=== block 1 ===
Fig. 1: block 1, clock wiring as the flow saved it
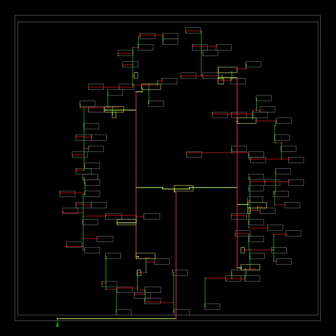

--- config.mk ---
export PLATFORM = sky130hd
export DESIGN_NAME = block_li_48_withoutround_flat
export DESIGN_NICKNAME = d
export VERILOG_FILES = /design/src/rtl/block_li_48_withoutround_pkg.sv /design/src/rtl/block_li_48_withoutround_if.sv /design/src/rtl/block_li_48_withoutround_tick_gen.sv /design/src/rtl/block_li_48_withoutround.sv /design/src/flat_wrapper.sv
export SDC_FILE = /design/constraint.sdc
export NUM_CORES = 1
export LEC_CHECK = 0
export CAP_MARGIN = 10
export CORE_UTILIZATION = 30
export DETAILED_ROUTE_END_ITERATION = 16
export GPL_ROUTABILITY_DRIVEN = 0
export SYNTH_ARGS = -nofsm -noshare
export SYNTH_HDL_FRONTEND = slang
export SYNTH_HIERARCHICAL = 1
export SYNTH_SLANG_ARGS = --single-unit
export TNS_END_PERCENT = 30
--- constraint.sdc ---
create_clock -name clock -period 4.22 [get_ports clock]
set_input_delay 0.844 -clock clock [delete_from_list [all_inputs] [get_ports clock]]
set_output_delay 0.844 -clock clock [all_outputs]
set_load 0.02 [all_outputs]
--- src/rtl/block_li_48_withoutround_pkg.sv ---
// Shared constants for the 48 kHz L+R / L-R chain and the interpolator state encoding.
package block_li_48_withoutround_pkg;

  localparam int SAMPLE_W   = 18;
  localparam int LI_LOG2_UP = 3;
  localparam int LI_SPACING = 4;

  localparam logic [1:0] LI_IDLE = 2'd0;
  localparam logic [1:0] LI_LOAD = 2'd1;
  localparam logic [1:0] LI_WAIT = 2'd2;
  localparam logic [1:0] LI_EMIT = 2'd3;

  typedef enum logic [1:0] {
    ST_IDLE = LI_IDLE,
    ST_LOAD = LI_LOAD,
    ST_WAIT = LI_WAIT,
    ST_EMIT = LI_EMIT
  } li_state_e;

endpackage

--- src/rtl/block_li_48_withoutround_if.sv ---
// Sample-in / interpolated-sample-out strobe bus of the upsampler.
interface block_li_48_withoutround_if
  import block_li_48_withoutround_pkg::*;
#(
  parameter int WIDTH = SAMPLE_W
);
  logic signed [WIDTH-1:0] LI_in;
  logic                    ready_in;
  logic signed [WIDTH-1:0] LI_out;
  logic                    ready_out;
  logic                    overrun;

  modport master (output LI_in, ready_in, input LI_out, ready_out, overrun);
  modport slave  (input LI_in, ready_in, output LI_out, ready_out, overrun);
endinterface

--- src/rtl/block_li_48_withoutround_tick_gen.sv ---
// Spacing down-counter: after a load, tick is high in the (SPACING-1)-th following cycle.
module li_tick_gen #(
  parameter int SPACING = 4
) (
  input  logic clock,
  input  logic reset,
  input  logic load,
  input  logic clear,
  output logic tick
);
  localparam int CW = $clog2(SPACING + 1);

  logic [CW-1:0] cnt;

  always_ff @(posedge clock) begin
    if (reset || clear)
      cnt <= '0;
    else if (load)
      cnt <= CW'(SPACING - 1);
    else if (cnt != '0)
      cnt <= cnt - 1'b1;
  end

  assign tick = (cnt == CW'(1));
endmodule

--- src/rtl/block_li_48_withoutround.sv ---
// Linear-interpolation upsampler: each input strobe yields 2^LOG2_UP truncated
// ramp samples from the previous input to the new one, SPACING clocks apart.
module block_li_48_withoutround
  import block_li_48_withoutround_pkg::*;
#(
  parameter int WIDTH   = SAMPLE_W,
  parameter int LOG2_UP = LI_LOG2_UP,
  parameter int SPACING = LI_SPACING
) (
  input  logic                       clock,
  input  logic                       reset,
  block_li_48_withoutround_if.slave  bus
);
  localparam int AW = WIDTH + LOG2_UP + 1;
  localparam int N  = 1 << LOG2_UP;
  localparam logic [LOG2_UP:0] K_LAST = (LOG2_UP + 1)'(N);

  li_state_e               state;
  logic signed [WIDTH-1:0] prev_r, cur_r;
  logic signed [WIDTH:0]   delta;
  logic signed [AW-1:0]    acc, acc_load, acc_step;
  logic [LOG2_UP:0]        k;
  logic                    tick, tick_load;

  function automatic logic signed [WIDTH-1:0] trunc_out(input logic signed [AW-1:0] a);
    logic signed [AW-1:0] s;
    s = a >>> LOG2_UP;
    return s[WIDTH-1:0];
  endfunction

  // acc carries sample*N, so the output is a plain floor shift of it.
  assign delta    = (WIDTH+1)'(cur_r) - (WIDTH+1)'(prev_r);
  assign acc_load = (AW'(prev_r) <<< LOG2_UP) + AW'(delta);
  assign acc_step = acc + AW'(delta);

  assign tick_load = (state == ST_EMIT) && !bus.ready_in && (k != K_LAST);

  li_tick_gen #(.SPACING(SPACING)) u_tick (
    .clock (clock),
    .reset (reset),
    .load  (tick_load),
    .clear (bus.ready_in),
    .tick  (tick)
  );

  // Outputs are registered on entry to EMIT, so the strobe is visible for the
  // whole EMIT cycle; a new input always wins and restarts the burst.
  always_ff @(posedge clock) begin
    if (reset) begin
      state         <= ST_IDLE;
      prev_r        <= '0;
      cur_r         <= '0;
      acc           <= '0;
      k             <= '0;
      bus.LI_out    <= '0;
      bus.ready_out <= 1'b0;
      bus.overrun   <= 1'b0;
    end else begin
      bus.ready_out <= 1'b0;
      bus.overrun   <= 1'b0;
      if (bus.ready_in) begin
        bus.overrun <= (state != ST_IDLE);
        prev_r      <= cur_r;
        cur_r       <= bus.LI_in;
        state       <= ST_LOAD;
      end else begin
        case (state)
          ST_IDLE: ;
          ST_LOAD: begin
            acc           <= acc_load;
            k             <= (LOG2_UP + 1)'(1);
            bus.LI_out    <= trunc_out(acc_load);
            bus.ready_out <= 1'b1;
            state         <= ST_EMIT;
          end
          ST_EMIT: begin
            if (k == K_LAST) begin
              state <= ST_IDLE;
            end else begin
              acc <= acc_step;
              k   <= k + 1'b1;
              if (SPACING == 1) begin
                bus.LI_out    <= trunc_out(acc_step);
                bus.ready_out <= 1'b1;
              end else begin
                state <= ST_WAIT;
              end
            end
          end
          ST_WAIT: begin
            if (tick) begin
              bus.LI_out    <= trunc_out(acc);
              bus.ready_out <= 1'b1;
              state         <= ST_EMIT;
            end
          end
          default: state <= ST_IDLE;
        endcase
      end
    end
  end
endmodule

--- src/flat_wrapper.sv ---
// flat-port wrapper written by rule: the top's interface ports become plain ports
module block_li_48_withoutround_flat import block_li_48_withoutround_pkg::*;
#(
  parameter int WIDTH   = SAMPLE_W,
  parameter int LOG2_UP = LI_LOG2_UP,
  parameter int SPACING = LI_SPACING
)
  (clock, reset, bus_LI_in, bus_ready_in, bus_LI_out, bus_ready_out, bus_overrun);
  block_li_48_withoutround_if #(.WIDTH(WIDTH)) bus_i ();
  input  logic clock;
  input  logic reset;
  input wire logic [$bits(bus_i.LI_in)-1:0] bus_LI_in;
  input wire logic [$bits(bus_i.ready_in)-1:0] bus_ready_in;
  output wire logic [$bits(bus_i.LI_out)-1:0] bus_LI_out;
  output wire logic [$bits(bus_i.ready_out)-1:0] bus_ready_out;
  output wire logic [$bits(bus_i.overrun)-1:0] bus_overrun;
  assign bus_i.LI_in = bus_LI_in;
  assign bus_i.ready_in = bus_ready_in;
  assign bus_LI_out = bus_i.LI_out;
  assign bus_ready_out = bus_i.ready_out;
  assign bus_overrun = bus_i.overrun;
  block_li_48_withoutround #(.WIDTH(WIDTH), .LOG2_UP(LOG2_UP), .SPACING(SPACING)) u_core (.clock(clock), .reset(reset), .bus(bus_i));
endmodule
=== block 2 ===
==> src/rtl/sequence_memory_if.sv <==
// Purpose: bundles the game-side request, read addresses and read data of sequence_memory.
// Latency: wiring only; read data arrives one clock after its address.
// Backpressure: none; new_game is a level request and both read ports are always open.
interface sequence_memory_if;
   logic       new_game;
   logic [3:0] count;
   logic [3:0] chk_addr;
   logic [1:0] led_to_glow;
   logic [1:0] chk_data;
   logic       ready;

   // Game FSM, blinker and checker side.
   modport master (
      output new_game, count, chk_addr,
      input  led_to_glow, chk_data, ready
   );

   // Sequence memory side.
   modport slave (
      input  new_game, count, chk_addr,
      output led_to_glow, chk_data, ready
   );
endinterface

==> src/rtl/sequence_memory.sv <==
// Purpose: LFSR-filled 16 x 2-bit colour sequence with two independent read ports.
// Latency: fill takes 16 clocks after new_game; each read port returns data 1 clock after its address.
// Backpressure: new_game is ignored during FILL; outputs read 2'b00 until the sequence is complete.
// Optional feature: define SEQ_NO_REPEAT_EN to bump any entry equal to its predecessor by one (mod 4).
module sequence_memory #(
   parameter int          DEPTH = 16,
   parameter logic [15:0] SEED  = 16'hACE1
) (
   input  logic              clk,
   input  logic              reset,
   sequence_memory_if.slave  bus
);

   // An all-zero seed would lock a Galois LFSR at zero forever.
   localparam logic [15:0] SEED_EFF = (SEED == 16'h0000) ? 16'h0001 : SEED;
   localparam logic [15:0] LFSR_MASK = 16'hB400;

   typedef enum logic [1:0] {
      S_IDLE  = 2'd0,
      S_FILL  = 2'd1,
      S_READY = 2'd2
   } state_t;

   state_t      state;
   state_t      state_nxt;
   logic [15:0] lfsr;
   logic [3:0]  fill_idx;
   logic        wr_en;
   logic        fill_last;
   logic [1:0]  wr_data;
   logic [1:0]  led_raw;
   logic [1:0]  chk_raw;
   logic [1:0]  led_q;
   logic [1:0]  chk_q;
   logic        ready_q;
   logic [1:0]  mem [DEPTH];

   // Free-running LFSR; the player's timing of new_game is the entropy source.
   always_ff @(posedge clk) begin
      if (!reset) begin
         lfsr <= SEED_EFF;
      end else begin
         lfsr <= {1'b0, lfsr[15:1]} ^ (lfsr[0] ? LFSR_MASK : 16'h0000);
      end
   end

   // FSM state register.
   always_ff @(posedge clk) begin
      if (!reset) begin
         state <= S_IDLE;
      end else begin
         state <= state_nxt;
      end
   end

   // FSM next-state logic; a new game can only start from IDLE or READY.
   always_comb begin
      state_nxt = state;
      unique case (state)
         S_IDLE:  if (bus.new_game) state_nxt = S_FILL;
         S_FILL:  if (fill_last)    state_nxt = S_READY;
         S_READY: if (bus.new_game) state_nxt = S_FILL;
         default: state_nxt = S_IDLE;
      endcase
   end

   // FSM outputs: write strobe during FILL and detection of the final index.
   always_comb begin
      wr_en     = 1'b0;
      fill_last = 1'b0;
      if (state == S_FILL) begin
         wr_en     = 1'b1;
         fill_last = (fill_idx == 4'd15);
      end
   end

   // Fill index counts only while filling, so it is zero on every entry to FILL.
   always_ff @(posedge clk) begin
      if (!reset) begin
         fill_idx <= 4'd0;
      end else if (state == S_FILL) begin
         fill_idx <= fill_idx + 4'd1;
      end else begin
         fill_idx <= 4'd0;
      end
   end

`ifdef SEQ_NO_REPEAT_EN
   logic [1:0] prev_entry;

   // Stored colour: bump the raw LFSR colour when it would repeat the previous one.
   always_comb begin
      wr_data = lfsr[1:0];
      if (lfsr[1:0] == prev_entry) begin
         wr_data = lfsr[1:0] + 2'd1;
      end
   end

   // Last colour written; survives between fills so entry 0 is checked against entry 15.
   always_ff @(posedge clk) begin
      if (!reset) begin
         prev_entry <= 2'b00;
      end else if (wr_en) begin
         prev_entry <= wr_data;
      end
   end
`else
   // Stored colour is the raw LFSR colour; repeats are allowed.
   always_comb begin
      wr_data = lfsr[1:0];
   end
`endif

   // Sequence storage; deliberately not cleared by reset.
   always_ff @(posedge clk) begin
      if (reset && wr_en) begin
         mem[fill_idx] <= wr_data;
      end
   end

   // Read muxes; forward the final fill write so the first READY cycle is never stale.
   always_comb begin
      led_raw = mem[bus.count];
      chk_raw = mem[bus.chk_addr];
      if (wr_en && (bus.count == fill_idx)) begin
         led_raw = wr_data;
      end
      if (wr_en && (bus.chk_addr == fill_idx)) begin
         chk_raw = wr_data;
      end
   end

   // Registered outputs, gated to zero whenever the next registered state is not READY.
   always_ff @(posedge clk) begin
      if (!reset) begin
         ready_q <= 1'b0;
         led_q   <= 2'b00;
         chk_q   <= 2'b00;
      end else begin
         ready_q <= (state_nxt == S_READY);
         led_q   <= (state_nxt == S_READY) ? led_raw : 2'b00;
         chk_q   <= (state_nxt == S_READY) ? chk_raw : 2'b00;
      end
   end

   assign bus.ready       = ready_q;
   assign bus.led_to_glow = led_q;
   assign bus.chk_data    = chk_q;

endmodule

==> src/flat_wrapper.sv <==
// flat-port wrapper written by rule: the top's interface ports become plain ports
module sequence_memory_flat 
#(
   parameter int          DEPTH = 16,
   parameter logic [15:0] SEED  = 16'hACE1
)
  (clk, reset, bus_new_game, bus_count, bus_chk_addr, bus_led_to_glow, bus_chk_data, bus_ready);
  sequence_memory_if bus_i ();
  input  logic clk;
  input  logic reset;
  input wire logic [$bits(bus_i.new_game)-1:0] bus_new_game;
  input wire logic [$bits(bus_i.count)-1:0] bus_count;
  input wire logic [$bits(bus_i.chk_addr)-1:0] bus_chk_addr;
  output wire logic [$bits(bus_i.led_to_glow)-1:0] bus_led_to_glow;
  output wire logic [$bits(bus_i.chk_data)-1:0] bus_chk_data;
  output wire logic [$bits(bus_i.ready)-1:0] bus_ready;
  assign bus_i.new_game = bus_new_game;
  assign bus_i.count = bus_count;
  assign bus_i.chk_addr = bus_chk_addr;
  assign bus_led_to_glow = bus_i.led_to_glow;
  assign bus_chk_data = bus_i.chk_data;
  assign bus_ready = bus_i.ready;
  sequence_memory #(.DEPTH(DEPTH), .SEED(SEED)) u_core (.clk(clk), .reset(reset), .bus(bus_i));
endmodule
==> config.mk <==
export PLATFORM = sky130hd
export DESIGN_NAME = sequence_memory_flat
export DESIGN_NICKNAME = d
export VERILOG_FILES = /design/src/rtl/sequence_memory_if.sv /design/src/rtl/sequence_memory.sv /design/src/flat_wrapper.sv
export SDC_FILE = /design/constraint.sdc
export NUM_CORES = 1
export LEC_CHECK = 0
export CORE_ASPECT_RATIO = 0.6
export CORE_UTILIZATION = 31
export CTS_CLUSTER_DIAMETER = 150
export DETAILED_ROUTE_END_ITERATION = 16
export GPL_TIMING_DRIVEN = 0
export PLACE_DENSITY = 0.57
export SYNTH_ARGS = -nofsm -noshare
export SYNTH_HDL_FRONTEND = slang
export SYNTH_SLANG_ARGS = --single-unit
==> constraint.sdc <==
create_clock -name clk -period 3.2 [get_ports clk]
set_input_delay 0.32 -clock clk [delete_from_list [all_inputs] [get_ports clk]]
set_output_delay 0.32 -clock clk [all_outputs]
set_load 0.02 [all_outputs]
=== block 3 ===
File: src/rtl/gain_ramp.sv
// Multi-channel gain stage with a rate-limited gain ramp toward a target (fade-in after reset, mute fades).
// Two-stage pipeline: registered products, then round-half-up with per-channel saturation.
module gain_ramp #(
  parameter int DWIDTH       = 16,
  parameter int CHANNELS     = 2,
  parameter int GAIN_W       = 10,
  parameter int GAIN_FRAC    = 8,
  parameter int STEP         = 1,
  parameter int RESET_TARGET = 2 ** GAIN_FRAC
) (
  input  logic                         clk_i,
  input  logic                         srst_i,
  input  logic [CHANNELS*DWIDTH-1:0]   data_i,
  input  logic                         data_valid_i,
  input  logic [GAIN_W-1:0]            gain_i,
  input  logic                         gain_load_i,
  input  logic                         mute_i,
  output logic [CHANNELS*DWIDTH-1:0]   data_o,
  output logic                         data_valid_o,
  output logic                         sat_o,
  output logic [GAIN_W-1:0]            gain_o,
  output logic                         busy_o
);

  localparam int PW = DWIDTH + GAIN_W + 1;
  localparam logic [GAIN_W:0]          STEP_X = (GAIN_W + 1)'(STEP);
  localparam logic [GAIN_W-1:0]        RST_TGT = GAIN_W'(RESET_TARGET);
  localparam logic signed [PW-1:0]     HALF = PW'(64'sd1 <<< (GAIN_FRAC - 1));
  localparam logic signed [PW-1:0]     MAXV = PW'((64'sd1 <<< (DWIDTH - 1)) - 64'sd1);
  localparam logic signed [PW-1:0]     MINV = PW'(-(64'sd1 <<< (DWIDTH - 1)));

  logic [GAIN_W-1:0] gain;
  logic [GAIN_W-1:0] target;
  logic [GAIN_W-1:0] step_target;
  logic [GAIN_W-1:0] next_gain;
  logic [GAIN_W:0]   diff;
  logic              valid_s1;
  logic              valid_s2;

  logic signed [PW-1:0]        prod_c [CHANNELS];
  logic signed [PW-1:0]        prod_q [CHANNELS];
  logic [CHANNELS*DWIDTH-1:0]  sat_data;
  logic [CHANNELS-1:0]         clip;

  assign gain_o       = gain;
  assign data_valid_o = valid_s2;
  assign busy_o       = (gain != (mute_i ? '0 : target));

  // A load coinciding with a frame steers that frame's gain step, so look through the target register.
  assign step_target = mute_i ? '0 : (gain_load_i ? gain_i : target);

  always_comb begin
    next_gain = gain;
    diff      = '0;
    if (step_target > gain) begin
      diff      = {1'b0, step_target} - {1'b0, gain};
      next_gain = (diff > STEP_X) ? gain + STEP_X[GAIN_W-1:0] : step_target;
    end else if (step_target < gain) begin
      diff      = {1'b0, gain} - {1'b0, step_target};
      next_gain = (diff > STEP_X) ? gain - STEP_X[GAIN_W-1:0] : step_target;
    end
  end

  for (genvar k = 0; k < CHANNELS; k++) begin : g_ch
    logic signed [DWIDTH-1:0] sample;
    logic signed [PW-1:0]     rounded;
    logic                     clip_hi;
    logic                     clip_lo;

    assign sample    = data_i[k*DWIDTH +: DWIDTH];
    // Gain is zero-extended so the full-width product never truncates.
    assign prod_c[k] = PW'(sample) * $signed({{(PW-GAIN_W){1'b0}}, gain});
    assign rounded   = (prod_q[k] + HALF) >>> GAIN_FRAC;
    assign clip_hi   = (rounded > MAXV);
    assign clip_lo   = (rounded < MINV);
    assign clip[k]   = clip_hi | clip_lo;
    assign sat_data[k*DWIDTH +: DWIDTH] = clip_hi ? MAXV[DWIDTH-1:0] :
                                          clip_lo ? MINV[DWIDTH-1:0] :
                                                    rounded[DWIDTH-1:0];
  end

  always_ff @(posedge clk_i) begin
    if (srst_i) begin
      gain     <= '0;
      target   <= RST_TGT;
      valid_s1 <= 1'b0;
      valid_s2 <= 1'b0;
      data_o   <= '0;
      sat_o    <= 1'b0;
    end else begin
      if (gain_load_i) target <= gain_i;
      if (data_valid_i) gain <= next_gain;
      valid_s1 <= data_valid_i;
      valid_s2 <= valid_s1;
      if (valid_s1) begin
        data_o <= sat_data;
        sat_o  <= |clip;
      end
    end
  end

  always_ff @(posedge clk_i) begin
    if (data_valid_i) begin
      for (int k = 0; k < CHANNELS; k++) prod_q[k] <= prod_c[k];
    end
  end

endmodule
File: config.mk
export PLATFORM = sky130hd
export DESIGN_NAME = gain_ramp
export DESIGN_NICKNAME = d
export VERILOG_FILES = /design/src/rtl/gain_ramp.sv
export SDC_FILE = /design/constraint.sdc
export NUM_CORES = 1
export LEC_CHECK = 0
export CAP_MARGIN = 20
export CORE_MARGIN = 1
export CORE_UTILIZATION = 35
export DETAILED_ROUTE_END_ITERATION = 10
export PLACE_DENSITY_LB_ADDON = 0.2
export SLEW_MARGIN = 20
export SYNTH_ARGS = -nofsm -noshare
export SYNTH_HDL_FRONTEND = slang
export SYNTH_SLANG_ARGS = --single-unit
File: constraint.sdc
create_clock -name clk_i -period 8.79 [get_ports clk_i]
set_clock_uncertainty 0.05 [all_clocks]
set_input_delay 2.637 -clock clk_i [delete_from_list [all_inputs] [get_ports clk_i]]
set_output_delay 2.637 -clock clk_i [all_outputs]
set_load 0.05 [all_outputs]
=== block 4 ===
$ cat config.mk
export PLATFORM = sky130hd
export DESIGN_NAME = rob_commit_queue
export DESIGN_NICKNAME = d
export VERILOG_FILES = /design/src/rtl/rob_commit_queue.sv
export SDC_FILE = /design/constraint.sdc
export NUM_CORES = 1
export LEC_CHECK = 0
export ABC_CLOCK_PERIOD_IN_PS = 2950
export CAP_MARGIN = 20
export CORE_ASPECT_RATIO = 1.1
export CORE_MARGIN = 4
export CORE_UTILIZATION = 55
export CTS_BUF_LIST = sky130_fd_sc_hd__clkbuf_8
export DETAILED_ROUTE_END_ITERATION = 8
export PLACE_DENSITY = 0.87
export REMOVE_ABC_BUFFERS = 1
export SLEW_MARGIN = 20
export SYNTH_ARGS = -nofsm -noshare
export SYNTH_HDL_FRONTEND = slang
export SYNTH_SLANG_ARGS = --single-unit
export TNS_END_PERCENT = 5
$ cat constraint.sdc
create_clock -name clk -period 2.95 [get_ports clk]
set_input_delay 0.4425 -clock clk [delete_from_list [all_inputs] [get_ports clk]]
set_output_delay 0.4425 -clock clk [all_outputs]
set_load 0.01 [all_outputs]
$ cat src/rtl/rob_commit_queue.sv
// rob_commit_queue: in-order reorder buffer.
// Allocates one uid per dispatched instruction at the tail, takes completion results
// in any order, and retires from the head strictly in program order. Retirement drives
// a registered register-file write stream. The writer-tag update for the register file
// is a combinational strobe issued in the allocation cycle.

`ifndef ROB_QUEUE_BITS
`define ROB_QUEUE_BITS 3
`endif

module rob_commit_queue #(
   parameter int ROB_QUEUE_BITS = `ROB_QUEUE_BITS,
   parameter int ROB_QUEUE_SIZE = 1 << ROB_QUEUE_BITS
) (
   input  logic                      clk,
   input  logic                      reset,
   // dispatch side
   input  logic                      alloc_valid,
   input  logic                      alloc_has_dest,
   input  logic [3:0]                alloc_waddr,
   output logic                      alloc_ready,
   output logic [ROB_QUEUE_BITS-1:0] alloc_uid,
   // writer-tag update towards the register file
   output logic                      change_writer,
   output logic [3:0]                writer_waddr,
   output logic [ROB_QUEUE_BITS-1:0] new_writer,
   // completion side
   input  logic                      cmp_valid,
   input  logic [ROB_QUEUE_BITS-1:0] cmp_uid,
   input  logic [15:0]               cmp_data,
   // retirement stream
   output logic                      commit_valid,
   output logic [3:0]                commit_waddr,
   output logic [15:0]               commit_data,
   output logic [ROB_QUEUE_BITS-1:0] commit_uid,
   // control / status
   input  logic                      flush_all,
   output logic [ROB_QUEUE_BITS:0]   count
);

   localparam int CW = ROB_QUEUE_BITS + 1;

   // Advance a ring pointer, wrapping the last slot back to 0.
   function automatic logic [ROB_QUEUE_BITS-1:0] ptr_inc(input logic [ROB_QUEUE_BITS-1:0] p);
      if (p == ROB_QUEUE_BITS'(ROB_QUEUE_SIZE - 1)) begin
         return '0;
      end
      return p + ROB_QUEUE_BITS'(1);
   endfunction

   // ---------------------------------------------------------------------------
   // Pointer / occupancy state
   // ---------------------------------------------------------------------------
   logic [ROB_QUEUE_BITS-1:0] head_reg, head_next;
   logic [ROB_QUEUE_BITS-1:0] tail_reg, tail_next;
   logic [CW-1:0]             count_reg, count_next;

   // Per-entry state, gathered from the generate blocks below.
   logic [ROB_QUEUE_SIZE-1:0] valid_vec;
   logic [ROB_QUEUE_SIZE-1:0] done_vec;
   logic [ROB_QUEUE_SIZE-1:0] has_dest_vec;
   logic [3:0]                waddr_vec [ROB_QUEUE_SIZE];
   logic [15:0]               data_vec  [ROB_QUEUE_SIZE];

   // Control strobes for this cycle.
   logic                      alloc_fire;
   logic                      retire;
   logic                      head_has_dest;
   logic [3:0]                head_waddr;
   logic [15:0]               head_data;

   // Refuse allocation while in reset, and whenever the current occupancy is full.
   // A retire in the same cycle does not free a slot early.
   assign alloc_ready = !reset && (count_reg < CW'(ROB_QUEUE_SIZE));
   assign alloc_fire  = alloc_valid && alloc_ready;
   assign alloc_uid   = tail_reg;

   // Register 0 is hard-wired, so it never gets a writer tag.
   assign change_writer = alloc_fire && alloc_has_dest && (alloc_waddr != 4'd0);
   assign writer_waddr  = alloc_waddr;
   assign new_writer    = tail_reg;

   // The head retires once it has been marked done at an earlier edge.
   // Completion writes land in done_vec at the edge, so a completion never
   // bypasses into a same-edge retire.
   assign retire        = valid_vec[head_reg] && done_vec[head_reg];
   assign head_has_dest = has_dest_vec[head_reg];
   assign head_waddr    = waddr_vec[head_reg];
   assign head_data     = data_vec[head_reg];

   assign count = count_reg;

   // ---------------------------------------------------------------------------
   // Per-entry storage
   // ---------------------------------------------------------------------------
   genvar gi;
   generate
      for (gi = 0; gi < ROB_QUEUE_SIZE; gi++) begin : g_entry
         logic        valid_reg;
         logic        done_reg;
         logic        has_dest_reg;
         logic [3:0]  waddr_reg;
         logic [15:0] data_reg;
         logic        alloc_here;
         logic        retire_here;
         logic        cmp_here;

         assign alloc_here  = alloc_fire && (tail_reg == ROB_QUEUE_BITS'(gi));
         assign retire_here = retire && (head_reg == ROB_QUEUE_BITS'(gi));
         // Completion only counts for an occupied slot; a slot being allocated in
         // this same cycle is still empty, so its completion is dropped.
         assign cmp_here    = cmp_valid && (cmp_uid == ROB_QUEUE_BITS'(gi)) && valid_reg;

         // Entry status: flush/reset clear, allocation opens, retire closes, completion marks done.
         always_ff @(posedge clk) begin
            if (reset || flush_all) begin
               valid_reg <= 1'b0;
               done_reg  <= 1'b0;
            end else if (alloc_here) begin
               valid_reg <= 1'b1;
               done_reg  <= 1'b0;
            end else if (retire_here) begin
               valid_reg <= 1'b0;
               done_reg  <= 1'b0;
            end else if (cmp_here) begin
               done_reg  <= 1'b1;
            end
         end

         // Entry payload: destination captured on allocation, result on (every) completion.
         always_ff @(posedge clk) begin
            if (alloc_here) begin
               has_dest_reg <= alloc_has_dest;
               waddr_reg    <= alloc_waddr;
            end
            if (cmp_here) begin
               data_reg     <= cmp_data;
            end
         end

         assign valid_vec[gi]    = valid_reg;
         assign done_vec[gi]     = done_reg;
         assign has_dest_vec[gi] = has_dest_reg;
         assign waddr_vec[gi]    = waddr_reg;
         assign data_vec[gi]     = data_reg;
      end
   endgenerate

   // ---------------------------------------------------------------------------
   // Pointers and occupancy
   // ---------------------------------------------------------------------------

   // Next-state for head, tail and count from this cycle's alloc/retire strobes.
   always_comb begin
      head_next  = head_reg;
      tail_next  = tail_reg;
      count_next = count_reg;
      if (alloc_fire) begin
         tail_next = ptr_inc(tail_reg);
      end
      if (retire) begin
         head_next = ptr_inc(head_reg);
      end
      if (alloc_fire && !retire) begin
         count_next = count_reg + CW'(1);
      end else if (!alloc_fire && retire) begin
         count_next = count_reg - CW'(1);
      end
   end

   // Pointer/count registers; flush empties the queue the same way reset does.
   always_ff @(posedge clk) begin
      if (reset || flush_all) begin
         head_reg  <= '0;
         tail_reg  <= '0;
         count_reg <= '0;
      end else begin
         head_reg  <= head_next;
         tail_reg  <= tail_next;
         count_reg <= count_next;
      end
   end

   // ---------------------------------------------------------------------------
   // Retirement stream
   // ---------------------------------------------------------------------------

   // Commit registers: load the retiring head; pulse valid only for a real register write.
   always_ff @(posedge clk) begin
      if (reset) begin
         commit_valid <= 1'b0;
         commit_waddr <= 4'd0;
         commit_data  <= 16'd0;
         commit_uid   <= '0;
      end else if (flush_all) begin
         commit_valid <= 1'b0;
      end else if (retire) begin
         commit_valid <= head_has_dest && (head_waddr != 4'd0);
         commit_waddr <= head_waddr;
         commit_data  <= head_data;
         commit_uid   <= head_reg;
      end else begin
         commit_valid <= 1'b0;
      end
   end

endmodule


==> layout pictures side by side <==
Signal wires on met3.
Cells faint in the background.
panel A
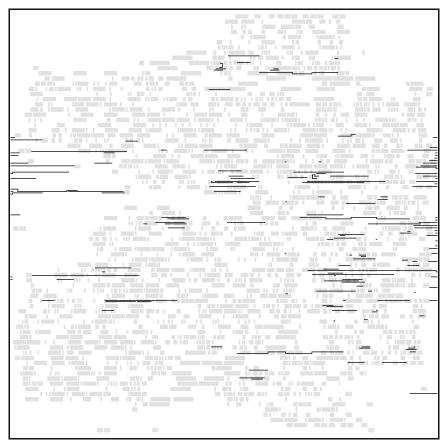
panel B
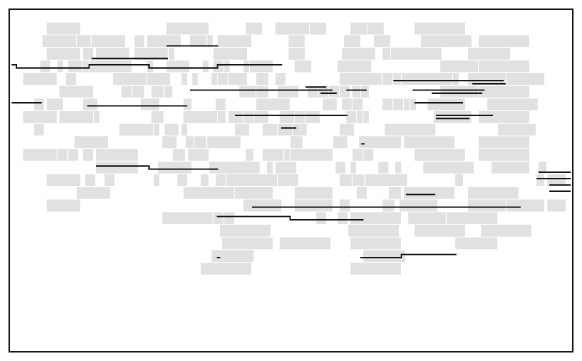
panel C
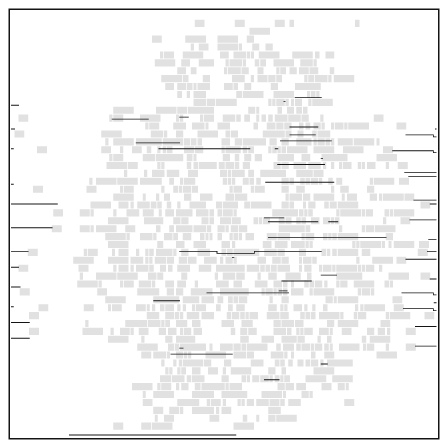
panel D
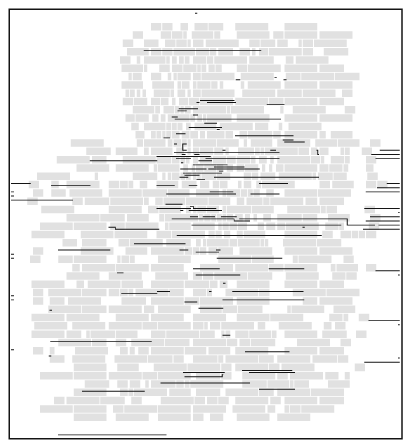
| picture | from |
|---|---|
| panel A | block 3 |
| panel C | block 1 |
| panel D | block 4 |
| panel B | block 2 |

Fig. 2: block 4, clock wiring as the flow saved it
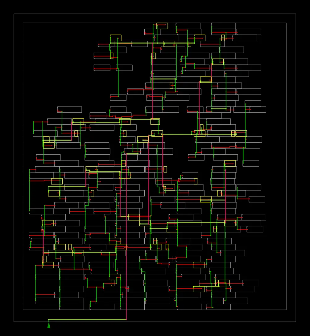
cts bufs inserted: 31
clk pwr: 2.18 mW
clock insertion delay at the later pin of the skew report: 0.56 ns
Sinks on Clock Net: 218

==> job_summary.md, block 4 <==
### Metrics collected by this job

| Metric | Value |
|---|---|
| Share of final-layout standard cells stronger than drive strength 1 | 0.215 |
| Setup bufs post-CTS | 1 |
| Netlist area before placement | a little under 9000 µm² |
| Count of port buffers added during placement | a little under 70 |
| CP Capture Point | count[3] |
| Setup slack after placement | between 0.005 and 0.006 ns |
| Most frequent cells after synthesis | edfxtp_1 (168), dfxtp_1 (50), mux4_2 (41) |
| Clk pin slew, worst setup/hold paths | approximately 0.060 ns |
| Outcome | finished clean |
| Number of cells traversed by the worst hold path | 2 |
| Clock tree from TritonCTS | built |
| Crit-path max cell delay | 0.54 ns |
| Clock Skew | 0.00834 ns |
| Via-per-instance ratio | around 6 |
| Number of distinct library cells after synthesis | around 47 |
| Grt met1 use | 0.275 |
| Flip-flop count of the largest register, all copies and words added | roughly 130 |
| Standard-cell rows | about 48 |
| Cell count after synthesis | roughly 500 |
block 4: report_power, final:
| group | internal [mW] | switching (mW) | leakage (nW) |
|---|---|---|---|
| clock network | 1.09 | 1.09 | 0.330 |
| logic | 0.0766 | 0.0998 | 1.27 |
| registers | 3.31 | 0.00629 | 1.92 |
| total | 4.48 | 1.19 | 3.52 |
block 4: cell families after synthesis:
kind of cell / count (synthesis) / synth area share
buf+inv: 47 / 0.0290
fa+ha+maj: 16 / 0.0238
simple gates: 84 / 0.0522
flops: 218 / 0.693
compound gates: 83 / 0.0681
mux: 63 / 0.131
xor+xnor: 3 / 0.00301
block 4: worst max-delay path, delay by kind of cell (launching register included):
family	cells	cell delay (ns)
DFF	1	0.37
muxes	1	0.54
xor gates and xnor gates	1	0.09
and+or+nand+nor	1	0.30
AOI/OAI and AO/OA	4	0.74
buffers and inverters	3	0.27
adders and majority gates	2	0.47
block 4: area by class of cell:
class                   count  share of cell area
clock buffers              35              0.0468
clock inverters            23             0.00997
inverters                  14             0.00511
multi-input cells         249               0.237
flip-flops and latches    218               0.588
well taps                 200              0.0243
repair buffers             99              0.0892
Fig. 3: block 3, clock wires, drivers and flops
Scale bar: 50 µm.
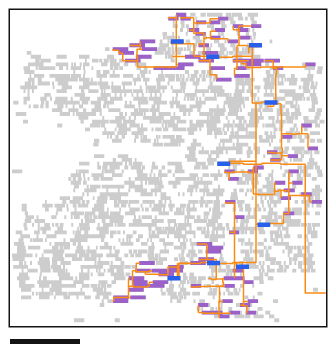
clock wires: drawn in orange, length 1630 µm. cells driving clock nets: drawn in blue, count 9. flip-flops: drawn in purple, count 95.
There are 10 routed clock nets.

==> job_summary.md, block 3 <==
### Metrics collected by this job

| Metric | Value |
|---|---|
| Setup slack after placement | between 0.1 and 0.15 ns |
| Leading cell kind | multi-input combinational cells |
| PD cells | between 300 and 400 nW/µm² |
| Number of cells in the finished layout apart from fillers | 2714 |
| Setup bufs post-CTS | 0 |
| Vias | between 10000 and 15000 |
| Outcome | finished clean |
| Layout net count | about 2500 |
| Die extent in y | ~230 µm |
| Initial Util | 0.355 |
| Sequential cell power | around 0.96 mW |
| Average detailed-routed wire length per instance | roughly 16 µm |
| Layout sequential cell count | ~95 |
| RSZ-0062 raised after global routing | false |
| Clk pwr | between 0.4 and 0.5 mW |
| Top cells excl fill/tap | inv_1 (426), fa_1 (290), nand2_1 (235) |
| Cell seen most often among critical-path stages | fa_1 |
| Slew Limit Headroom | 0.283 |
| IO Pins | slightly above 90 |
| Final routed wirelength across all metal layers | between 40000 and 50000 µm |
| Floorplan die width | roughly 230 µm |
## block 3: routing by layer
metal / vias up / track usage
met4: 6 / 0.0349
met2: 260 / 0.316
met1: 6650 / 0.248
met3: 33 / 0.0254
met5: - / 0
li1: 6303 / -
## block 3: logic make-up after synthesis
| group | Yosys count | synth area share |
|---|---|---|
| XOR/XNOR | 91 | 0.0458 |
| AND-OR/OR-AND | 205 | 0.0816 |
| buffers and inverters | 523 | 0.115 |
| AND/OR/NAND/NOR | 652 | 0.182 |
| adder cells (fa/ha/maj) | 430 | 0.434 |
| multiplexers | 15 | 0.00891 |
| flip-flops | 95 | 0.132 |
## block 3: registers in the layout, indices dropped and copies added, names as in the netlist
name,cells
data_o,32
data_valid_o,1
gain_o,10
prod_q,40
sat_o,1
target,10
valid_s1,1
## block 3: worst max-delay path: cells and delay by family
family | cells | cell delay (ns)
adder cells (fa/ha/maj) | 6 | 2.92
AND-OR/OR-AND | 7 | 1.45
buffers and inverters | 4 | 0.89
AND/OR/NAND/NOR | 2 | 0.35
XOR/XNOR | 1 | 0.08
Fig. 4: block 1, layout detail
Region (54, 54) to (94, 94) µm. Cells in gray, sequential cells in the stronger gray; small squares are vias.
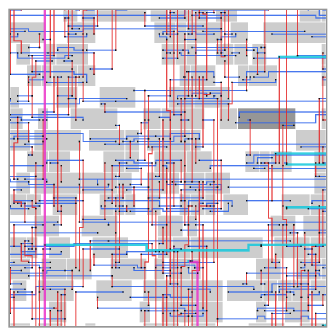
met2: drawn in red. met1: drawn in blue. met3: drawn in cyan. met4: drawn in magenta.
118 logic cells have their middle in the window. Netlist names of flops here include u_core/acc (1). Sequential cells in the window: 1. Most frequent: a21oi_1 (10), ha_1 (10), nand2_1 (9).

Fig. 5: block 1, signal metal coverage by tile
Scale bar: 50 µm. The die is cut into 29 by 29 equal tiles; white is low, dark blue is high, scaled to the fullest tile. Values are wire area over tile area, all layers added.
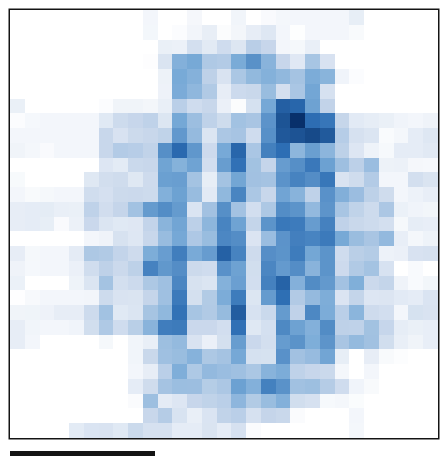
The densest ninth of the die: middle. The emptiest ninth of the die: top left. The mean over all tiles is 0.11. 27% of the tiles are nearly empty. The fullest tile reaches 0.50. 14% of the tiles are over half the peak.
vias: 5375
average detailed-routed wire length per instance: 13.7 µm

About Fig. 1:
cts bufs inserted: 9
layout sequential cell count: 86

==> job_summary.md, block 1 <==
### Metrics collected by this job

| Metric | Value |
|---|---|
| Outcome | finished clean |
| Critical path, cell by cell | inv_2 -> ha_4 -> inv_2 -> fa_2 -> a211oi_4 -> o21bai_4 -> a21oi_2 -> o21ai_2 -> a21oi_2 -> o21ai_2 -> or4_4 -> nand3_4 -> ha_4 -> or2_4 -> a21o_1 -> a31oi_4 -> xnor2_2 -> or3_1 -> a31oi_1 |
| Total routing resource utilization after global routing | 0.139 |
| Yosys chip area | between 6000 and 7000 µm² |
| Final routed wirelength across all metal layers | between 10000 and 15000 µm |
| Count of port buffers added during placement | roughly 40 |
| Clock insertion delay at the later pin of the skew report | 0.35 ns |
| Portion of the layout cell area used by non-clock buffers | 0.0773 |
| Path length in cells of the critical path | 19 |
| Cell at the slowest stage of the critical path | or4_4 |
| Most frequent cells after synthesis | nor2_1 (109), dfxtp_1 (86), ha_1 (65) |
| Final Max-Slew Violation Tally | 0 |
| Number of failing setup endpoints in the final timing report | 0 |
| Wire length of the first global-routing pass | around 24000 µm |
| Cycle use final | 0.975 |
| Main flop type after synthesis | dfxtp_1 |
| Overflow after GRT | 0 |
| Iteration tally of the first detailed-router pass | 4 |
| Depth of the worst register-to-register path | 19 |
| Initial Util | 0.309 |
| Multi-input combinational cell area | 4560 µm² |
| Destination of the worst register-to-register timing path | u_core/acc[20] |
| Combinational share of cell area | 0.594 |
| Synthesis warning total | 6 |
| Number of cells in the finished layout apart from fillers | between 1000 and 1500 |
| Most frequent standard cell in the layout excluding fill and tap cells | nor2_1 |
| Syn Area/Cell | 8.29 µm² |
| Crit-path max cell delay | 0.50 ns |
| Clock period minus final worst setup slack | ~4 ns |
| Setup CP Type | reg -> reg |
## block 1: logic make-up (layout without fill, tap and decap cells)
family | after synthesis | in the layout
AND-OR/OR-AND | 201 | 201
XOR/XNOR | 38 | 38
adder cells (fa/ha/maj) | 68 | 68
buffers and inverters | 83 | 134
flip-flops | 86 | 86
multiplexers | 47 | 47
AND/OR/NAND/NOR | 242 | 242
## block 1: through the flow
step	setup TNS, ns	setup slack (ns)	util	area, µm²	hold slack, ns
after CTS	-0.0195	-0.0195	0.356	7300	0.465
after global routing	-0.116	-0.0628	0.374	7670	0.495
final	0	0.106	0.374	7670	0.461
after detailed placement	-0.0530	-0.0530	0.343	7030	0.454
after floorplan	0	0.276	-	6340	0.436
after global placement	-0.0436	-0.0436	0.343	7030	0.446
## block 1: what timing repair did
item | CTS | global route
pin swaps | 0 | 29
setup buffers | 0 | 11
resized | 3 | 64
endpoints found under the setup margin | 5 | 17
hold endpoints to repair | 0 | 0
## block 1: report_power, final
group	leakage [nW]	switching, mW	internal [mW]	total, mW
combinational	2.34	0.763	0.626	1.39
sequential	0.708	0.0499	0.875	0.925
clock	0.128	0.323	0.391	0.714
Fig. 6: block 2, clock wiring as the flow saved it
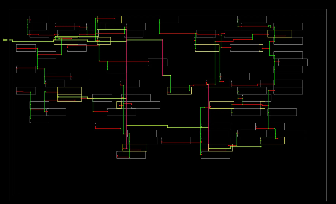
clk pwr: 1.02 mW
Sinks on Clock Net: 59
layout sequential cell count: 59
clock buffer count: 14

Fig. 7: block 2, layout detail
Region (40, 17) to (80, 57) µm. Cells in gray, sequential cells in the stronger gray; small squares are vias.
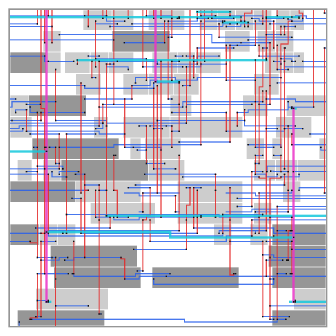
met3: drawn in cyan. met4: drawn in magenta. met2: drawn in red. met1: drawn in blue.
Sequential cells in the window: 14. Most frequent: and2_1 (12), edfxtp_1 (11), xnor2_1 (8). Netlist names of flops here include u_core.mem (11), u_core.fill_idx (2). 73 logic cells have their middle in the window.

==> job_summary.md, block 2 <==
### Metrics collected by this job

| Metric | Value |
|---|---|
| Fin Setup TNS | 0 ns |
| Fill cell instance count of the final layout | 732 |
| Clock tree from TritonCTS | built |
| Top logic family | simple AND/OR/NAND/NOR gates |
| Count of flip-flops with a built-in enable after synthesis | 32 |
| H-tree depth | 3 |
| Worst slew pin tran | ~0.73 ns |
| Xor/xnor share | 0.0433 |
| Resized cells post-CTS | 0 |
| Die extent in y | between 70 and 80 µm |
| Via count of the first global-routing pass | 1548 |
| IO Pins | 16 |
| Standard-cell rows | 25 |
| Wire length of the first global-routing pass | 8840 µm |
| Clock Skew | ~0.0067 ns |
| Syn Area/Cell | ~14 µm² |
| Sort of element at the end of the critical path | flop |
| Outcome | finished clean |
| Final Max-Slew Violation Tally | 0 |
| Sequential cell power | ~0.83 mW |
| Number of failing setup endpoints in the final timing report | 0 |
| Initial Util | 0.327 |
| Number of nets at floorplan | approximately 200 |
| Cell at the slowest stage of the critical path | or4b_1 |
| Path length in cells of the critical path | 4 |
| MUX area fraction | 0.137 |
## block 2: state kept, by name (all words and copies together) (netlist names)
signal                  flops
u_core.fill_idx             4
u_core.bus.led_to_glow      2
u_core.bus.ready            1
u_core.bus.chk_data         2
u_core.lfsr                16
u_core.state                2
u_core.mem                 32
## block 2: per-layer routing
metal / global-route usage / up-vias / routed length (µm)
met3: 0.0606 / 9 / 434
met5: 0 / - / 0
met1: 0.217 / 783 / 2940
li1: - / 744 / -
met2: 0.174 / 49 / 2140
met4: 0.0658 / 0 / 83
## block 2: how the worst min path moves through the flow
stage,from,end,slack (ns),cells after the start
floorplan,u_core.lfsr[12],u_core.lfsr[11],0.39,1
global placement,u_core.lfsr[8],u_core.lfsr[7],0.40,1
detailed placement,u_core.lfsr[7],u_core.lfsr[6],0.40,1
CTS,u_core.lfsr[8],u_core.lfsr[7],0.42,1
global route,u_core.lfsr[8],u_core.lfsr[7],0.44,1
finish,u_core.lfsr[8],u_core.lfsr[7],0.41,1
## block 2: metrics by stage
stage,cells,instance area [µm²],hold WS (ns)
after floorplan,189,2630,0.386
after global placement,308,2870,0.398
after detailed placement,308,2870,0.404
after CTS,324,3200,0.417
after global routing,324,3200,0.438
final,324,3200,0.410

=== block 5 ===
==> config.mk <==
export PLATFORM = sky130hd
export DESIGN_NAME = xy_store_unit_flat
export DESIGN_NICKNAME = d
export VERILOG_FILES = /design/src/rtl/xy_store_unit_if.sv /design/src/rtl/xy_store_unit.sv /design/src/flat_wrapper.sv
export SDC_FILE = /design/constraint.sdc
export NUM_CORES = 1
export LEC_CHECK = 0
export ABC_AREA = 1
export CORE_MARGIN = 2
export CORE_UTILIZATION = 41
export CTS_CLUSTER_SIZE = 25
export DETAILED_ROUTE_END_ITERATION = 12
export PLACE_DENSITY = 0.94
export SKIP_CTS_REPAIR_TIMING = 1
export SYNTH_ARGS = -nofsm -noshare
export SYNTH_HDL_FRONTEND = slang
export SYNTH_SLANG_ARGS = --single-unit
==> constraint.sdc <==
create_clock -name clk -period 3.15 [get_ports clk]
set_input_delay 0.4725 -clock clk [delete_from_list [all_inputs] [get_ports clk]]
set_output_delay 0.4725 -clock clk [all_outputs]
set_load 0.005 [all_outputs]
==> src/rtl/xy_store_unit_if.sv <==
// Memory write port bundle for the X/Y store unit.
// Master drives the request, slave answers with ready.
interface xy_store_unit_if #(
  parameter int DATA_W = 16,
  parameter int ADDR_W = 16
);
  logic              mem_wr_valid;
  logic              mem_wr_ready;
  logic [ADDR_W-1:0] mem_wr_addr;
  logic [DATA_W-1:0] mem_wr_data;

  modport master (
    output mem_wr_valid,
    output mem_wr_addr,
    output mem_wr_data,
    input  mem_wr_ready
  );

  modport slave (
    input  mem_wr_valid,
    input  mem_wr_addr,
    input  mem_wr_data,
    output mem_wr_ready
  );
endinterface

==> src/rtl/xy_store_unit.sv <==
// X/Y register store path: capture on command, one memory write.
// Optional REQ timeout abort enabled by XY_STORE_TIMEOUT_EN.
module xy_store_unit #(
  parameter int DATA_W = 16,
  parameter int ADDR_W = 16
`ifdef XY_STORE_TIMEOUT_EN
  ,
  parameter int TIMEOUT_CYC = 15
`endif
) (
  input  logic              clk,
  input  logic              reset,
  input  logic              st_x,
  input  logic              st_y,
  input  logic [DATA_W-1:0] x_val,
  input  logic [DATA_W-1:0] y_val,
  input  logic [ADDR_W-1:0] st_addr,
  output logic              busy,
  output logic              done,
  output logic              err,
  xy_store_unit_if.master   mem
);

  typedef enum logic [1:0] {
    S_IDLE = 2'd0,
    S_REQ  = 2'd1,
    S_DONE = 2'd2
  } state_t;

  state_t            r_state;
  state_t            w_next;
  logic              w_cap_x;
  logic              w_cap_y;
  logic              w_hs;
  logic              w_abort;
  logic [ADDR_W-1:0] r_addr;
  logic [DATA_W-1:0] r_data;

  assign w_hs = (r_state == S_REQ)
              & mem.mem_wr_ready;

`ifdef XY_STORE_TIMEOUT_EN
  localparam int CNT_W =
    $clog2(TIMEOUT_CYC + 1);
  localparam logic [CNT_W-1:0] CNT_LAST =
    CNT_W'(TIMEOUT_CYC - 1);

  logic [CNT_W-1:0] r_cnt;
  logic             r_err;
  logic             w_expired;

  assign w_expired = (r_state == S_REQ)
                   & (r_cnt == CNT_LAST);

  // Count REQ cycles without handshake; idle clears it.
  always_ff @(posedge clk or negedge reset) begin
    if (!reset)
      r_cnt <= '0;
    else if (r_state != S_REQ)
      r_cnt <= '0;
    else if (!w_hs)
      r_cnt <= r_cnt + 1'b1;
  end

  // Error flag rides alongside the DONE pulse.
  always_ff @(posedge clk or negedge reset) begin
    if (!reset)
      r_err <= 1'b0;
    else
      r_err <= w_abort;
  end

  assign err = r_err;
`else
  assign err = 1'b0;
`endif

  // State register.
  always_ff @(posedge clk or negedge reset) begin
    if (!reset)
      r_state <= S_IDLE;
    else
      r_state <= w_next;
  end

  // Next state and capture strobes; X wins over Y.
  always_comb begin
    w_next  = r_state;
    w_cap_x = 1'b0;
    w_cap_y = 1'b0;
    w_abort = 1'b0;
    unique case (r_state)
      S_IDLE: begin
        if (st_x) begin
          w_cap_x = 1'b1;
          w_next  = S_REQ;
        end else if (st_y) begin
          w_cap_y = 1'b1;
          w_next  = S_REQ;
        end
      end
      S_REQ: begin
        if (w_hs) begin
          w_next = S_DONE;
        end
`ifdef XY_STORE_TIMEOUT_EN
        else if (w_expired) begin
          w_abort = 1'b1;
          w_next  = S_DONE;
        end
`endif
      end
      S_DONE: w_next = S_IDLE;
      default: w_next = S_IDLE;
    endcase
  end

  // Capture address and selected register value.
  always_ff @(posedge clk or negedge reset) begin
    if (!reset) begin
      r_addr <= '0;
      r_data <= '0;
    end else if (w_cap_x) begin
      r_addr <= st_addr;
      r_data <= x_val;
    end else if (w_cap_y) begin
      r_addr <= st_addr;
      r_data <= y_val;
    end
  end

  assign busy             = (r_state != S_IDLE);
  assign done             = (r_state == S_DONE);
  assign mem.mem_wr_valid = (r_state == S_REQ);
  assign mem.mem_wr_addr  = r_addr;
  assign mem.mem_wr_data  = r_data;

endmodule
==> src/flat_wrapper.sv <==
// flat-port wrapper written by rule: the top's interface ports become plain ports
module xy_store_unit_flat 
#(
  parameter int DATA_W = 16,
  parameter int ADDR_W = 16

)
  (clk, reset, st_x, st_y, x_val, y_val, st_addr, busy, done, err, mem_mem_wr_valid, mem_mem_wr_addr, mem_mem_wr_data, mem_mem_wr_ready);
  xy_store_unit_if #(.DATA_W(DATA_W), .ADDR_W(ADDR_W)) mem_i ();
  input  logic clk;
  input  logic reset;
  input  logic st_x;
  input  logic st_y;
  input  logic [DATA_W-1:0] x_val;
  input  logic [DATA_W-1:0] y_val;
  input  logic [ADDR_W-1:0] st_addr;
  output logic busy;
  output logic done;
  output logic err;
  output wire logic [$bits(mem_i.mem_wr_valid)-1:0] mem_mem_wr_valid;
  output wire logic [$bits(mem_i.mem_wr_addr)-1:0] mem_mem_wr_addr;
  output wire logic [$bits(mem_i.mem_wr_data)-1:0] mem_mem_wr_data;
  input wire logic [$bits(mem_i.mem_wr_ready)-1:0] mem_mem_wr_ready;
  assign mem_mem_wr_valid = mem_i.mem_wr_valid;
  assign mem_mem_wr_addr = mem_i.mem_wr_addr;
  assign mem_mem_wr_data = mem_i.mem_wr_data;
  assign mem_i.mem_wr_ready = mem_mem_wr_ready;
  xy_store_unit #(.DATA_W(DATA_W), .ADDR_W(ADDR_W)) u_core (.clk(clk), .reset(reset), .st_x(st_x), .st_y(st_y), .x_val(x_val), .y_val(y_val), .st_addr(st_addr), .busy(busy), .done(done), .err(err), .mem(mem_i));
endmodule
=== block 6 ===
$ cat src/rtl/beta_dcache_ctrl.sv
// Direct-mapped write-through word cache for Beta loads: hits return data in 0 cycles, misses stall through the MemReadReady/MemReadDone fill.
// Backpressure is the stall output only; define DCACHE_STATS_EN to add saturating hitCount/missCount outputs.
module beta_dcache_ctrl #(
    parameter  int LINES = 16,
    localparam int IDX_W = $clog2(LINES)
) (
    input  logic        clk,
    input  logic        reset,
    input  logic [31:0] memAddr,
    input  logic [31:0] memWriteData,
    input  logic        MemRead,
    input  logic        MemWrite,
    input  logic [31:0] memReadData,
    input  logic        MemReadReady,
    output logic        MemReadDone,
    output logic        MemHit,
    output logic [31:0] cacheReadData,
    output logic        stall
`ifdef DCACHE_STATS_EN
    ,
    output logic [15:0] hitCount,
    output logic [15:0] missCount
`endif
);

    localparam int TAG_W = 30 - IDX_W;

    typedef enum logic [1:0] {
        S_IDLE,
        S_WAIT_READY,
        S_DONE
    } state_t;

    state_t             r_state;
    state_t             w_state_nxt;
    logic [LINES-1:0]   r_valid;
    logic [TAG_W-1:0]   r_tag [LINES];
    logic [31:0]        r_data [LINES];
    logic [IDX_W-1:0]   r_miss_idx;
    logic [TAG_W-1:0]   r_miss_tag;
    logic [31:0]        r_rdata;

    logic [IDX_W-1:0]   w_idx;
    logic [TAG_W-1:0]   w_tag;
    logic               w_hit;
    logic               w_miss;
    logic               w_fill;
    logic               w_store;
    logic               w_unused;

    assign w_idx    = memAddr[IDX_W+1:2];
    assign w_tag    = memAddr[31:IDX_W+2];
    assign w_unused = ^memAddr[1:0];
    assign w_hit    = r_valid[w_idx] && (r_tag[w_idx] == w_tag);

    always_ff @(posedge clk or negedge reset) begin
        if (!reset) begin
            r_state <= S_IDLE;
        end else begin
            r_state <= w_state_nxt;
        end
    end

    always_comb begin
        w_state_nxt = r_state;
        MemHit      = 1'b0;
        stall       = 1'b0;
        w_miss      = 1'b0;
        w_fill      = 1'b0;
        w_store     = 1'b0;
        case (r_state)
            S_IDLE: begin
                MemHit  = MemRead && w_hit;
                // A simultaneous load wins; the store half is dropped.
                w_store = MemWrite && !MemRead && w_hit;
                if (MemRead && !w_hit) begin
                    stall       = 1'b1;
                    w_miss      = 1'b1;
                    w_state_nxt = S_WAIT_READY;
                end
            end
            S_WAIT_READY: begin
                stall = 1'b1;
                if (MemReadReady) begin
                    w_fill      = 1'b1;
                    w_state_nxt = S_DONE;
                end
            end
            S_DONE: begin
                stall = MemReadReady;
                if (!MemReadReady) begin
                    w_state_nxt = S_IDLE;
                end
            end
            default: w_state_nxt = S_IDLE;
        endcase
    end

    assign MemReadDone   = (r_state == S_DONE);
    assign cacheReadData = MemHit ? r_data[w_idx] : r_rdata;

    always_ff @(posedge clk or negedge reset) begin
        if (!reset) begin
            r_valid    <= '0;
            r_miss_idx <= '0;
            r_miss_tag <= '0;
            r_rdata    <= '0;
        end else begin
            if (w_miss) begin
                r_miss_idx <= w_idx;
                r_miss_tag <= w_tag;
            end
            if (w_fill) begin
                r_valid[r_miss_idx] <= 1'b1;
                r_rdata             <= memReadData;
            end
        end
    end

    // Tag/data arrays need no reset: the valid bits gate every use.
    always_ff @(posedge clk) begin
        if (w_fill) begin
            r_tag[r_miss_idx]  <= r_miss_tag;
            r_data[r_miss_idx] <= memReadData;
        end else if (w_store) begin
            r_data[w_idx] <= memWriteData;
        end
    end

`ifdef DCACHE_STATS_EN
    logic [15:0] r_hit_cnt;
    logic [15:0] r_miss_cnt;

    always_ff @(posedge clk or negedge reset) begin
        if (!reset) begin
            r_hit_cnt  <= '0;
            r_miss_cnt <= '0;
        end else begin
            if (MemHit && (r_hit_cnt != 16'hFFFF)) begin
                r_hit_cnt <= r_hit_cnt + 16'd1;
            end
            if (w_miss && (r_miss_cnt != 16'hFFFF)) begin
                r_miss_cnt <= r_miss_cnt + 16'd1;
            end
        end
    end

    assign hitCount  = r_hit_cnt;
    assign missCount = r_miss_cnt;
`endif

endmodule

$ cat config.mk
export PLATFORM = sky130hd
export DESIGN_NAME = beta_dcache_ctrl
export DESIGN_NICKNAME = d
export VERILOG_FILES = /design/src/rtl/beta_dcache_ctrl.sv
export SDC_FILE = /design/constraint.sdc
export NUM_CORES = 1
export LEC_CHECK = 0
export CAP_MARGIN = 20
export CORE_ASPECT_RATIO = 0.6
export CORE_MARGIN = 8
export CORE_UTILIZATION = 50
export CTS_BUF_LIST = sky130_fd_sc_hd__clkbuf_8
export CTS_CLUSTER_SIZE = 14
export DETAILED_ROUTE_END_ITERATION = 7
export GPL_TIMING_DRIVEN = 0
export PLACE_DENSITY = 0.78
export SYNTH_ARGS = -nofsm -noshare
export SYNTH_HDL_FRONTEND = slang
export SYNTH_SLANG_ARGS = --single-unit
$ cat constraint.sdc
create_clock -name clk -period 7.9 [get_ports clk]
set_input_delay 1.975 -clock clk [delete_from_list [all_inputs] [get_ports clk]]
set_output_delay 1.975 -clock clk [all_outputs]
set_load 0.02 [all_outputs]
=== block 7 ===
### src/rtl/wb_stage_arb.sv
// Register-file writeback stage: muxes the in-order pipeline result and drains
// a FIFO of out-of-order late results onto NUM_WR_PORTS write ports.
module wb_stage_arb #(
  parameter int XLEN         = 32,
  parameter int DEPTH        = 4,
  parameter int NUM_WR_PORTS = 1,
  parameter int STARVE_MAX   = 8
) (
  input  logic                         clk,
  input  logic                         rst,
  input  logic                         in_valid,
  input  logic [XLEN-1:0]              in_opr_res,
  input  logic [XLEN-1:0]              in_lsu_rdata,
  input  logic [XLEN-1:0]              in_pc4,
  input  logic [XLEN-1:0]              in_csr_rdata,
  input  logic [4:0]                   in_rd,
  input  logic                         in_rf_en,
  input  logic [1:0]                   in_wb_sel,
  input  logic                         late_valid,
  output logic                         late_ready,
  input  logic [XLEN-1:0]              late_data,
  input  logic [4:0]                   late_rd,
  output logic                         stall_req,
  input  logic [4:0]                   query_rd,
  output logic                         query_hit,
  output logic [NUM_WR_PORTS-1:0]      rf_wr_en,
  output logic [5*NUM_WR_PORTS-1:0]    rf_wr_rd,
  output logic [XLEN*NUM_WR_PORTS-1:0] rf_wr_data
);
  localparam int AW = $clog2(DEPTH);
  localparam int SW = $clog2(STARVE_MAX + 1);
  localparam logic [AW:0]   FULL_CNT = (AW+1)'(DEPTH);
  localparam logic [SW-1:0] SMAX     = SW'(STARVE_MAX);
  localparam bit DUAL = (NUM_WR_PORTS == 2);
  localparam int LP   = NUM_WR_PORTS - 1;

  logic [XLEN-1:0] mem_data [DEPTH];
  logic [4:0]      mem_rd   [DEPTH];
  logic [AW-1:0]   qoff     [DEPTH];
  logic [AW-1:0]   wptr, rptr;
  logic [AW:0]     count;
  logic [SW-1:0]   starve, starve_nxt;
  logic            full, empty, push, pop, main_cap, collide, late_wr, late_out;
  logic [XLEN-1:0] main_data;
  logic            p_en   [NUM_WR_PORTS];
  logic [4:0]      p_rd   [NUM_WR_PORTS];
  logic [XLEN-1:0] p_data [NUM_WR_PORTS];

  assign full       = (count == FULL_CNT);
  assign empty      = (count == '0);
  assign late_ready = !rst && !full;
  // x0 late results complete the handshake but never occupy a slot
  assign push       = late_valid && late_ready && (late_rd != '0);
  assign main_cap   = in_valid && in_rf_en && (in_rd != '0);
  assign pop        = !empty && (DUAL || !main_cap);
  // the younger in-order write to the same rd supersedes the late one
  assign collide    = pop && main_cap && (mem_rd[rptr] == in_rd);
  assign late_wr    = pop && !collide;

  always_comb begin
    main_data = in_opr_res;
    case (in_wb_sel)
      2'd1:    main_data = in_lsu_rdata;
      2'd2:    main_data = in_pc4;
      2'd3:    main_data = in_csr_rdata;
      default: main_data = in_opr_res;
    endcase
  end

  always_ff @(posedge clk) begin
    if (push) begin
      mem_data[wptr] <= late_data;
      mem_rd[wptr]   <= late_rd;
    end
  end

  always_ff @(posedge clk or posedge rst) begin
    if (rst) begin
      wptr  <= '0;
      rptr  <= '0;
      count <= '0;
    end else begin
      if (push) wptr <= wptr + 1'b1;
      if (pop)  rptr <= rptr + 1'b1;
      count <= count + (AW+1)'(push) - (AW+1)'(pop);
    end
  end

  always_comb begin
    starve_nxt = starve;
    if (empty || pop)          starve_nxt = '0;
    else if (starve != SMAX)   starve_nxt = starve + 1'b1;
  end

  always_ff @(posedge clk or posedge rst) begin
    if (rst) begin
      starve    <= '0;
      stall_req <= 1'b0;
    end else begin
      starve    <= starve_nxt;
      stall_req <= !DUAL && (starve_nxt == SMAX);
    end
  end

  // port 0 carries the main write; the late write goes on the last port
  always_ff @(posedge clk or posedge rst) begin
    if (rst) begin
      late_out <= 1'b0;
      for (int p = 0; p < NUM_WR_PORTS; p++) begin
        p_en[p]   <= 1'b0;
        p_rd[p]   <= '0;
        p_data[p] <= '0;
      end
    end else begin
      late_out <= late_wr;
      p_en[0]  <= main_cap || (!DUAL && late_wr);
      if (main_cap) begin
        p_rd[0]   <= in_rd;
        p_data[0] <= main_data;
      end else if (!DUAL && late_wr) begin
        p_rd[0]   <= mem_rd[rptr];
        p_data[0] <= mem_data[rptr];
      end
      if (DUAL) begin
        p_en[LP] <= late_wr;
        if (late_wr) begin
          p_rd[LP]   <= mem_rd[rptr];
          p_data[LP] <= mem_data[rptr];
        end
      end
    end
  end

  for (genvar p = 0; p < NUM_WR_PORTS; p++) begin : g_port
    assign rf_wr_en[p]                 = p_en[p];
    assign rf_wr_rd[5*p +: 5]          = p_rd[p];
    assign rf_wr_data[XLEN*p +: XLEN]  = p_data[p];
  end

  always_comb begin
    for (int i = 0; i < DEPTH; i++) qoff[i] = AW'(i) - rptr;
  end

  always_comb begin
    query_hit = late_out && (p_rd[LP] == query_rd);
    for (int i = 0; i < DEPTH; i++)
      if (({1'b0, qoff[i]} < count) && (mem_rd[i] == query_rd)) query_hit = 1'b1;
    if (query_rd == '0) query_hit = 1'b0;
  end
endmodule
### config.mk
export PLATFORM = sky130hd
export DESIGN_NAME = wb_stage_arb
export DESIGN_NICKNAME = d
export VERILOG_FILES = /design/src/rtl/wb_stage_arb.sv
export SDC_FILE = /design/constraint.sdc
export NUM_CORES = 1
export LEC_CHECK = 0
export CAP_MARGIN = 20
export CORE_UTILIZATION = 53
export DETAILED_ROUTE_END_ITERATION = 8
export PLACE_DENSITY = 0.85
export SETUP_SLACK_MARGIN = 0.15
export SYNTH_ARGS = -nofsm -noshare
export SYNTH_HDL_FRONTEND = slang
export SYNTH_SLANG_ARGS = --single-unit
### constraint.sdc
create_clock -name clk -period 5.4 [get_ports clk]
set_clock_uncertainty 0.15 [all_clocks]
set_input_delay 1.08 -clock clk [delete_from_list [all_inputs] [get_ports clk]]
set_output_delay 1.08 -clock clk [all_outputs]
set_load 0.02 [all_outputs]
=== block 8 ===
`src/rtl/dec_pkg.sv`:
```
// dec_pkg: mode/state encodings and sizing helper shared by the scan decoder
package dec_pkg;
   localparam logic [1:0] MODE_DIRECT = 2'b00;
   localparam logic [1:0] MODE_SCAN   = 2'b01;
   localparam logic [1:0] MODE_SWEEP  = 2'b10;
   localparam logic [1:0] ST_IDLE = 2'd0;
   localparam logic [1:0] ST_RUN  = 2'd1;
   localparam logic [1:0] ST_DONE = 2'd2;
   function automatic int cnt_width(input int dwell);
      return (dwell > 1) ? $clog2(dwell) : 1;
   endfunction
endpackage

```
`src/rtl/dec_onehot.sv`:
```
// dec_onehot: combinational N-bit index to 2**N one-hot map, gated by en
module dec_onehot #(
   parameter int N = 4
) (
   input  logic [N-1:0]    idx,
   input  logic            en,
   output logic [2**N-1:0] oh
);
   localparam int W = 2**N;
   localparam logic [W-1:0] ONE = W'(1);
   assign oh = en ? ONE << idx : '0;
endmodule

```
`src/rtl/dec_scan_seq.sv`:
```
// dec_scan_seq: registered N-to-2**N one-hot decoder with direct, scan and sweep modes
module dec_scan_seq
   import dec_pkg::*;
#(
   parameter int N     = 4,
   parameter int DWELL = 4
) (
   input  logic            clk,
   input  logic            rst_n,
   input  logic            en,
   input  logic [1:0]      mode,
   input  logic [N-1:0]    sel,
   input  logic [N-1:0]    last,
   input  logic            start,
   input  logic            stop,
   output logic [2**N-1:0] out,
   output logic [N-1:0]    idx,
   output logic            busy,
   output logic            done
);
   localparam int W  = 2**N;
   localparam int CW = cnt_width(DWELL);
   localparam logic [CW-1:0] CNT_LAST = CW'(DWELL-1);
   logic [1:0]    state, nxt_state, mode_q, nxt_mode;
   logic [N-1:0]  last_q, nxt_last, nxt_idx;
   logic [CW-1:0] cnt, nxt_cnt;
   logic          nxt_on, accept, expire, at_end;
   logic [W-1:0]  nxt_out;
   assign accept = en && start && !stop && (mode == MODE_SCAN || mode == MODE_SWEEP);
   assign expire = en && cnt == CNT_LAST;
   assign at_end = idx >= last_q;
   assign busy   = state == ST_RUN;
   assign done   = state == ST_DONE;
   // everything funnels into one next-index/enable pair so a single decoder feeds out
   always_comb begin
      nxt_state = state;
      nxt_mode  = mode_q;
      nxt_last  = last_q;
      nxt_idx   = idx;
      nxt_cnt   = cnt;
      nxt_on    = 1'b0;
      case (state)
         ST_RUN:
            if (stop) begin
               nxt_state = ST_IDLE;
               nxt_idx   = '0;
               nxt_cnt   = '0;
            end else if (expire && at_end && mode_q == MODE_SWEEP) begin
               nxt_state = ST_DONE;
               nxt_cnt   = '0;
            end else if (en) begin
               nxt_on  = 1'b1;
               nxt_cnt = expire ? '0 : cnt + CW'(1);
               nxt_idx = !expire ? idx : at_end ? '0 : idx + N'(1);
            end
         default:
            if (state == ST_IDLE && accept) begin
               nxt_state = ST_RUN;
               nxt_mode  = mode;
               nxt_last  = last;
               nxt_idx   = '0;
               nxt_cnt   = '0;
               nxt_on    = 1'b1;
            end else begin
               nxt_state = ST_IDLE;
               nxt_idx   = sel;
               nxt_on    = en;
            end
      endcase
   end
   dec_onehot #(.N(N)) u_oh (.idx(nxt_idx), .en(nxt_on), .oh(nxt_out));
   always_ff @(posedge clk or negedge rst_n) begin
      if (!rst_n) begin
         state  <= ST_IDLE;
         mode_q <= MODE_DIRECT;
         last_q <= '0;
         idx    <= '0;
         cnt    <= '0;
         out    <= '0;
      end else begin
         state  <= nxt_state;
         mode_q <= nxt_mode;
         last_q <= nxt_last;
         idx    <= nxt_idx;
         cnt    <= nxt_cnt;
         out    <= nxt_out;
      end
   end
endmodule

```
`config.mk`:
```
export PLATFORM = sky130hd
export DESIGN_NAME = dec_scan_seq
export DESIGN_NICKNAME = d
export VERILOG_FILES = /design/src/rtl/dec_pkg.sv /design/src/rtl/dec_onehot.sv /design/src/rtl/dec_scan_seq.sv
export SDC_FILE = /design/constraint.sdc
export NUM_CORES = 1
export LEC_CHECK = 0
export ABC_AREA = 1
export CAP_MARGIN = 20
export CORE_ASPECT_RATIO = 0.8
export CORE_MARGIN = 1
export CORE_UTILIZATION = 52
export DETAILED_ROUTE_END_ITERATION = 10
export PLACE_DENSITY = 0.87
export SLEW_MARGIN = 20
export SYNTH_ARGS = -nofsm -noshare
export SYNTH_HDL_FRONTEND = slang
export SYNTH_SLANG_ARGS = --single-unit
export TNS_END_PERCENT = 10
```
`constraint.sdc`:
```
create_clock -name clk -period 5.86 [get_ports clk]
set_clock_uncertainty 0.15 [all_clocks]
set_input_delay 1.758 -clock clk [delete_from_list [all_inputs] [get_ports clk]]
set_output_delay 1.758 -clock clk [all_outputs]
set_load 0.05 [all_outputs]
```
=== block 9 ===
`config.mk`:
```
export PLATFORM = sky130hd
export DESIGN_NAME = mult_seq
export DESIGN_NICKNAME = d
export VERILOG_FILES = /design/src/rtl/mult_pkg.sv /design/src/rtl/mult_step.sv /design/src/rtl/mult_seq.sv
export SDC_FILE = /design/constraint.sdc
export NUM_CORES = 1
export LEC_CHECK = 0
export CELL_PAD_IN_SITES_DETAIL_PLACEMENT = 0
export CELL_PAD_IN_SITES_GLOBAL_PLACEMENT = 1
export CORE_ASPECT_RATIO = 1.25
export CORE_MARGIN = 2
export CORE_UTILIZATION = 29
export CTS_BUF_LIST = sky130_fd_sc_hd__clkbuf_4 sky130_fd_sc_hd__clkbuf_8
export CTS_CLUSTER_SIZE = 25
export DETAILED_ROUTE_END_ITERATION = 10
export GPL_TIMING_DRIVEN = 0
export PLACE_DENSITY_LB_ADDON = 0.1
export SLEW_MARGIN = 10
export SYNTH_ARGS = -nofsm -noshare
export SYNTH_HDL_FRONTEND = slang
export SYNTH_SLANG_ARGS = --single-unit
```
`constraint.sdc`:
```
create_clock -name CLK -period 2.55 [get_ports CLK]
set_input_delay 0.51 -clock CLK [delete_from_list [all_inputs] [get_ports CLK]]
set_output_delay 0.51 -clock CLK [all_outputs]
set_load 0.03 [all_outputs]
```
`src/rtl/mult_pkg.sv`:
```
// mult_pkg: shared FSM state type and default operand width for mult_seq.
package mult_pkg;
   typedef enum logic [1:0] {IDLE, CALC, DONE} state_t;
   localparam int DEF_WIDTH = 16;
endpackage

```
`src/rtl/mult_step.sv`:
```
// mult_step: one shift-add step of the sequential multiplier.
module mult_step #(
   parameter int WIDTH = 16
) (
   input  logic [2*WIDTH-1:0] i_acc,
   input  logic [2*WIDTH-1:0] i_a,
   input  logic [WIDTH-1:0]   i_b,
   output logic [2*WIDTH-1:0] o_acc,
   output logic [2*WIDTH-1:0] o_a,
   output logic [WIDTH-1:0]   o_b
);
   always_comb begin
      o_acc = i_b[0] ? i_acc + i_a : i_acc;
      o_a   = i_a << 1;
      o_b   = i_b >> 1;
   end
endmodule

```
`src/rtl/mult_seq.sv`:
```
// mult_seq: unsigned shift-add multiplier, WIDTH cycles per product.
// Optional ovf output when MULT_SEQ_OVF_EN is defined.
module mult_seq
   import mult_pkg::*;
#(
   parameter int WIDTH = DEF_WIDTH
) (
   input  logic             CLK,
   input  logic             RST_N,
   input  logic             start,
   input  logic [WIDTH-1:0] multiplicand,
   input  logic [WIDTH-1:0] multiplier,
   output logic [WIDTH-1:0] product,
`ifdef MULT_SEQ_OVF_EN
   output logic             ovf,
`endif
   output logic             busy,
   output logic             done
);
   localparam int CW = $clog2(WIDTH + 1);

   state_t               r_state, w_state_nxt;
   logic [2*WIDTH-1:0]   r_acc, r_a, w_acc, w_a;
   logic [WIDTH-1:0]     r_b, w_b, r_product;
   logic [CW-1:0]        r_cnt;
   logic                 w_last, w_accept;

   assign w_last   = r_cnt == CW'(WIDTH - 1);
   assign w_accept = r_state == IDLE && start;
   assign product  = r_product;

   mult_step #(.WIDTH(WIDTH)) u_step (
      .i_acc(r_acc),
      .i_a  (r_a),
      .i_b  (r_b),
      .o_acc(w_acc),
      .o_a  (w_a),
      .o_b  (w_b)
   );

   always_ff @(posedge CLK) begin
      if (!RST_N) r_state <= IDLE;
      else        r_state <= w_state_nxt;
   end

   always_comb begin
      w_state_nxt = r_state;
      case (r_state)
         IDLE:    w_state_nxt = start ? CALC : IDLE;
         CALC:    w_state_nxt = w_last ? DONE : CALC;
         default: w_state_nxt = IDLE;
      endcase
   end

   always_comb begin
      busy = r_state != IDLE;
      done = r_state == DONE;
   end

   always_ff @(posedge CLK) begin
      if (!RST_N) begin
         r_acc     <= '0;
         r_a       <= '0;
         r_b       <= '0;
         r_cnt     <= '0;
         r_product <= '0;
      end else if (w_accept) begin
         r_acc <= '0;
         r_a   <= {{WIDTH{1'b0}}, multiplicand};
         r_b   <= multiplier;
         r_cnt <= '0;
      end else if (r_state == CALC) begin
         r_acc <= w_acc;
         r_a   <= w_a;
         r_b   <= w_b;
         r_cnt <= r_cnt + 1'b1;
         if (w_last) r_product <= w_acc[WIDTH-1:0];
      end
   end

`ifdef MULT_SEQ_OVF_EN
   // The final step's upper half decides overflow, captured with product.
   always_ff @(posedge CLK) begin
      if (!RST_N)                      ovf <= 1'b0;
      else if (r_state == CALC && w_last) ovf <= |w_acc[2*WIDTH-1:WIDTH];
   end
`endif
endmodule
```
Fig. 8: block 6, clock wiring as the flow saved it
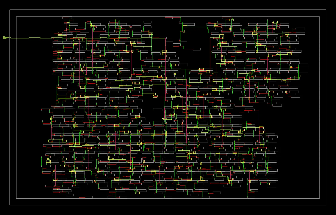
layout sequential cell count: 1008
Sinks on Clock Net: 1008
clk pwr: 3.91 mW
clock buffer count: 164

Fig. 9: block 6, signal wires on met3
Cells faint in the background.
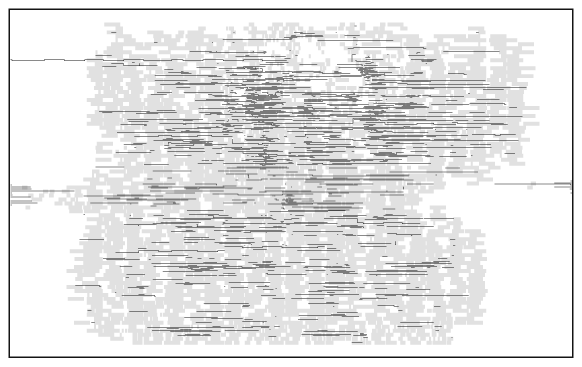
The longest straight run is 127 µm. The layer holds 12% of the routed length. The wires run mostly horizontal.
final routed wirelength across all metal layers: 107000 µm
met3 demand-to-capacity share in global routing: 0.0668
vias: 22600

==> job_summary.md, block 6 <==
### Metrics collected by this job

| Metric | Value |
|---|---|
| Total buffers and inverters traversed by the critical path | 7 |
| Clk pin slew, worst setup/hold paths | ~0.06 ns |
| Biggest area consumer among synthesized cells | edfxtp_1 |
| Placed insts | around 3300 |
| DR WL met3 | approximately 13000 µm |
| Simple-Gate Area Share | 0.0358 |
| Standard-cell rows | around 81 |
| Failing checks | negative setup slack |
| Floorplan die width | between 300 and 400 µm |
| Clock share of power | 0.305 |
| Crit path setup slack, layout | -0.0548 ns |
| Synth-to-Final Area Change | 16.6% |
| Achievable clock frequency | 0.126 GHz |
| Critical path, cell by cell | clkdlybuf4s15_2 -> buf_6 -> buf_4 -> buf_4 -> mux4_2 -> mux2i_1 -> nor2_1 -> nor3_1 -> o21ai_2 -> nor3_1 -> and3_2 -> clkbuf_8 -> buf_12 -> mux2_2 -> dlygate4sd2_1 |
| Clock root buffer master | clkbuf_8 |
| Outcome | finished, violations left |
| Iteration tally of the first detailed-router pass | 5 |
| Most frequent standard cell in the layout excluding fill and tap cells | edfxtp_1 |
| Total DRC errors in the routed layout | 0 |
| Synthesis warning total | 0 |
| Number of failing setup endpoints in the final timing report | 2 |
| Number of cells traversed by the worst hold path | 1 |
-- block 6: final cells by class --
class                      count  share of cell area
clock inverter               105              0.0101
antenna                        1           0.0000528
timing repair buffer         165              0.0418
multi-input combinational    864               0.223
sequential                  1008               0.630
tap                         1079              0.0285
buffer                       126              0.0186
clock buffer                 164              0.0476
inverter                      14             0.00111
-- block 6: flip-flops by register name (all words and copies together), names as in the netlist --
register	flops
r_valid	16
r_tag	416
r_miss_idx	4
r_rdata	32
r_state	2
r_data	512
r_miss_tag	26
-- block 6: power by group through the flow --
stage	registers, mW	clock network, mW	logic (mW)
floorplan	6.94	0	1.06
global placement	7.12	0	1.64
detailed placement	7.18	0	1.78
CTS	7.07	3.95	1.76
global route	7.14	4.16	1.89
finish	7.10	3.91	1.79
-- block 6: synth_stat cells (22+ instances only) --
| cell | instances |
|---|---|
| clkbuf_1 | 74 |
| nand2_1 | 125 |
| nand4_1 | 34 |
| mux2_2 | 57 |
| mux4_2 | 259 |
| a21boi_0 | 31 |
| dfrtp_1 | 80 |
| mux2_4 | 26 |
| edfxtp_1 | 928 |
| a41oi_1 | 30 |
| mux2i_1 | 36 |
| nand3_1 | 39 |
| o211ai_1 | 36 |
| buf_2 | 22 |
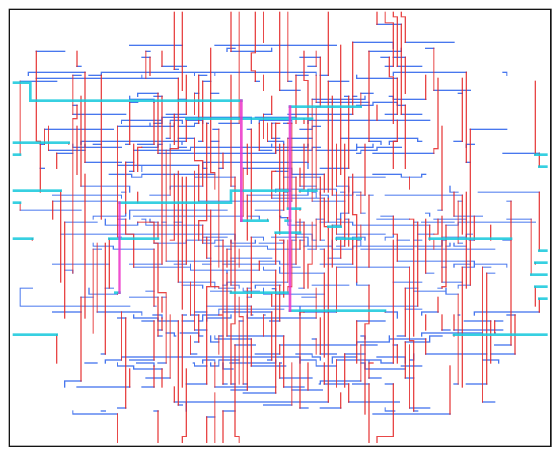
Fig. 10. Wiring by layer (block 8).
met3: drawn in cyan, wire length 155 µm. met1: drawn in blue, wire length 1370 µm. met2: drawn in red, wire length 1650 µm. met4: drawn in magenta, wire length 46.9 µm.
vias: 1222
final routed wirelength across all metal layers: 3230 µm
average detailed-routed wire length per instance: 13.3 µm
total routing resource utilization after global routing: 0.260

Fig. 11: block 8, signal metal coverage by tile
Scale bar: 20 µm. The die is cut into 12 by 10 equal tiles; white is low, dark blue is high, scaled to the fullest tile. Values are wire area over tile area, all layers added.
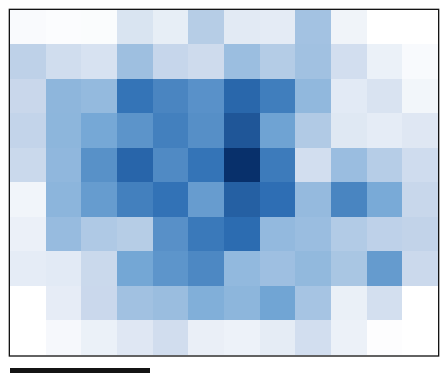
The densest ninth of the die: middle. The mean over all tiles is 0.17. 6.7% of the tiles are nearly empty. 27% of the tiles are over half the peak. The fullest tile reaches 0.49.

==> job_summary.md, block 8 <==
### Metrics collected by this job

| Metric | Value |
|---|---|
| Layout sequential cell count | 30 |
| Post-place instance area | approximately 1900 µm² |
| Crit path setup slack, layout | approximately 2.2 ns |
| Die extent in y | between 40 and 50 µm |
| Sequential cell power | around 0.24 mW |
| Max power group | sequential cells |
| RSZ-0062 raised after global routing | false |
| Core ar. | ~2500 µm² |
| Area of all placed cells without fillers | between 1500 and 2000 µm² |
| Number of tap cells added at floorplan | 36 |
| Clock tree from TritonCTS | built |
| Portion of the layout cell area used by non-clock buffers | 0.191 |
| # Cells Yosys | ~160 |
| Multi-input gates | about 110 |
| Fill cell instance count of the final layout | around 190 |
| Via-per-instance ratio | approximately 5.0 |
| Outcome | finished clean |
| Adder share | 0.0514 |
| Number of distinct library cells after synthesis | 26 |
| Overflow after GRT | 0 |
| Setup bufs post-CTS | 0 |
| Worst vdd ir | between 0.15 and 0.2 mV |
| Footprint of the flip-flops and latches | roughly 750 µm² |
| Hold Vio Cnt, Final | 0 |
| Syn Area/Cell | between 8 and 9 µm² |
| Critical path data arrival time | about 1.8 ns |
| Total DRC errors in the routed layout | 0 |
| IO Pins | 37 |
| Number of buffers on the longest clock path | 2 |
==> block 8: cell usage after synthesis, types with 2 or more instances <==
cell type  number  area share
a21oi_2         2       0.012
dfrtp_1        30        0.51
ha_1            6       0.051
inv_1          14       0.036
inv_2           5       0.013
nand2_1        39        0.10
nand2_2         7       0.030
nand3_1        10       0.034
nand3_2         2       0.014
nand4_1         4       0.017
nand4_2         2       0.017
nor2_1         21       0.054
nor2_2          2      0.0086
nor2_4          2       0.015
o21ai_0         6       0.021
==> block 8: stage by stage <==
step                      instances  power, mW   util
after floorplan                 163      0.326      -
after global placement          235      0.365  0.735
after detailed placement        235      0.372  0.735
after CTS                       243      0.497  0.758
after global routing            243      0.522  0.758
final                           243      0.493  0.758
==> block 8: metal layers <==
| metal | track usage | part of all wire | vias to the layer above |
|---|---|---|---|
| li1 | - | - | 606 |
| met1 | 0.308 | 0.43 | 569 |
| met2 | 0.442 | 0.51 | 39 |
| met3 | 0.0955 | 0.048 | 8 |
| met4 | 0.0568 | 0.014 | 0 |
| met5 | 0 | 0 | - |
==> block 8: state kept, by name, indices dropped and copies added, names as in the netlist <==
signal,flops
mode_q,2
cnt,2
out,16
idx,4
state,2
last_q,4
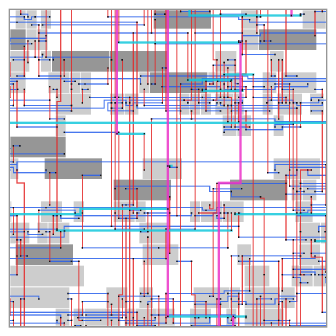
Fig. 12. Layout detail (block 9).
Region (32, 44) to (72, 84) µm. Cells in gray, sequential cells in the stronger gray; small squares are vias.
met2: drawn in red. met3: drawn in cyan. met1: drawn in blue. met4: drawn in magenta.
Sequential cells in the window: 10. 88 logic cells have their middle in the window. Netlist names of flops here include r_a (3), r_acc (3), product (2). Most frequent: dfxtp_1 (10), nand2_1 (8).

Fig. 13: block 9, signal metal coverage by tile
Scale bar: 20 µm. The die is cut into 21 by 26 equal tiles; white is low, dark blue is high, scaled to the fullest tile. Values are wire area over tile area, all layers added.
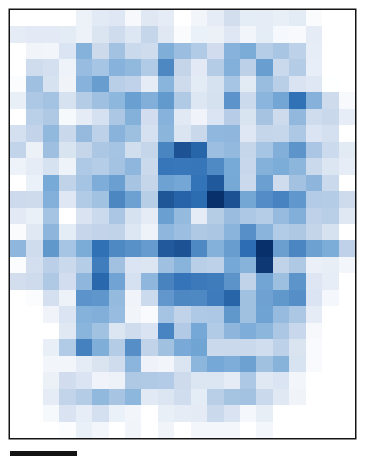
14% of the tiles are nearly empty. 15% of the tiles are over half the peak. The fullest tile reaches 0.47. The mean over all tiles is 0.13.

==> job_summary.md, block 9 <==
### Metrics collected by this job

| Metric | Value |
|---|---|
| Outcome | finished clean |
| Floorplan die width | 103 µm |
| Clk pwr | around 1.1 mW |
| Slew Limit Headroom | 0.435 |
| Setup CP Type | reg -> reg |
| Met2 layer usage reported by global route | 0.286 |
| Clock buffer count | 10 |
| Count of port buffers added during placement | 52 |
| Layout sequential cell count | 71 |
| IO Pins | 53 |
| Share of final-layout standard cells stronger than drive strength 1 | 0.0505 |
| Worst vdd ir | roughly 0.27 mV |
| DR iter-0 viols | 110 |
| Number of tap cells added at floorplan | ~160 |
| Largest fanout on the critical path | 5 |
| Hold Vio Cnt, Final | 0 |
| Critical path data arrival time | 2.68 ns |
| Total routing resource utilization after global routing | 0.174 |
| Synthesis warning total | 0 |
| Critical Path Source | r_a[1] |
| Netlist area before placement | around 3600 µm² |
| Critical path, cell by cell | ha_1 -> a211oi_1 -> o31ai_4 -> a31oi_4 -> o41ai_2 -> xnor2_1 -> or3_1 -> a31oi_1 |
| Final Max-Slew Violation Tally | 0 |
| Global-route layer with the greatest usage | met2 |
| Multi-input combinational cell area | approximately 2000 µm² |
| Flop2flop setup slack | around 0.16 ns |
| Reg2Reg Launch Point | r_a[1] |
| Sequential cell power | 1.19 mW |
| Cell family with most CP delay | AND-OR/OR-AND gates |
| Post-place instance area | ~4300 µm² |
## block 9: flip-flops by register name (all words and copies together), names as in the netlist
register  flops
product      16
r_cnt         5
r_acc        16
r_state       2
r_b          16
r_a          16
## block 9: worst min-delay path, cell delays in order, from the launching register on
cell      delay (ns)
dfxtp_1         0.31
nand2_1         0.04
a21boi_0        0.06
## block 9: stage by stage
stage | std cells | worst slack, ns | utilization | hold slack [ns] | TNS [ns]
4_1_cts | 658 | 0.00198 | 0.376 | 0.469 | 0
6_report | 659 | 0.164 | 0.378 | 0.464 | 0
2_1_floorplan | 426 | 0.324 | - | 0.443 | 0
3_5_place_dp | 642 | -0.0943 | 0.355 | 0.457 | -0.119
5_1_grt | 659 | -0.00982 | 0.378 | 0.492 | -0.00982
3_3_place_gp | 642 | -0.0677 | 0.355 | 0.451 | -0.0745
## block 9: what timing repair did
| item | 4_1_cts | 5_1_grt |
|---|---|---|
| gates cloned | 0 | 0 |
| pin swaps | 0 | 2 |
| buffers inserted | 0 | 1 |
| setup endpoints to repair | 2 | 4 |
| hold endpoints to repair | 0 | 0 |
| gates resized | 2 | 3 |
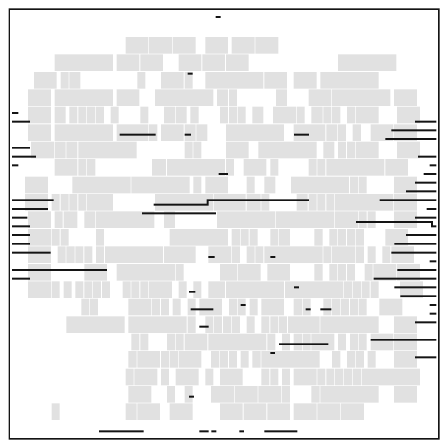
Fig. 14. Signal wires on met3 (block 5).
Cells faint in the background.
The wires run mostly horizontal. 52 nets have wire on it. The layer carries 247 µm of wire.
final routed wirelength across all metal layers: 4250 µm
met3 demand-to-capacity share in global routing: 0.0389
vias: 1649

==> job_summary.md, block 5 <==
### Metrics collected by this job

| Metric | Value |
|---|---|
| Biggest area consumer among synthesized cells | dfrtp_1 |
| Fin Setup TNS | 0 ns |
| Critical path data arrival time | 1.64 ns |
| Most frequent cells after synthesis | nand2_1 (96), nor2_1 (35), dfrtp_1 (34) |
| Worst hold slack | between 0.2 and 0.3 ns |
| CP Capture Point | busy |
| Die extent in y | between 60 and 70 µm |
| Number of register bits inferred by synthesis | 34 |
| Adder share | 0 |
| IO Pins | 89 |
| Internal | 1.36 mW |
| Switching share of power | 0.347 |
| Final Wtd Congestion | 0.790 |
| Cycle use final | 0.670 |
| Clock period minus final worst setup slack | 2.11 ns |
| Number of buffers on the longest clock path | 2 |
| Sinks on Clock Net | 34 |
| Clock root buffer master | clkbuf_8 |
| Global-route layer with the greatest usage | met2 |
| Reg2Reg Launch Point | u_core.r_state[1] |
| Share of flip-flops with an asynchronous set or reset after synthesis | 1.00 |
| Worst vdd ir | between 0.4 and 0.5 mV |
| Initial antenna violation count | 0 |
| Grt met1 use | 0.222 |
| Slew Limit Headroom | 0.496 |
| Outcome | finished clean |
| Via count of the first global-routing pass | roughly 1600 |
| Number of failing setup endpoints in the final timing report | 0 |
| Share of final-layout standard cells stronger than drive strength 1 | 0.0490 |
| Floorplan die width | around 67 µm |
| Top cells by area, synth | dfrtp_1 (53%), nand2_1 (22%), nor2_1 (8.2%), inv_1 (5.1%), nand3_1 (5.0%) |
| H-tree depth | 2 |
| Sequential group share of total power | 0.373 |
| Overflow after GRT | 0 |
| Hold Vio Cnt, Final | 0 |
| DRT antenna net count | 0 |
| Top routing layer in use | met4 |
| DR WL met3 | around 250 µm |
| DR WL met2 | roughly 2100 µm |
| Synthesis warning total | 0 |
| Simple-Gate Area Share | 0.373 |
[block 5: worst max-delay path, cell delays in order (launching register included)]
cell and delay [ns]:
dfrtp_1 0.42, nor2_4 0.40, inv_1 0.08, clkdlybuf4s50_1 0.45
[block 5: final cells by class]
class,count,area [µm²]
Tap cell,48,60.1
Clock buffer,5,68.8
Timing Repair Buffer,89,881
Sequential cell,34,851
Inverter,23,86.3
Multi-Input combinational cell,153,611
Clock inverter,2,10.0
Fill cell,310,1150
[block 5: power by group through the flow]
stage | sequential, mW | clock, mW | combinational (mW)
global placement | 0.776 | 0 | 0.978
floorplan | 0.781 | 0 | 0.435
global route | 0.800 | 0.320 | 1.13
CTS | 0.776 | 0.304 | 1.02
detailed placement | 0.779 | 0 | 1.02
finish | 0.777 | 0.293 | 1.01
[block 5: layout by cell type (no fill, tap or decap)]
cell             count
nand2_1             96
clkdlybuf4s50_1     86
nor2_1              35
dfrtp_1             34
inv_1               22
nand3_1             16
clkbuf_8             5
nand2_2              3
clkinv_2             2
buf_4                2
nor2_4               1
inv_2                1
o21ai_0              1
conb_1               1
buf_2                1
Fig. 15: block 7, layout detail
Region (46, 46) to (86, 86) µm. Cells in gray, sequential cells in the stronger gray; small squares are vias.
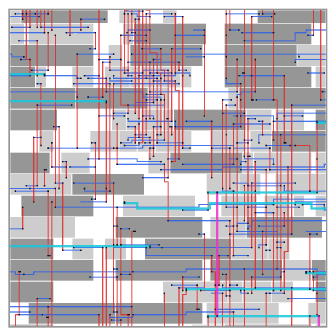
met3: drawn in cyan. met4: drawn in magenta. met2: drawn in red. met1: drawn in blue.
Netlist names of flops here include mem_data (17), starve (4), rf_wr_data (2). Most frequent: edfxtp_1 (17), dfrtp_1 (9), ha_1 (5). 79 logic cells have their middle in the window. Sequential cells in the window: 27.

Fig. 16: block 7, clock wiring as the flow saved it
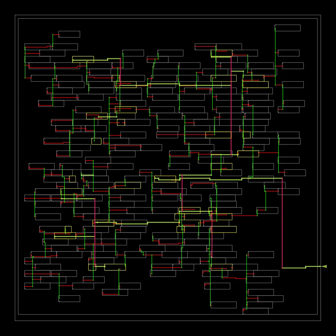
layout sequential cell count: 199
clock buffer count: 17
clk pwr: 1.40 mW

==> job_summary.md, block 7 <==
### Metrics collected by this job

| Metric | Value |
|---|---|
| Count of port buffers added during placement | 222 |
| Number of warnings in the stage logs | 31 |
| Crit path required time | about 4.2 ns |
| Synth top area share | 0.496 |
| Destination of the worst register-to-register timing path | count[2] |
| Critical path data arrival time | between 3 and 4 ns |
| Via count of the first global-routing pass | 6045 |
| Depth of the worst register-to-register path | 12 |
| Fin Setup TNS | 0 ns |
| Outcome | finished clean |
| Yosys chip area | ~9000 µm² |
| Achievable clock frequency | between 0.2 and 0.25 GHz |
| Total routing resource utilization after global routing | 0.254 |
| Largest net degree at the start of global routing | between 70 and 80 |
| Die extent in y | 132 µm |
| P_leak | 4.17 nW |
| Sw power | ~1.7 mW |
| Reg2Reg Launch Point | count[1] |
| Vias | around 5500 |
| Number of failing setup endpoints in the final timing report | 0 |
| Worst vdd ir | 0.300 mV |
| Critical Path Source | query_rd[0] |
| Clock root buffer master | clkbuf_16 |
| Number of cells in the finished layout apart from fillers | ~970 |
| Cell family with most CP delay | buffers and inverters |
| Cell seen most often among critical-path stages | clkdlybuf4s50_1 |
| Power drawn by the combinational cells | about 1.8 mW |
| DRT antenna net count | 0 |
| Clk pin slew, worst setup/hold paths | 0.06 ns |
| Simple-Gate Area Share | 0.0367 |
| Critical path, cell by cell | clkdlybuf4s50_1 -> xor2_1 -> a2111oi_0 -> nand4_1 -> nand3_1 -> o22a_1 -> clkdlybuf4s50_1 |
| Synthesis warning total | 0 |
| Main flop type after synthesis | edfxtp_1 |
| Most frequent standard cell in the layout excluding fill and tap cells | clkdlybuf4s50_1 |
| Final Wtd Congestion | 0.895 |
-- block 7: metal layers --
metal / track usage / vias to the layer above / part of all wire
li1: - / 2471 / -
met1: 0.315 / 2810 / 0.39
met2: 0.444 / 201 / 0.54
met3: 0.0469 / 30 / 0.055
met4: 0.0950 / 0 / 0.018
met5: 0 / - / 0
-- block 7: sequential cells by signal, indices dropped and copies added, names as in the netlist --
| register | cells |
|---|---|
| mem_data | 128 |
| rf_wr_data | 32 |
| mem_rd | 20 |
| rf_wr_rd | 5 |
| starve | 4 |
| count | 3 |
| rptr | 2 |
| wptr | 2 |
| late_out | 1 |
| rf_wr_en | 1 |
| stall_req | 1 |
-- block 7: final cells by class --
type,instances,area [µm²]
inverters,12,45.0
clock buffers,17,425
flip-flops and latches,199,5720
repair buffers,230,2310
well taps,220,275
clock inverters,15,240
multi-input cells,275,3050
fillers,1015,4460
-- block 7: synth_stat cells, types with 3 or more instances --
master,number
inv_1,12
dfrtp_1,51
mux4_2,69
buf_2,18
clkbuf_1,11
mux2_2,3
and2_1,4
edfxtp_1,148
nor3_1,5
xnor2_1,17
ha_1,12
xor2_1,16
nand2_1,5
nand3_1,4
o2111ai_1,3
a21oi_1,41
mux2i_1,35
nor2_1,39

==> notes/layouts.md <==
Pictures saved along the way, in no particular order.

Clock wires, drivers and flops.
Plate I
Scale bar: 20 µm.
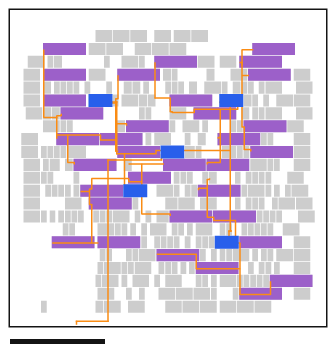
Plate II
Scale bar: 20 µm.
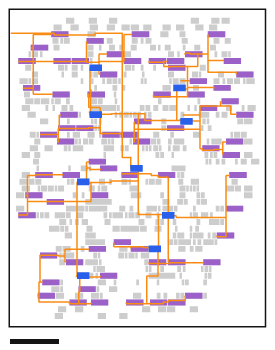
Plate III
Scale bar: 20 µm.
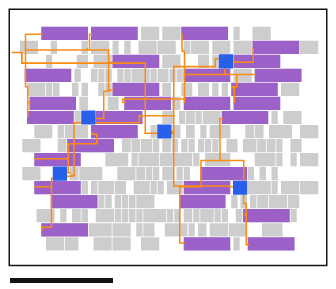
Plate IV
Scale bar: 100 µm.
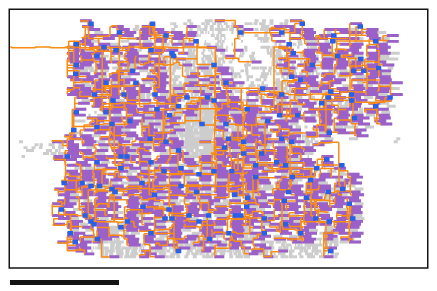
Plate V
Scale bar: 50 µm.
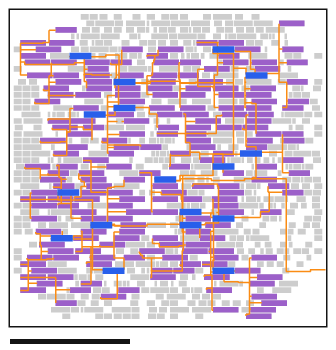
Plate IV -> block 6
Plate V -> block 7
Plate III -> block 8
Plate I -> block 5
Plate II -> block 9
The one with the most sequential cells is Plate IV.
The one with the smallest die is Plate III.


=== block 10 ===
Fig. 17: block 10, clock wires, drivers and flops
Scale bar: 20 µm.
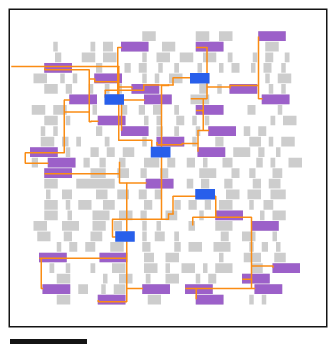

<file path="src/rtl/scan_ctrl.sv">
`timescale 1ns/1ps
// Scan test controller for a single chain of scanff cells: shift in a pattern,
// run one capture cycle, shift the response out and compare it with the expected vector.
module scan_ctrl #(
    parameter int unsigned CHAIN_LEN = 8
) (
    input  logic                 clock,
    input  logic                 reset,
    input  logic                 start,
    input  logic [CHAIN_LEN-1:0] pattern_in,
    input  logic [CHAIN_LEN-1:0] expected_in,
    input  logic                 scan_out,
    output logic                 scan_en,
    output logic                 scan_in,
    output logic                 busy,
    output logic                 done,
    output logic                 pass,
    output logic [CHAIN_LEN-1:0] response
);

    localparam int unsigned CW = $clog2(CHAIN_LEN + 1);
    localparam logic [CW-1:0] LastCnt = CW'(CHAIN_LEN - 1);

    typedef enum logic [2:0] {
        StIdle,
        StShiftIn,
        StCapture,
        StShiftOut,
        StDone
    } state_e;

    state_e               state_q, state_d;
    logic [CW-1:0]        cnt_q, cnt_d;
    logic [CHAIN_LEN-1:0] pattern_q, pattern_d;
    logic [CHAIN_LEN-1:0] expected_q, expected_d;
    logic [CHAIN_LEN-1:0] response_q, response_d;
    logic                 pass_q, pass_d;

    always_comb begin
        state_d    = state_q;
        cnt_d      = cnt_q;
        pattern_d  = pattern_q;
        expected_d = expected_q;
        response_d = response_q;
        pass_d     = pass_q;
        case (state_q)
            StIdle: begin
                if (start) begin
                    pattern_d  = pattern_in;
                    expected_d = expected_in;
                    cnt_d      = '0;
                    pass_d     = 1'b0;
                    state_d    = StShiftIn;
                end
            end
            StShiftIn: begin
                // MSB leaves first, so after CHAIN_LEN shifts cell k holds pattern[k]
                pattern_d = {pattern_q[CHAIN_LEN-2:0], 1'b0};
                if (cnt_q == LastCnt) begin
                    cnt_d   = '0;
                    state_d = StCapture;
                end else begin
                    cnt_d = cnt_q + CW'(1);
                end
            end
            StCapture: begin
                state_d = StShiftOut;
            end
            StShiftOut: begin
                for (int k = 0; k < CHAIN_LEN; k++) begin
                    if (CW'(CHAIN_LEN - 1 - k) == cnt_q) begin
                        response_d[k] = scan_out;
                    end
                end
                if (cnt_q == LastCnt) begin
                    // Compare against the fully assembled response so pass is valid with done
                    pass_d  = (response_d == expected_q);
                    state_d = StDone;
                end else begin
                    cnt_d = cnt_q + CW'(1);
                end
            end
            StDone: begin
                state_d = StIdle;
            end
            default: begin
                state_d = StIdle;
            end
        endcase
    end

    always_ff @(posedge clock) begin
        if (reset) begin
            state_q    <= StIdle;
            cnt_q      <= '0;
            pattern_q  <= '0;
            expected_q <= '0;
            response_q <= '0;
            pass_q     <= 1'b0;
        end else begin
            state_q    <= state_d;
            cnt_q      <= cnt_d;
            pattern_q  <= pattern_d;
            expected_q <= expected_d;
            response_q <= response_d;
            pass_q     <= pass_d;
        end
    end

    assign scan_en  = (state_q == StShiftIn) || (state_q == StShiftOut);
    assign scan_in  = (state_q == StShiftIn) && pattern_q[CHAIN_LEN-1];
    assign busy     = (state_q != StIdle);
    assign done     = (state_q == StDone);
    assign pass     = pass_q;
    assign response = response_q;

endmodule

</file>
<file path="config.mk">
export PLATFORM = sky130hd
export DESIGN_NAME = scan_ctrl
export DESIGN_NICKNAME = d
export VERILOG_FILES = /design/src/rtl/scan_ctrl.sv
export SDC_FILE = /design/constraint.sdc
export NUM_CORES = 1
export LEC_CHECK = 0
export CAP_MARGIN = 20
export CELL_PAD_IN_SITES_DETAIL_PLACEMENT = 2
export CELL_PAD_IN_SITES_GLOBAL_PLACEMENT = 2
export CORE_MARGIN = 4
export CORE_UTILIZATION = 32
export DETAILED_ROUTE_END_ITERATION = 8
export PLACE_DENSITY_LB_ADDON = 0.1
export SLEW_MARGIN = 5
export SYNTH_ARGS = -nofsm -noshare
export SYNTH_HDL_FRONTEND = slang
export SYNTH_SLANG_ARGS = --single-unit
export TNS_END_PERCENT = 10
</file>
<file path="constraint.sdc">
create_clock -name clock -period 3.9 [get_ports clock]
set_clock_uncertainty 0.2 [all_clocks]
set_input_delay 1.17 -clock clock [delete_from_list [all_inputs] [get_ports clock]]
set_output_delay 1.17 -clock clock [all_outputs]
set_load 0.02 [all_outputs]
</file>
=== block 11 ===
===== src/rtl/id_fwd_stage.sv =====
// Registered MIPS decode stage (logic/immediate subset) with multi-source operand forwarding.
// Optional load-use stall logic is enabled by defining ID_LOAD_USE_STALL_EN.
module id_fwd_stage #(
  parameter int unsigned DATA_W = 32,
  parameter int unsigned ADDR_W = 5,
  parameter int unsigned FWD_N  = 2
) (
  input  logic                      clk,
  input  logic                      rst,
  input  logic                      in_valid,
  output logic                      in_ready,
  input  logic [31:0]               pc_i,
  input  logic [31:0]               inst_i,
  output logic [ADDR_W-1:0]         reg1_addr_o,
  output logic [ADDR_W-1:0]         reg2_addr_o,
  output logic                      reg1_read_o,
  output logic                      reg2_read_o,
  input  logic [DATA_W-1:0]         reg1_data_i,
  input  logic [DATA_W-1:0]         reg2_data_i,
  input  logic [FWD_N-1:0]          fwd_wreg_i,
  input  logic [FWD_N*ADDR_W-1:0]   fwd_wd_i,
  input  logic [FWD_N*DATA_W-1:0]   fwd_wdata_i,
  input  logic [FWD_N-1:0]          fwd_load_i,
  input  logic                      flush_i,
  output logic                      out_valid,
  input  logic                      out_ready,
  output logic [31:0]               pc_o,
  output logic [7:0]                aluop_o,
  output logic [2:0]                alusel_o,
  output logic [ADDR_W-1:0]         wd_o,
  output logic                      wreg_o,
  output logic [DATA_W-1:0]         reg1_o,
  output logic [DATA_W-1:0]         reg2_o,
  output logic                      stallreq_o,
  output logic [15:0]               stall_cycles_o
);

  localparam logic [5:0] OpSpecial = 6'b000000;
  localparam logic [5:0] OpAndi    = 6'b001100;
  localparam logic [5:0] OpOri     = 6'b001101;
  localparam logic [5:0] OpXori    = 6'b001110;
  localparam logic [5:0] OpLui     = 6'b001111;
  localparam logic [5:0] FnAnd     = 6'b100100;
  localparam logic [5:0] FnOr      = 6'b100101;
  localparam logic [5:0] FnXor     = 6'b100110;
  localparam logic [5:0] FnNor     = 6'b100111;

  localparam logic [7:0] AluAnd = 8'h24;
  localparam logic [7:0] AluOr  = 8'h25;
  localparam logic [7:0] AluXor = 8'h26;
  localparam logic [7:0] AluNor = 8'h27;
  localparam logic [2:0] SelLogic = 3'b001;

  typedef enum logic {StRun, StStall} state_e;

  logic [5:0]        opcode;
  logic [5:0]        func;
  logic [15:0]       imm;
  logic [ADDR_W-1:0] rs;
  logic [ADDR_W-1:0] rt;
  logic [ADDR_W-1:0] rd;

  assign opcode = inst_i[31:26];
  assign func   = inst_i[5:0];
  assign imm    = inst_i[15:0];
  assign rs     = ADDR_W'(inst_i[25:21]);
  assign rt     = ADDR_W'(inst_i[20:16]);
  assign rd     = ADDR_W'(inst_i[15:11]);

  // Decode
  logic [7:0]        dec_aluop;
  logic [2:0]        dec_alusel;
  logic [ADDR_W-1:0] dec_wd;
  logic              dec_wreg;
  logic              dec_rd1_en;
  logic              dec_rd2_en;
  logic [DATA_W-1:0] dec_imm;

  always_comb begin
    dec_aluop  = 8'h00;
    dec_alusel = 3'b000;
    dec_wd     = '0;
    dec_wreg   = 1'b0;
    dec_rd1_en = 1'b0;
    dec_rd2_en = 1'b0;
    dec_imm    = '0;
    case (opcode)
      OpOri, OpAndi, OpXori: begin
        dec_aluop  = (opcode == OpOri)  ? AluOr  :
                     (opcode == OpAndi) ? AluAnd : AluXor;
        dec_alusel = SelLogic;
        dec_rd1_en = 1'b1;
        dec_imm    = DATA_W'(imm);
        dec_wd     = rt;
        dec_wreg   = 1'b1;
      end
      OpLui: begin
        dec_aluop  = AluOr;
        dec_alusel = SelLogic;
        dec_imm    = DATA_W'(imm) << (DATA_W - 16);
        dec_wd     = rt;
        dec_wreg   = 1'b1;
      end
      OpSpecial: begin
        case (func)
          FnOr, FnAnd, FnXor, FnNor: begin
            dec_aluop  = (func == FnOr)  ? AluOr  :
                         (func == FnAnd) ? AluAnd :
                         (func == FnXor) ? AluXor : AluNor;
            dec_alusel = SelLogic;
            dec_rd1_en = 1'b1;
            dec_rd2_en = 1'b1;
            dec_wd     = rd;
            dec_wreg   = 1'b1;
          end
          default: ;
        endcase
      end
      default: ;
    endcase
  end

  // Forwarding: scan from oldest to youngest so the lowest matching index wins.
  logic              fwd1_hit;
  logic              fwd2_hit;
  logic [DATA_W-1:0] fwd1_data;
  logic [DATA_W-1:0] fwd2_data;
  logic              fwd1_load;
  logic              fwd2_load;

  always_comb begin
    fwd1_hit  = 1'b0;
    fwd2_hit  = 1'b0;
    fwd1_data = '0;
    fwd2_data = '0;
    fwd1_load = 1'b0;
    fwd2_load = 1'b0;
    for (int k = FWD_N - 1; k >= 0; k--) begin
      if (fwd_wreg_i[k] && (fwd_wd_i[k*ADDR_W +: ADDR_W] == rs)) begin
        fwd1_hit  = 1'b1;
        fwd1_data = fwd_wdata_i[k*DATA_W +: DATA_W];
        fwd1_load = fwd_load_i[k];
      end
      if (fwd_wreg_i[k] && (fwd_wd_i[k*ADDR_W +: ADDR_W] == rt)) begin
        fwd2_hit  = 1'b1;
        fwd2_data = fwd_wdata_i[k*DATA_W +: DATA_W];
        fwd2_load = fwd_load_i[k];
      end
    end
  end

  logic [DATA_W-1:0] op1;
  logic [DATA_W-1:0] op2;

  always_comb begin
    op1 = '0;
    op2 = dec_imm;
    if (dec_rd1_en && (rs != '0)) begin
      op1 = fwd1_hit ? fwd1_data : reg1_data_i;
    end
    if (dec_rd2_en) begin
      op2 = (rt == '0) ? '0 : (fwd2_hit ? fwd2_data : reg2_data_i);
    end
  end

  logic hazard;

`ifdef ID_LOAD_USE_STALL_EN
  logic hz1;
  logic hz2;
  assign hz1    = dec_rd1_en && (rs != '0) && fwd1_hit && fwd1_load;
  assign hz2    = dec_rd2_en && (rt != '0) && fwd2_hit && fwd2_load;
  assign hazard = !rst && in_valid && (hz1 || hz2);
`else
  // Loads are treated as already resolved; their data is forwarded directly.
  assign hazard = 1'b0;
`endif

  // FSM: state register / next state / outputs
  state_e state_q;
  state_e state_d;
  logic   stall_cnt_en;

  always_ff @(posedge clk) begin
    if (rst) begin
      state_q <= StRun;
    end else begin
      state_q <= state_d;
    end
  end

  always_comb begin
    state_d = state_q;
    if (flush_i) begin
      state_d = StRun;
    end else begin
      case (state_q)
        StRun:   if (hazard) state_d = StStall;
        StStall: if (!hazard) state_d = StRun;
        default: state_d = StRun;
      endcase
    end
  end

  always_comb begin
    stall_cnt_en = (state_q == StStall);
    stallreq_o   = hazard;
  end

`ifdef ID_LOAD_USE_STALL_EN
  logic [15:0] stall_cnt_q;

  always_ff @(posedge clk) begin
    if (rst) begin
      stall_cnt_q <= 16'd0;
    end else if (stall_cnt_en && (stall_cnt_q != 16'hFFFF)) begin
      stall_cnt_q <= stall_cnt_q + 16'd1;
    end
  end

  assign stall_cycles_o = stall_cnt_q;
`else
  logic unused_stall;
  assign unused_stall   = ^{fwd1_load, fwd2_load, stall_cnt_en};
  assign stall_cycles_o = 16'd0;
`endif

  // Handshake and combinational regfile interface
  logic out_valid_q;
  logic accept;

  assign in_ready    = !rst && !hazard && !flush_i && (out_ready || !out_valid_q);
  assign accept      = in_valid && in_ready;
  assign reg1_addr_o = rst ? '0 : rs;
  assign reg2_addr_o = rst ? '0 : rt;
  assign reg1_read_o = !rst && dec_rd1_en;
  assign reg2_read_o = !rst && dec_rd2_en;

  // ID/EX output register
  logic [31:0]       pc_q;
  logic [7:0]        aluop_q;
  logic [2:0]        alusel_q;
  logic [ADDR_W-1:0] wd_q;
  logic              wreg_q;
  logic [DATA_W-1:0] reg1_q;
  logic [DATA_W-1:0] reg2_q;

  always_ff @(posedge clk) begin
    if (rst) begin
      out_valid_q <= 1'b0;
      pc_q        <= '0;
      aluop_q     <= '0;
      alusel_q    <= '0;
      wd_q        <= '0;
      wreg_q      <= 1'b0;
      reg1_q      <= '0;
      reg2_q      <= '0;
    end else if (flush_i) begin
      out_valid_q <= 1'b0;
    end else if (accept) begin
      out_valid_q <= 1'b1;
      pc_q        <= pc_i;
      aluop_q     <= dec_aluop;
      alusel_q    <= dec_alusel;
      wd_q        <= dec_wd;
      wreg_q      <= dec_wreg;
      reg1_q      <= op1;
      reg2_q      <= op2;
    end else if (out_ready) begin
      out_valid_q <= 1'b0;
    end
  end

  assign out_valid = out_valid_q;
  assign pc_o      = pc_q;
  assign aluop_o   = aluop_q;
  assign alusel_o  = alusel_q;
  assign wd_o      = wd_q;
  assign wreg_o    = wreg_q;
  assign reg1_o    = reg1_q;
  assign reg2_o    = reg2_q;

endmodule


===== config.mk =====
export PLATFORM = sky130hd
export DESIGN_NAME = id_fwd_stage
export DESIGN_NICKNAME = d
export VERILOG_FILES = /design/src/rtl/id_fwd_stage.sv
export SDC_FILE = /design/constraint.sdc
export NUM_CORES = 1
export LEC_CHECK = 0
export ABC_AREA = 0
export CORE_AREA = 4 4 137 139
export DETAILED_ROUTE_END_ITERATION = 7
export DIE_AREA = 0 0 141 143
export GPL_TIMING_DRIVEN = 1
export PLACE_DENSITY = 0.85
export SETUP_SLACK_MARGIN = 0.2
export SLEW_MARGIN = 10
export SYNTH_ARGS = -nofsm -noshare
export SYNTH_HDL_FRONTEND = slang
export SYNTH_SLANG_ARGS = --single-unit

===== constraint.sdc =====
create_clock -name clk -period 5 [get_ports clk]
set_clock_uncertainty 0.1 [all_clocks]
set_input_delay 0.5 -clock clk [delete_from_list [all_inputs] [get_ports clk]]
set_output_delay 0.5 -clock clk [all_outputs]
set_load 0.01 [all_outputs]

Fig. 18: block 11, signal metal coverage by tile
Scale bar: 50 µm. The die is cut into 28 by 29 equal tiles; white is low, dark blue is high, scaled to the fullest tile. Values are wire area over tile area, all layers added.
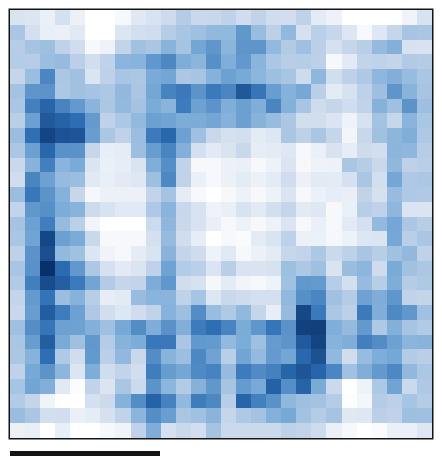
23% of the tiles are over half the peak. 2.7% of the tiles are nearly empty. The mean over all tiles is 0.23. The densest ninth of the die: bottom middle. The emptiest ninth of the die: middle. The fullest tile reaches 0.66.
vias: 7236
final routed wirelength across all metal layers: 28000 µm
total routing resource utilization after global routing: 0.266
average detailed-routed wire length per instance: 21.6 µm

==> job_summary.md, block 11 <==
### Metrics collected by this job

| Metric | Value |
|---|---|
| Worst vdd ir | between 0.1 and 0.15 mV |
| Count of flip-flops with a built-in enable after synthesis | 0 |
| Die Footprint | 20200 µm² |
| Largest fanout on the critical path | 10 |
| Clk pin slew, worst setup/hold paths | 0.07 ns |
| Share of flip-flops with an asynchronous set or reset after synthesis | 0 |
| Worst slew pin tran | between 1 and 1.5 ns |
| Initial Util | 0.347 |
| Worst hold slack | ~0.35 ns |
| Outcome | finished clean |
| Number of warnings in the stage logs | 28 |
| Final Wtd Congestion | 0.893 |
| Cell count after synthesis | approximately 780 |
| IO Pins | 355 |
| Via-per-instance ratio | 5.59 |
| Top cells by area, synth | dfxtp_1 (35%), nand2_1 (7.3%), a211oi_1 (6.1%), and3_1 (5.4%), o31ai_1 (4.3%) |
| Resized cells post-CTS | 0 |
| Clock root buffer master | clkbuf_16 |
| Biggest area consumer among synthesized cells | dfxtp_1 |
| Most frequent cells after synthesis | nand2_1 (119), dfxtp_1 (106), clkbuf_1 (63) |
| CP Capture Point | reg1_read_o |
| Layout net count | 1271 |
-- block 11: flip-flops by register name, summed over array words and instances, names as in the netlist --
signal and flops:
alusel_o 1, wd_o 5, pc_o 32, reg1_o 32, aluop_o 3, out_valid 1
reg2_o 32
-- block 11: power by group --
| group | switching [mW] | internal (mW) |
|---|---|---|
| Sequential | 0.0126 | 0.868 |
| Combinational | 0.221 | 0.255 |
| Clock | 0.335 | 0.404 |
| Total | 0.569 | 1.53 |
-- block 11: cell type report --
type / count / area, µm²
Tap cell: 229 / 287
Multi-Input combinational cell: 583 / 3580
Clock inverter: 4 / 51.3
Sequential cell: 106 / 2120
Timing Repair Buffer: 346 / 3420
Inverter: 14 / 52.6
Fill cell: 1637 / 7900
Clock buffer: 12 / 246
-- block 11: kinds of logic after synthesis --
logic type,count (synthesis),share of synthesized area
DFF,106,0.347
buffers and inverters,113,0.0899
xor gates and xnor gates,20,0.0286
and+or+nand+nor,302,0.243
AOI/OAI and AO/OA,238,0.291
other,1,0.000613
-- block 11: worst max-delay path, cell delays in order --
cell and delay, ns:
clkdlybuf4s50_1 0.60, or4b_4 0.53, nor3_4 0.17, buf_4 0.22, nor2_1 0.06, nor2_1 0.12, clkdlybuf4s50_1 0.55
Fig. 19: block 10, signal wires on met3
Cells faint in the background.
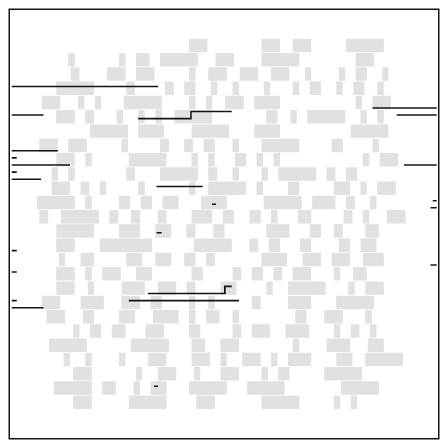
20 nets have wire on it. The wires run mostly horizontal. The longest straight run is 27.6 µm.
met3 demand-to-capacity share in global routing: 0.0384
final routed wirelength across all metal layers: 5510 µm
vias: 1642

## Picture notes: Fig. 17
flip-flops: drawn in purple, count 32. clock wires: drawn in orange, length 524 µm. cells driving clock nets: drawn in blue, count 5.
Position of the flops: all over the die.
clk pwr: 0.272 mW
clock insertion delay at the later pin of the skew report: 0.29 ns

==> job_summary.md, block 10 <==
### Metrics collected by this job

| Metric | Value |
|---|---|
| Outcome | finished clean |
| Power drawn by the combinational cells | roughly 0.11 mW |
| Yosys chip area | between 1500 and 2000 µm² |
| Number of cells traversed by the worst hold path | 2 |
| Fill cell instance count of the final layout | around 600 |
| Depth of the worst register-to-register path | 5 |
| Crit-path max cell delay | 0.62 ns |
| Number of register bits inferred by synthesis | 32 |
| Overflow after GRT | 0 |
| Area of all placed cells without fillers | approximately 2200 µm² |
| Average detailed-routed wire length per instance | around 18 µm |
| Largest net degree at the start of global routing | 20 |
| Worst slew pin tran | 0.693 ns |
| RSZ-0062 raised after global routing | false |
| Clock root buffer master | clkbuf_8 |
| Sequential group share of total power | 0.482 |
| Clk pin slew, worst setup/hold paths | 0.07 ns |
| Complex Gates by Area | 0.123 |
| Iteration tally of the first detailed-router pass | 4 |
| Total DRC errors in the routed layout | 0 |
| Cycle use final | 0.871 |
| Synth-to-Final Area Change | 25.1% |
| # Cells Yosys | about 210 |
| Share of final-layout standard cells stronger than drive strength 1 | 0.0830 |
| Flop2flop setup slack | between 1.5 and 2 ns |
| Reg2Reg Launch Point | cnt_q[2] |
| Slew Limit Headroom | 0.537 |
| Sw power | approximately 0.2 mW |
| Top cells excl fill/tap | nor2_1 (37), dfxtp_1 (32), clkdlybuf4s50_1 (32) |
| Setup CP Type | reg -> out |
| Global-route layer with the greatest usage | met2 |
| Largest fanout on the critical path | 10 |
| Max power group | sequential cells |
| Setup slack after placement | between 0.6 and 0.7 ns |
| Class of the worst hold path | reg -> reg |
| Grt met1 use | 0.202 |
| Xor/xnor share | 0.0303 |
| Worst hold slack | 0.295 ns |
| Final Wtd Congestion | between 0.8 and 0.9 |
block 10: registers in the layout, indices dropped and copies added, names as in the netlist:
| signal | cells |
|---|---|
| cnt_q | 4 |
| expected_q | 8 |
| pass | 1 |
| pattern_q | 8 |
| response | 8 |
| state_q | 3 |
block 10: cell usage after synthesis, types with 5 or more instances:
master,count,area (µm²)
a21oi_1,16,80.1
buf_2,7,35.0
dfxtp_1,32,641
inv_1,6,22.5
mux2i_1,11,110
nand2_1,28,105
nand2b_1,7,43.8
nor2_1,37,139
nor4_1,11,68.8
xnor2_1,5,43.8
block 10: routing by layer:
| metal | wire [µm] | share of wire |
|---|---|---|
| met2 | 2880 | 0.52 |
| met5 | 0 | 0 |
| met1 | 2380 | 0.43 |
| met3 | 160 | 0.029 |
| met4 | 84 | 0.015 |
block 10: worst max-delay path: cells and delay by family (launching register included):
kind,cells,cell delay [ns]
buf+inv,1,0.62
flops,1,0.38
simple gates,3,0.74
block 10: cell type report:
cell class,count,area [µm²],share of cell area
Sequential cell,32,641,0.296
Timing Repair Buffer,33,328,0.151
Clock inverter,2,10.0,0.00462
Inverter,6,22.5,0.0104
Clock buffer,6,82.6,0.0381
Tap cell,70,87.6,0.0404
Multi-Input combinational cell,162,996,0.460

=== block 12 ===
Fig. 20: block 12, clock wires, drivers and flops
Scale bar: 20 µm.
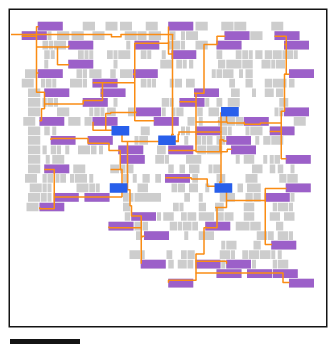
<file path="config.mk">
export PLATFORM = sky130hd
export DESIGN_NAME = regfile_scan_reader
export DESIGN_NICKNAME = d
export VERILOG_FILES = /design/src/rtl/regfile_scan_reader.sv
export SDC_FILE = /design/constraint.sdc
export NUM_CORES = 1
export LEC_CHECK = 0
export CAP_MARGIN = 30
export CORE_MARGIN = 3
export CORE_UTILIZATION = 35
export DETAILED_ROUTE_END_ITERATION = 10
export PLACE_DENSITY = 0.58
export SETUP_SLACK_MARGIN = 0.5
export SLEW_MARGIN = 20
export SYNTH_ARGS = -nofsm -noshare
export SYNTH_HDL_FRONTEND = slang
export SYNTH_SLANG_ARGS = --single-unit
</file>
<file path="constraint.sdc">
create_clock -name Clock -period 4.2 [get_ports Clock]
set_input_delay 0.84 -clock Clock [delete_from_list [all_inputs] [get_ports Clock]]
set_output_delay 0.84 -clock Clock [all_outputs]
set_load 0.03 [all_outputs]
</file>
<file path="src/rtl/regfile_scan_reader.sv">
// Register-file scan reader: walks a read pointer over registers 0..NUM_REGS-1,
// advancing on a prescaled tick or a synchronised push-button press, and latches each value.
module regfile_scan_reader #(
    parameter int TICK_COUNT = 30000000,
    parameter int NUM_REGS   = 16,
    parameter int DATA_WIDTH = 16
) (
    input  logic                  Clock,
    input  logic                  Reset,
    input  logic                  Start,
    input  logic                  AutoScan,
    input  logic                  Step,
    input  logic [DATA_WIDTH-1:0] RegData,
    output logic [3:0]            ReadSelect,
    output logic [DATA_WIDTH-1:0] Value,
    output logic [3:0]            Index,
    output logic                  Valid,
    output logic                  Wrapped
);

    localparam int PRESC_W = (TICK_COUNT > 1) ? $clog2(TICK_COUNT) : 1;
    localparam logic [PRESC_W-1:0] PRESC_LAST = PRESC_W'(TICK_COUNT - 1);
    localparam logic [3:0] LAST_REG = 4'(NUM_REGS - 1);

    typedef enum logic [1:0] {
        IDLE    = 2'd0,
        ISSUE   = 2'd1,
        CAPTURE = 2'd2,
        SHOW    = 2'd3
    } state_t;

    state_t               state_r;
    logic [PRESC_W-1:0]   presc_r;
    logic                 step_sync1_r;
    logic                 step_sync2_r;
    logic                 step_hist_r;
    logic                 step_evt_s;
    logic                 tick_s;
    logic                 advance_s;

    // Press edge: released last cycle, pressed now (button is active-low).
    assign step_evt_s = step_hist_r & ~step_sync2_r;
    assign tick_s     = (presc_r == PRESC_LAST);
    assign advance_s  = AutoScan ? tick_s : step_evt_s;

    // Two-flop synchroniser plus history flop for the raw push-button.
    always_ff @(posedge Clock) begin
        if (Reset) begin
            step_sync1_r <= 1'b1;
            step_sync2_r <= 1'b1;
            step_hist_r  <= 1'b1;
        end else begin
            step_sync1_r <= Step;
            step_sync2_r <= step_sync1_r;
            step_hist_r  <= step_sync2_r;
        end
    end

    // Scan sequencer: issue read, capture, then dwell until the next advance.
    always_ff @(posedge Clock) begin
        if (Reset) begin
            state_r    <= IDLE;
            presc_r    <= '0;
            ReadSelect <= 4'd0;
            Value      <= '0;
            Index      <= 4'd0;
            Valid      <= 1'b0;
            Wrapped    <= 1'b0;
        end else begin
            Wrapped <= 1'b0;
            if (Start) begin
                ReadSelect <= 4'd0;
                Valid      <= 1'b0;
                presc_r    <= '0;
                state_r    <= ISSUE;
            end else begin
                case (state_r)
                    IDLE: begin
                        state_r <= IDLE;
                    end
                    ISSUE: begin
                        state_r <= CAPTURE;
                    end
                    CAPTURE: begin
                        Value   <= RegData;
                        Index   <= ReadSelect;
                        Valid   <= 1'b1;
                        presc_r <= '0;
                        state_r <= SHOW;
                    end
                    SHOW: begin
                        // Saturating count keeps a late AutoScan switch advancing promptly.
                        if (!tick_s) begin
                            presc_r <= presc_r + PRESC_W'(1);
                        end else begin
                            presc_r <= presc_r;
                        end
                        if (advance_s) begin
                            if (ReadSelect == LAST_REG) begin
                                ReadSelect <= 4'd0;
                                Wrapped    <= 1'b1;
                            end else begin
                                ReadSelect <= ReadSelect + 4'd1;
                            end
                            state_r <= ISSUE;
                        end else begin
                            state_r <= SHOW;
                        end
                    end
                    default: begin
                        state_r <= IDLE;
                    end
                endcase
            end
        end
    end

endmodule

</file>
==> job_summary.md <==
### Metrics collected by this job

| Metric | Value |
|---|---|
| Outcome | finished clean |
| Top cells excl fill/tap | nand2_1 (59), dfxtp_1 (56), clkdlybuf4s50_1 (46) |
| Detailed placement HPWL | a little under 4000 µm |
| Yosys chip area | between 2000 and 2500 µm² |
| Footprint of the flip-flops and latches | 1120 µm² |
| Proportion of cell area spent on the clock network | 0.0311 |
| Flip-flop count of the largest register, all copies and words added | 25 |
| Flop2flop setup slack | between 2 and 2.5 ns |
| Clock share of power | 0.347 |
| DR iter-0 viols | between 90 and 100 |
| Most flops, register | presc_r |
| Share of final-layout standard cells stronger than drive strength 1 | 0.0758 |
| Multi-input gates | 225 |
| Internal | between 0.6 and 0.7 mW |
| Clock Skew | ~0.0086 ns |
| Top routing layer in use | met4 |
| Cell family with most CP delay | simple AND/OR/NAND/NOR gates |
| P_leak | 0.994 nW |
## Picture notes: Fig. 20
clock wires: drawn in orange, length 724 µm. flip-flops: drawn in purple, count 56. cells driving clock nets: drawn in blue, count 5.
Position of the flops: all over the die. There are 6 routed clock nets.

[how the worst min path moves through the flow]
stage / from / endpoint / slack (ns)
detailed placement: step_sync1_r / step_sync2_r / 0.40
CTS: step_sync1_r / step_sync2_r / 0.43
floorplan: step_sync1_r / step_sync2_r / 0.39
global placement: step_sync1_r / step_sync2_r / 0.39
finish: step_sync1_r / step_sync2_r / 0.42
global route: step_sync1_r / step_sync2_r / 0.43
[cell families after synthesis]
logic type,synth area share
AOI/OAI and AO/OA,0.123
xor gates and xnor gates,0.0423
adders and majority gates,0.0101
buffers and inverters,0.0287
DFF,0.451
muxes,0.00805
and+or+nand+nor,0.337
[worst reg2reg max path: cells and delay by family, from the launching register on]
kind | cells | cell delay [ns]
and+or+nand+nor | 5 | 1.68
DFF | 1 | 0.39
[power by group through the flow]
stage	sequential (mW)	clock (mW)	combinational, mW
after floorplan	0.554	0	0.0209
after global placement	0.551	0	0.0543
after detailed placement	0.551	0	0.0543
after CTS	0.538	0.326	0.0544
after global routing	0.539	0.336	0.0593
final	0.538	0.315	0.0540
[stage by stage]
step            util  cells
6_report       0.459    439
5_1_grt        0.459    439
4_1_cts        0.459    439
3_5_place_dp   0.445    431
3_3_place_gp   0.444    430
2_1_floorplan      -    300


==> gallery <==
Signal metal coverage by tile.
image #1
Scale bar: 50 µm. The die is cut into 23 by 23 equal tiles; white is low, dark blue is high, scaled to the fullest tile. Values are wire area over tile area, all layers added.
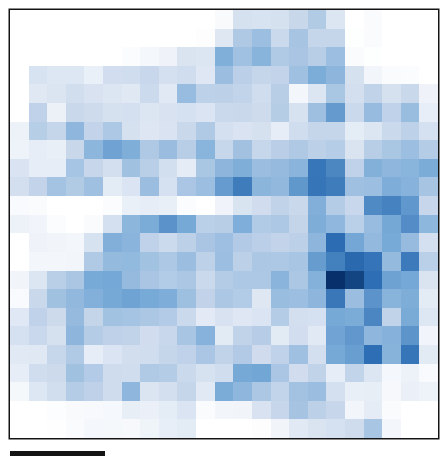
image #2
Scale bar: 20 µm. The die is cut into 13 by 13 equal tiles; white is low, dark blue is high, scaled to the fullest tile. Values are wire area over tile area, all layers added.
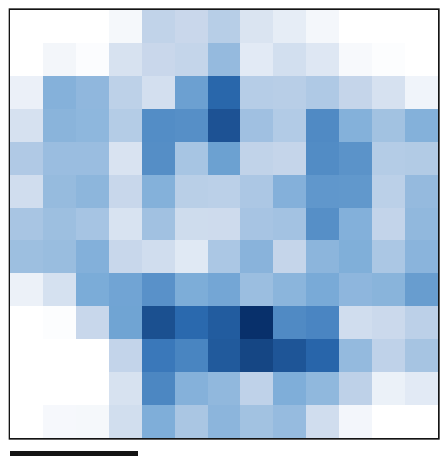
image #3
Scale bar: 50 µm. The die is cut into 26 by 26 equal tiles; white is low, dark blue is high, scaled to the fullest tile. Values are wire area over tile area, all layers added.
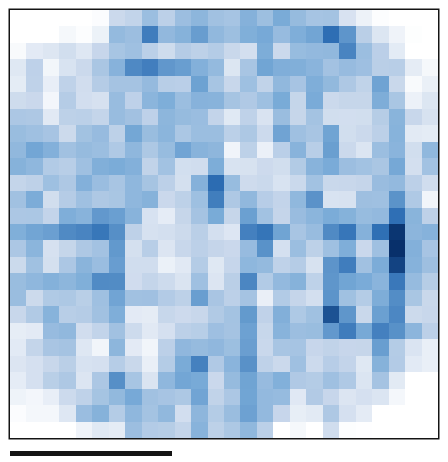
image #4
Scale bar: 20 µm. The die is cut into 18 by 18 equal tiles; white is low, dark blue is high, scaled to the fullest tile. Values are wire area over tile area, all layers added.
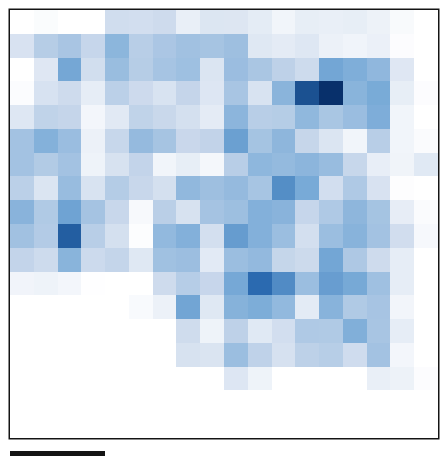
image #5
Scale bar: 100 µm. The die is cut into 38 by 24 equal tiles; white is low, dark blue is high, scaled to the fullest tile. Values are wire area over tile area, all layers added.
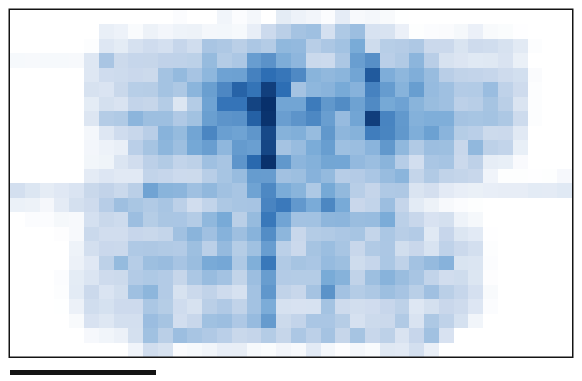
image #6
Scale bar: 20 µm. The die is cut into 24 by 15 equal tiles; white is low, dark blue is high, scaled to the fullest tile. Values are wire area over tile area, all layers added.
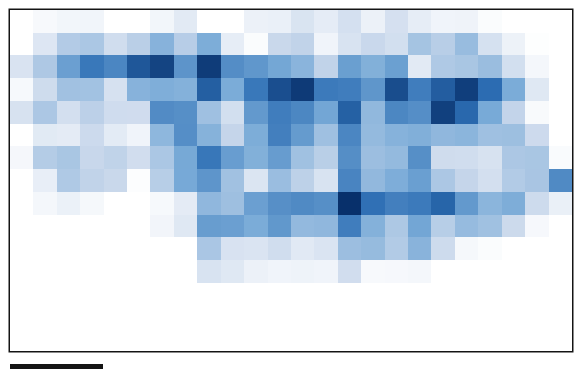
Of these, largest die: image #5
Of these, smallest die: image #2
Block 2 is image #6.
Block 12 is image #4.
Block 7 is image #3.
Block 5 is image #2.
Block 6 is image #5.
Block 3 is image #1.


==> screenshots <==
Layout detail.
picture 1
Region (13, 13) to (53, 53) µm. Cells in gray, sequential cells in the stronger gray; small squares are vias.
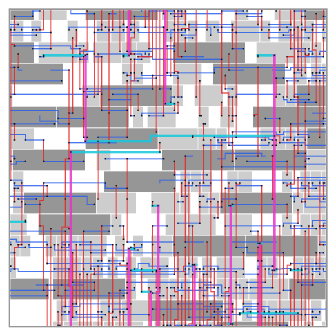
picture 2
Region (50, 52) to (90, 92) µm. Cells in gray, sequential cells in the stronger gray; small squares are vias.
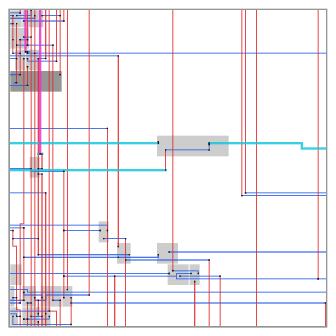
picture 3
Region (93, 93) to (133, 133) µm. Cells in gray, sequential cells in the stronger gray; small squares are vias.
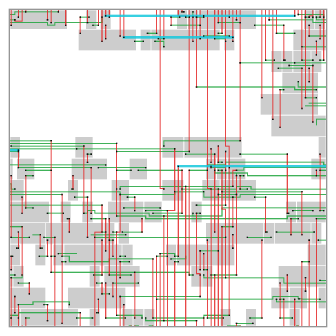
picture 4
Region (44, 50) to (84, 90) µm. Cells in gray, sequential cells in the stronger gray; small squares are vias.
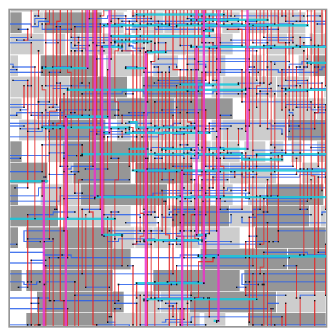
picture 5
Region (21, 21) to (61, 61) µm. Cells in gray, sequential cells in the stronger gray; small squares are vias.
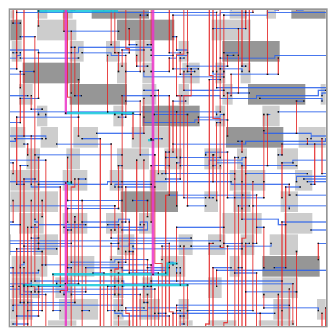
picture 6
Region (172, 98) to (212, 138) µm. Cells in gray, sequential cells in the stronger gray; small squares are vias.
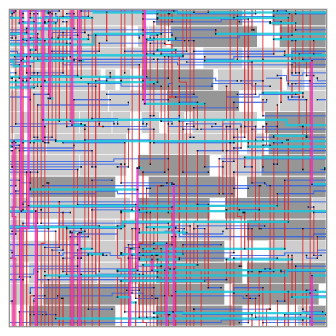
Picture 2 is block 11.
Picture 6 is block 6.
Picture 1 is block 5.
Picture 3 is block 3.
Picture 4 is block 4.
Picture 5 is block 10.

Key to picture 6:
met4: drawn in magenta. met2: drawn in red. met3: drawn in cyan. met1: drawn in blue.
Sequential cells in the window: 24. 80 logic cells have their middle in the window. Netlist names of flops here include r_data (14), r_valid (7), r_tag (3). Most frequent: edfxtp_1 (17), buf_12 (9).

Power figures rest on the tool's default switching activity, not on a simulated workload.
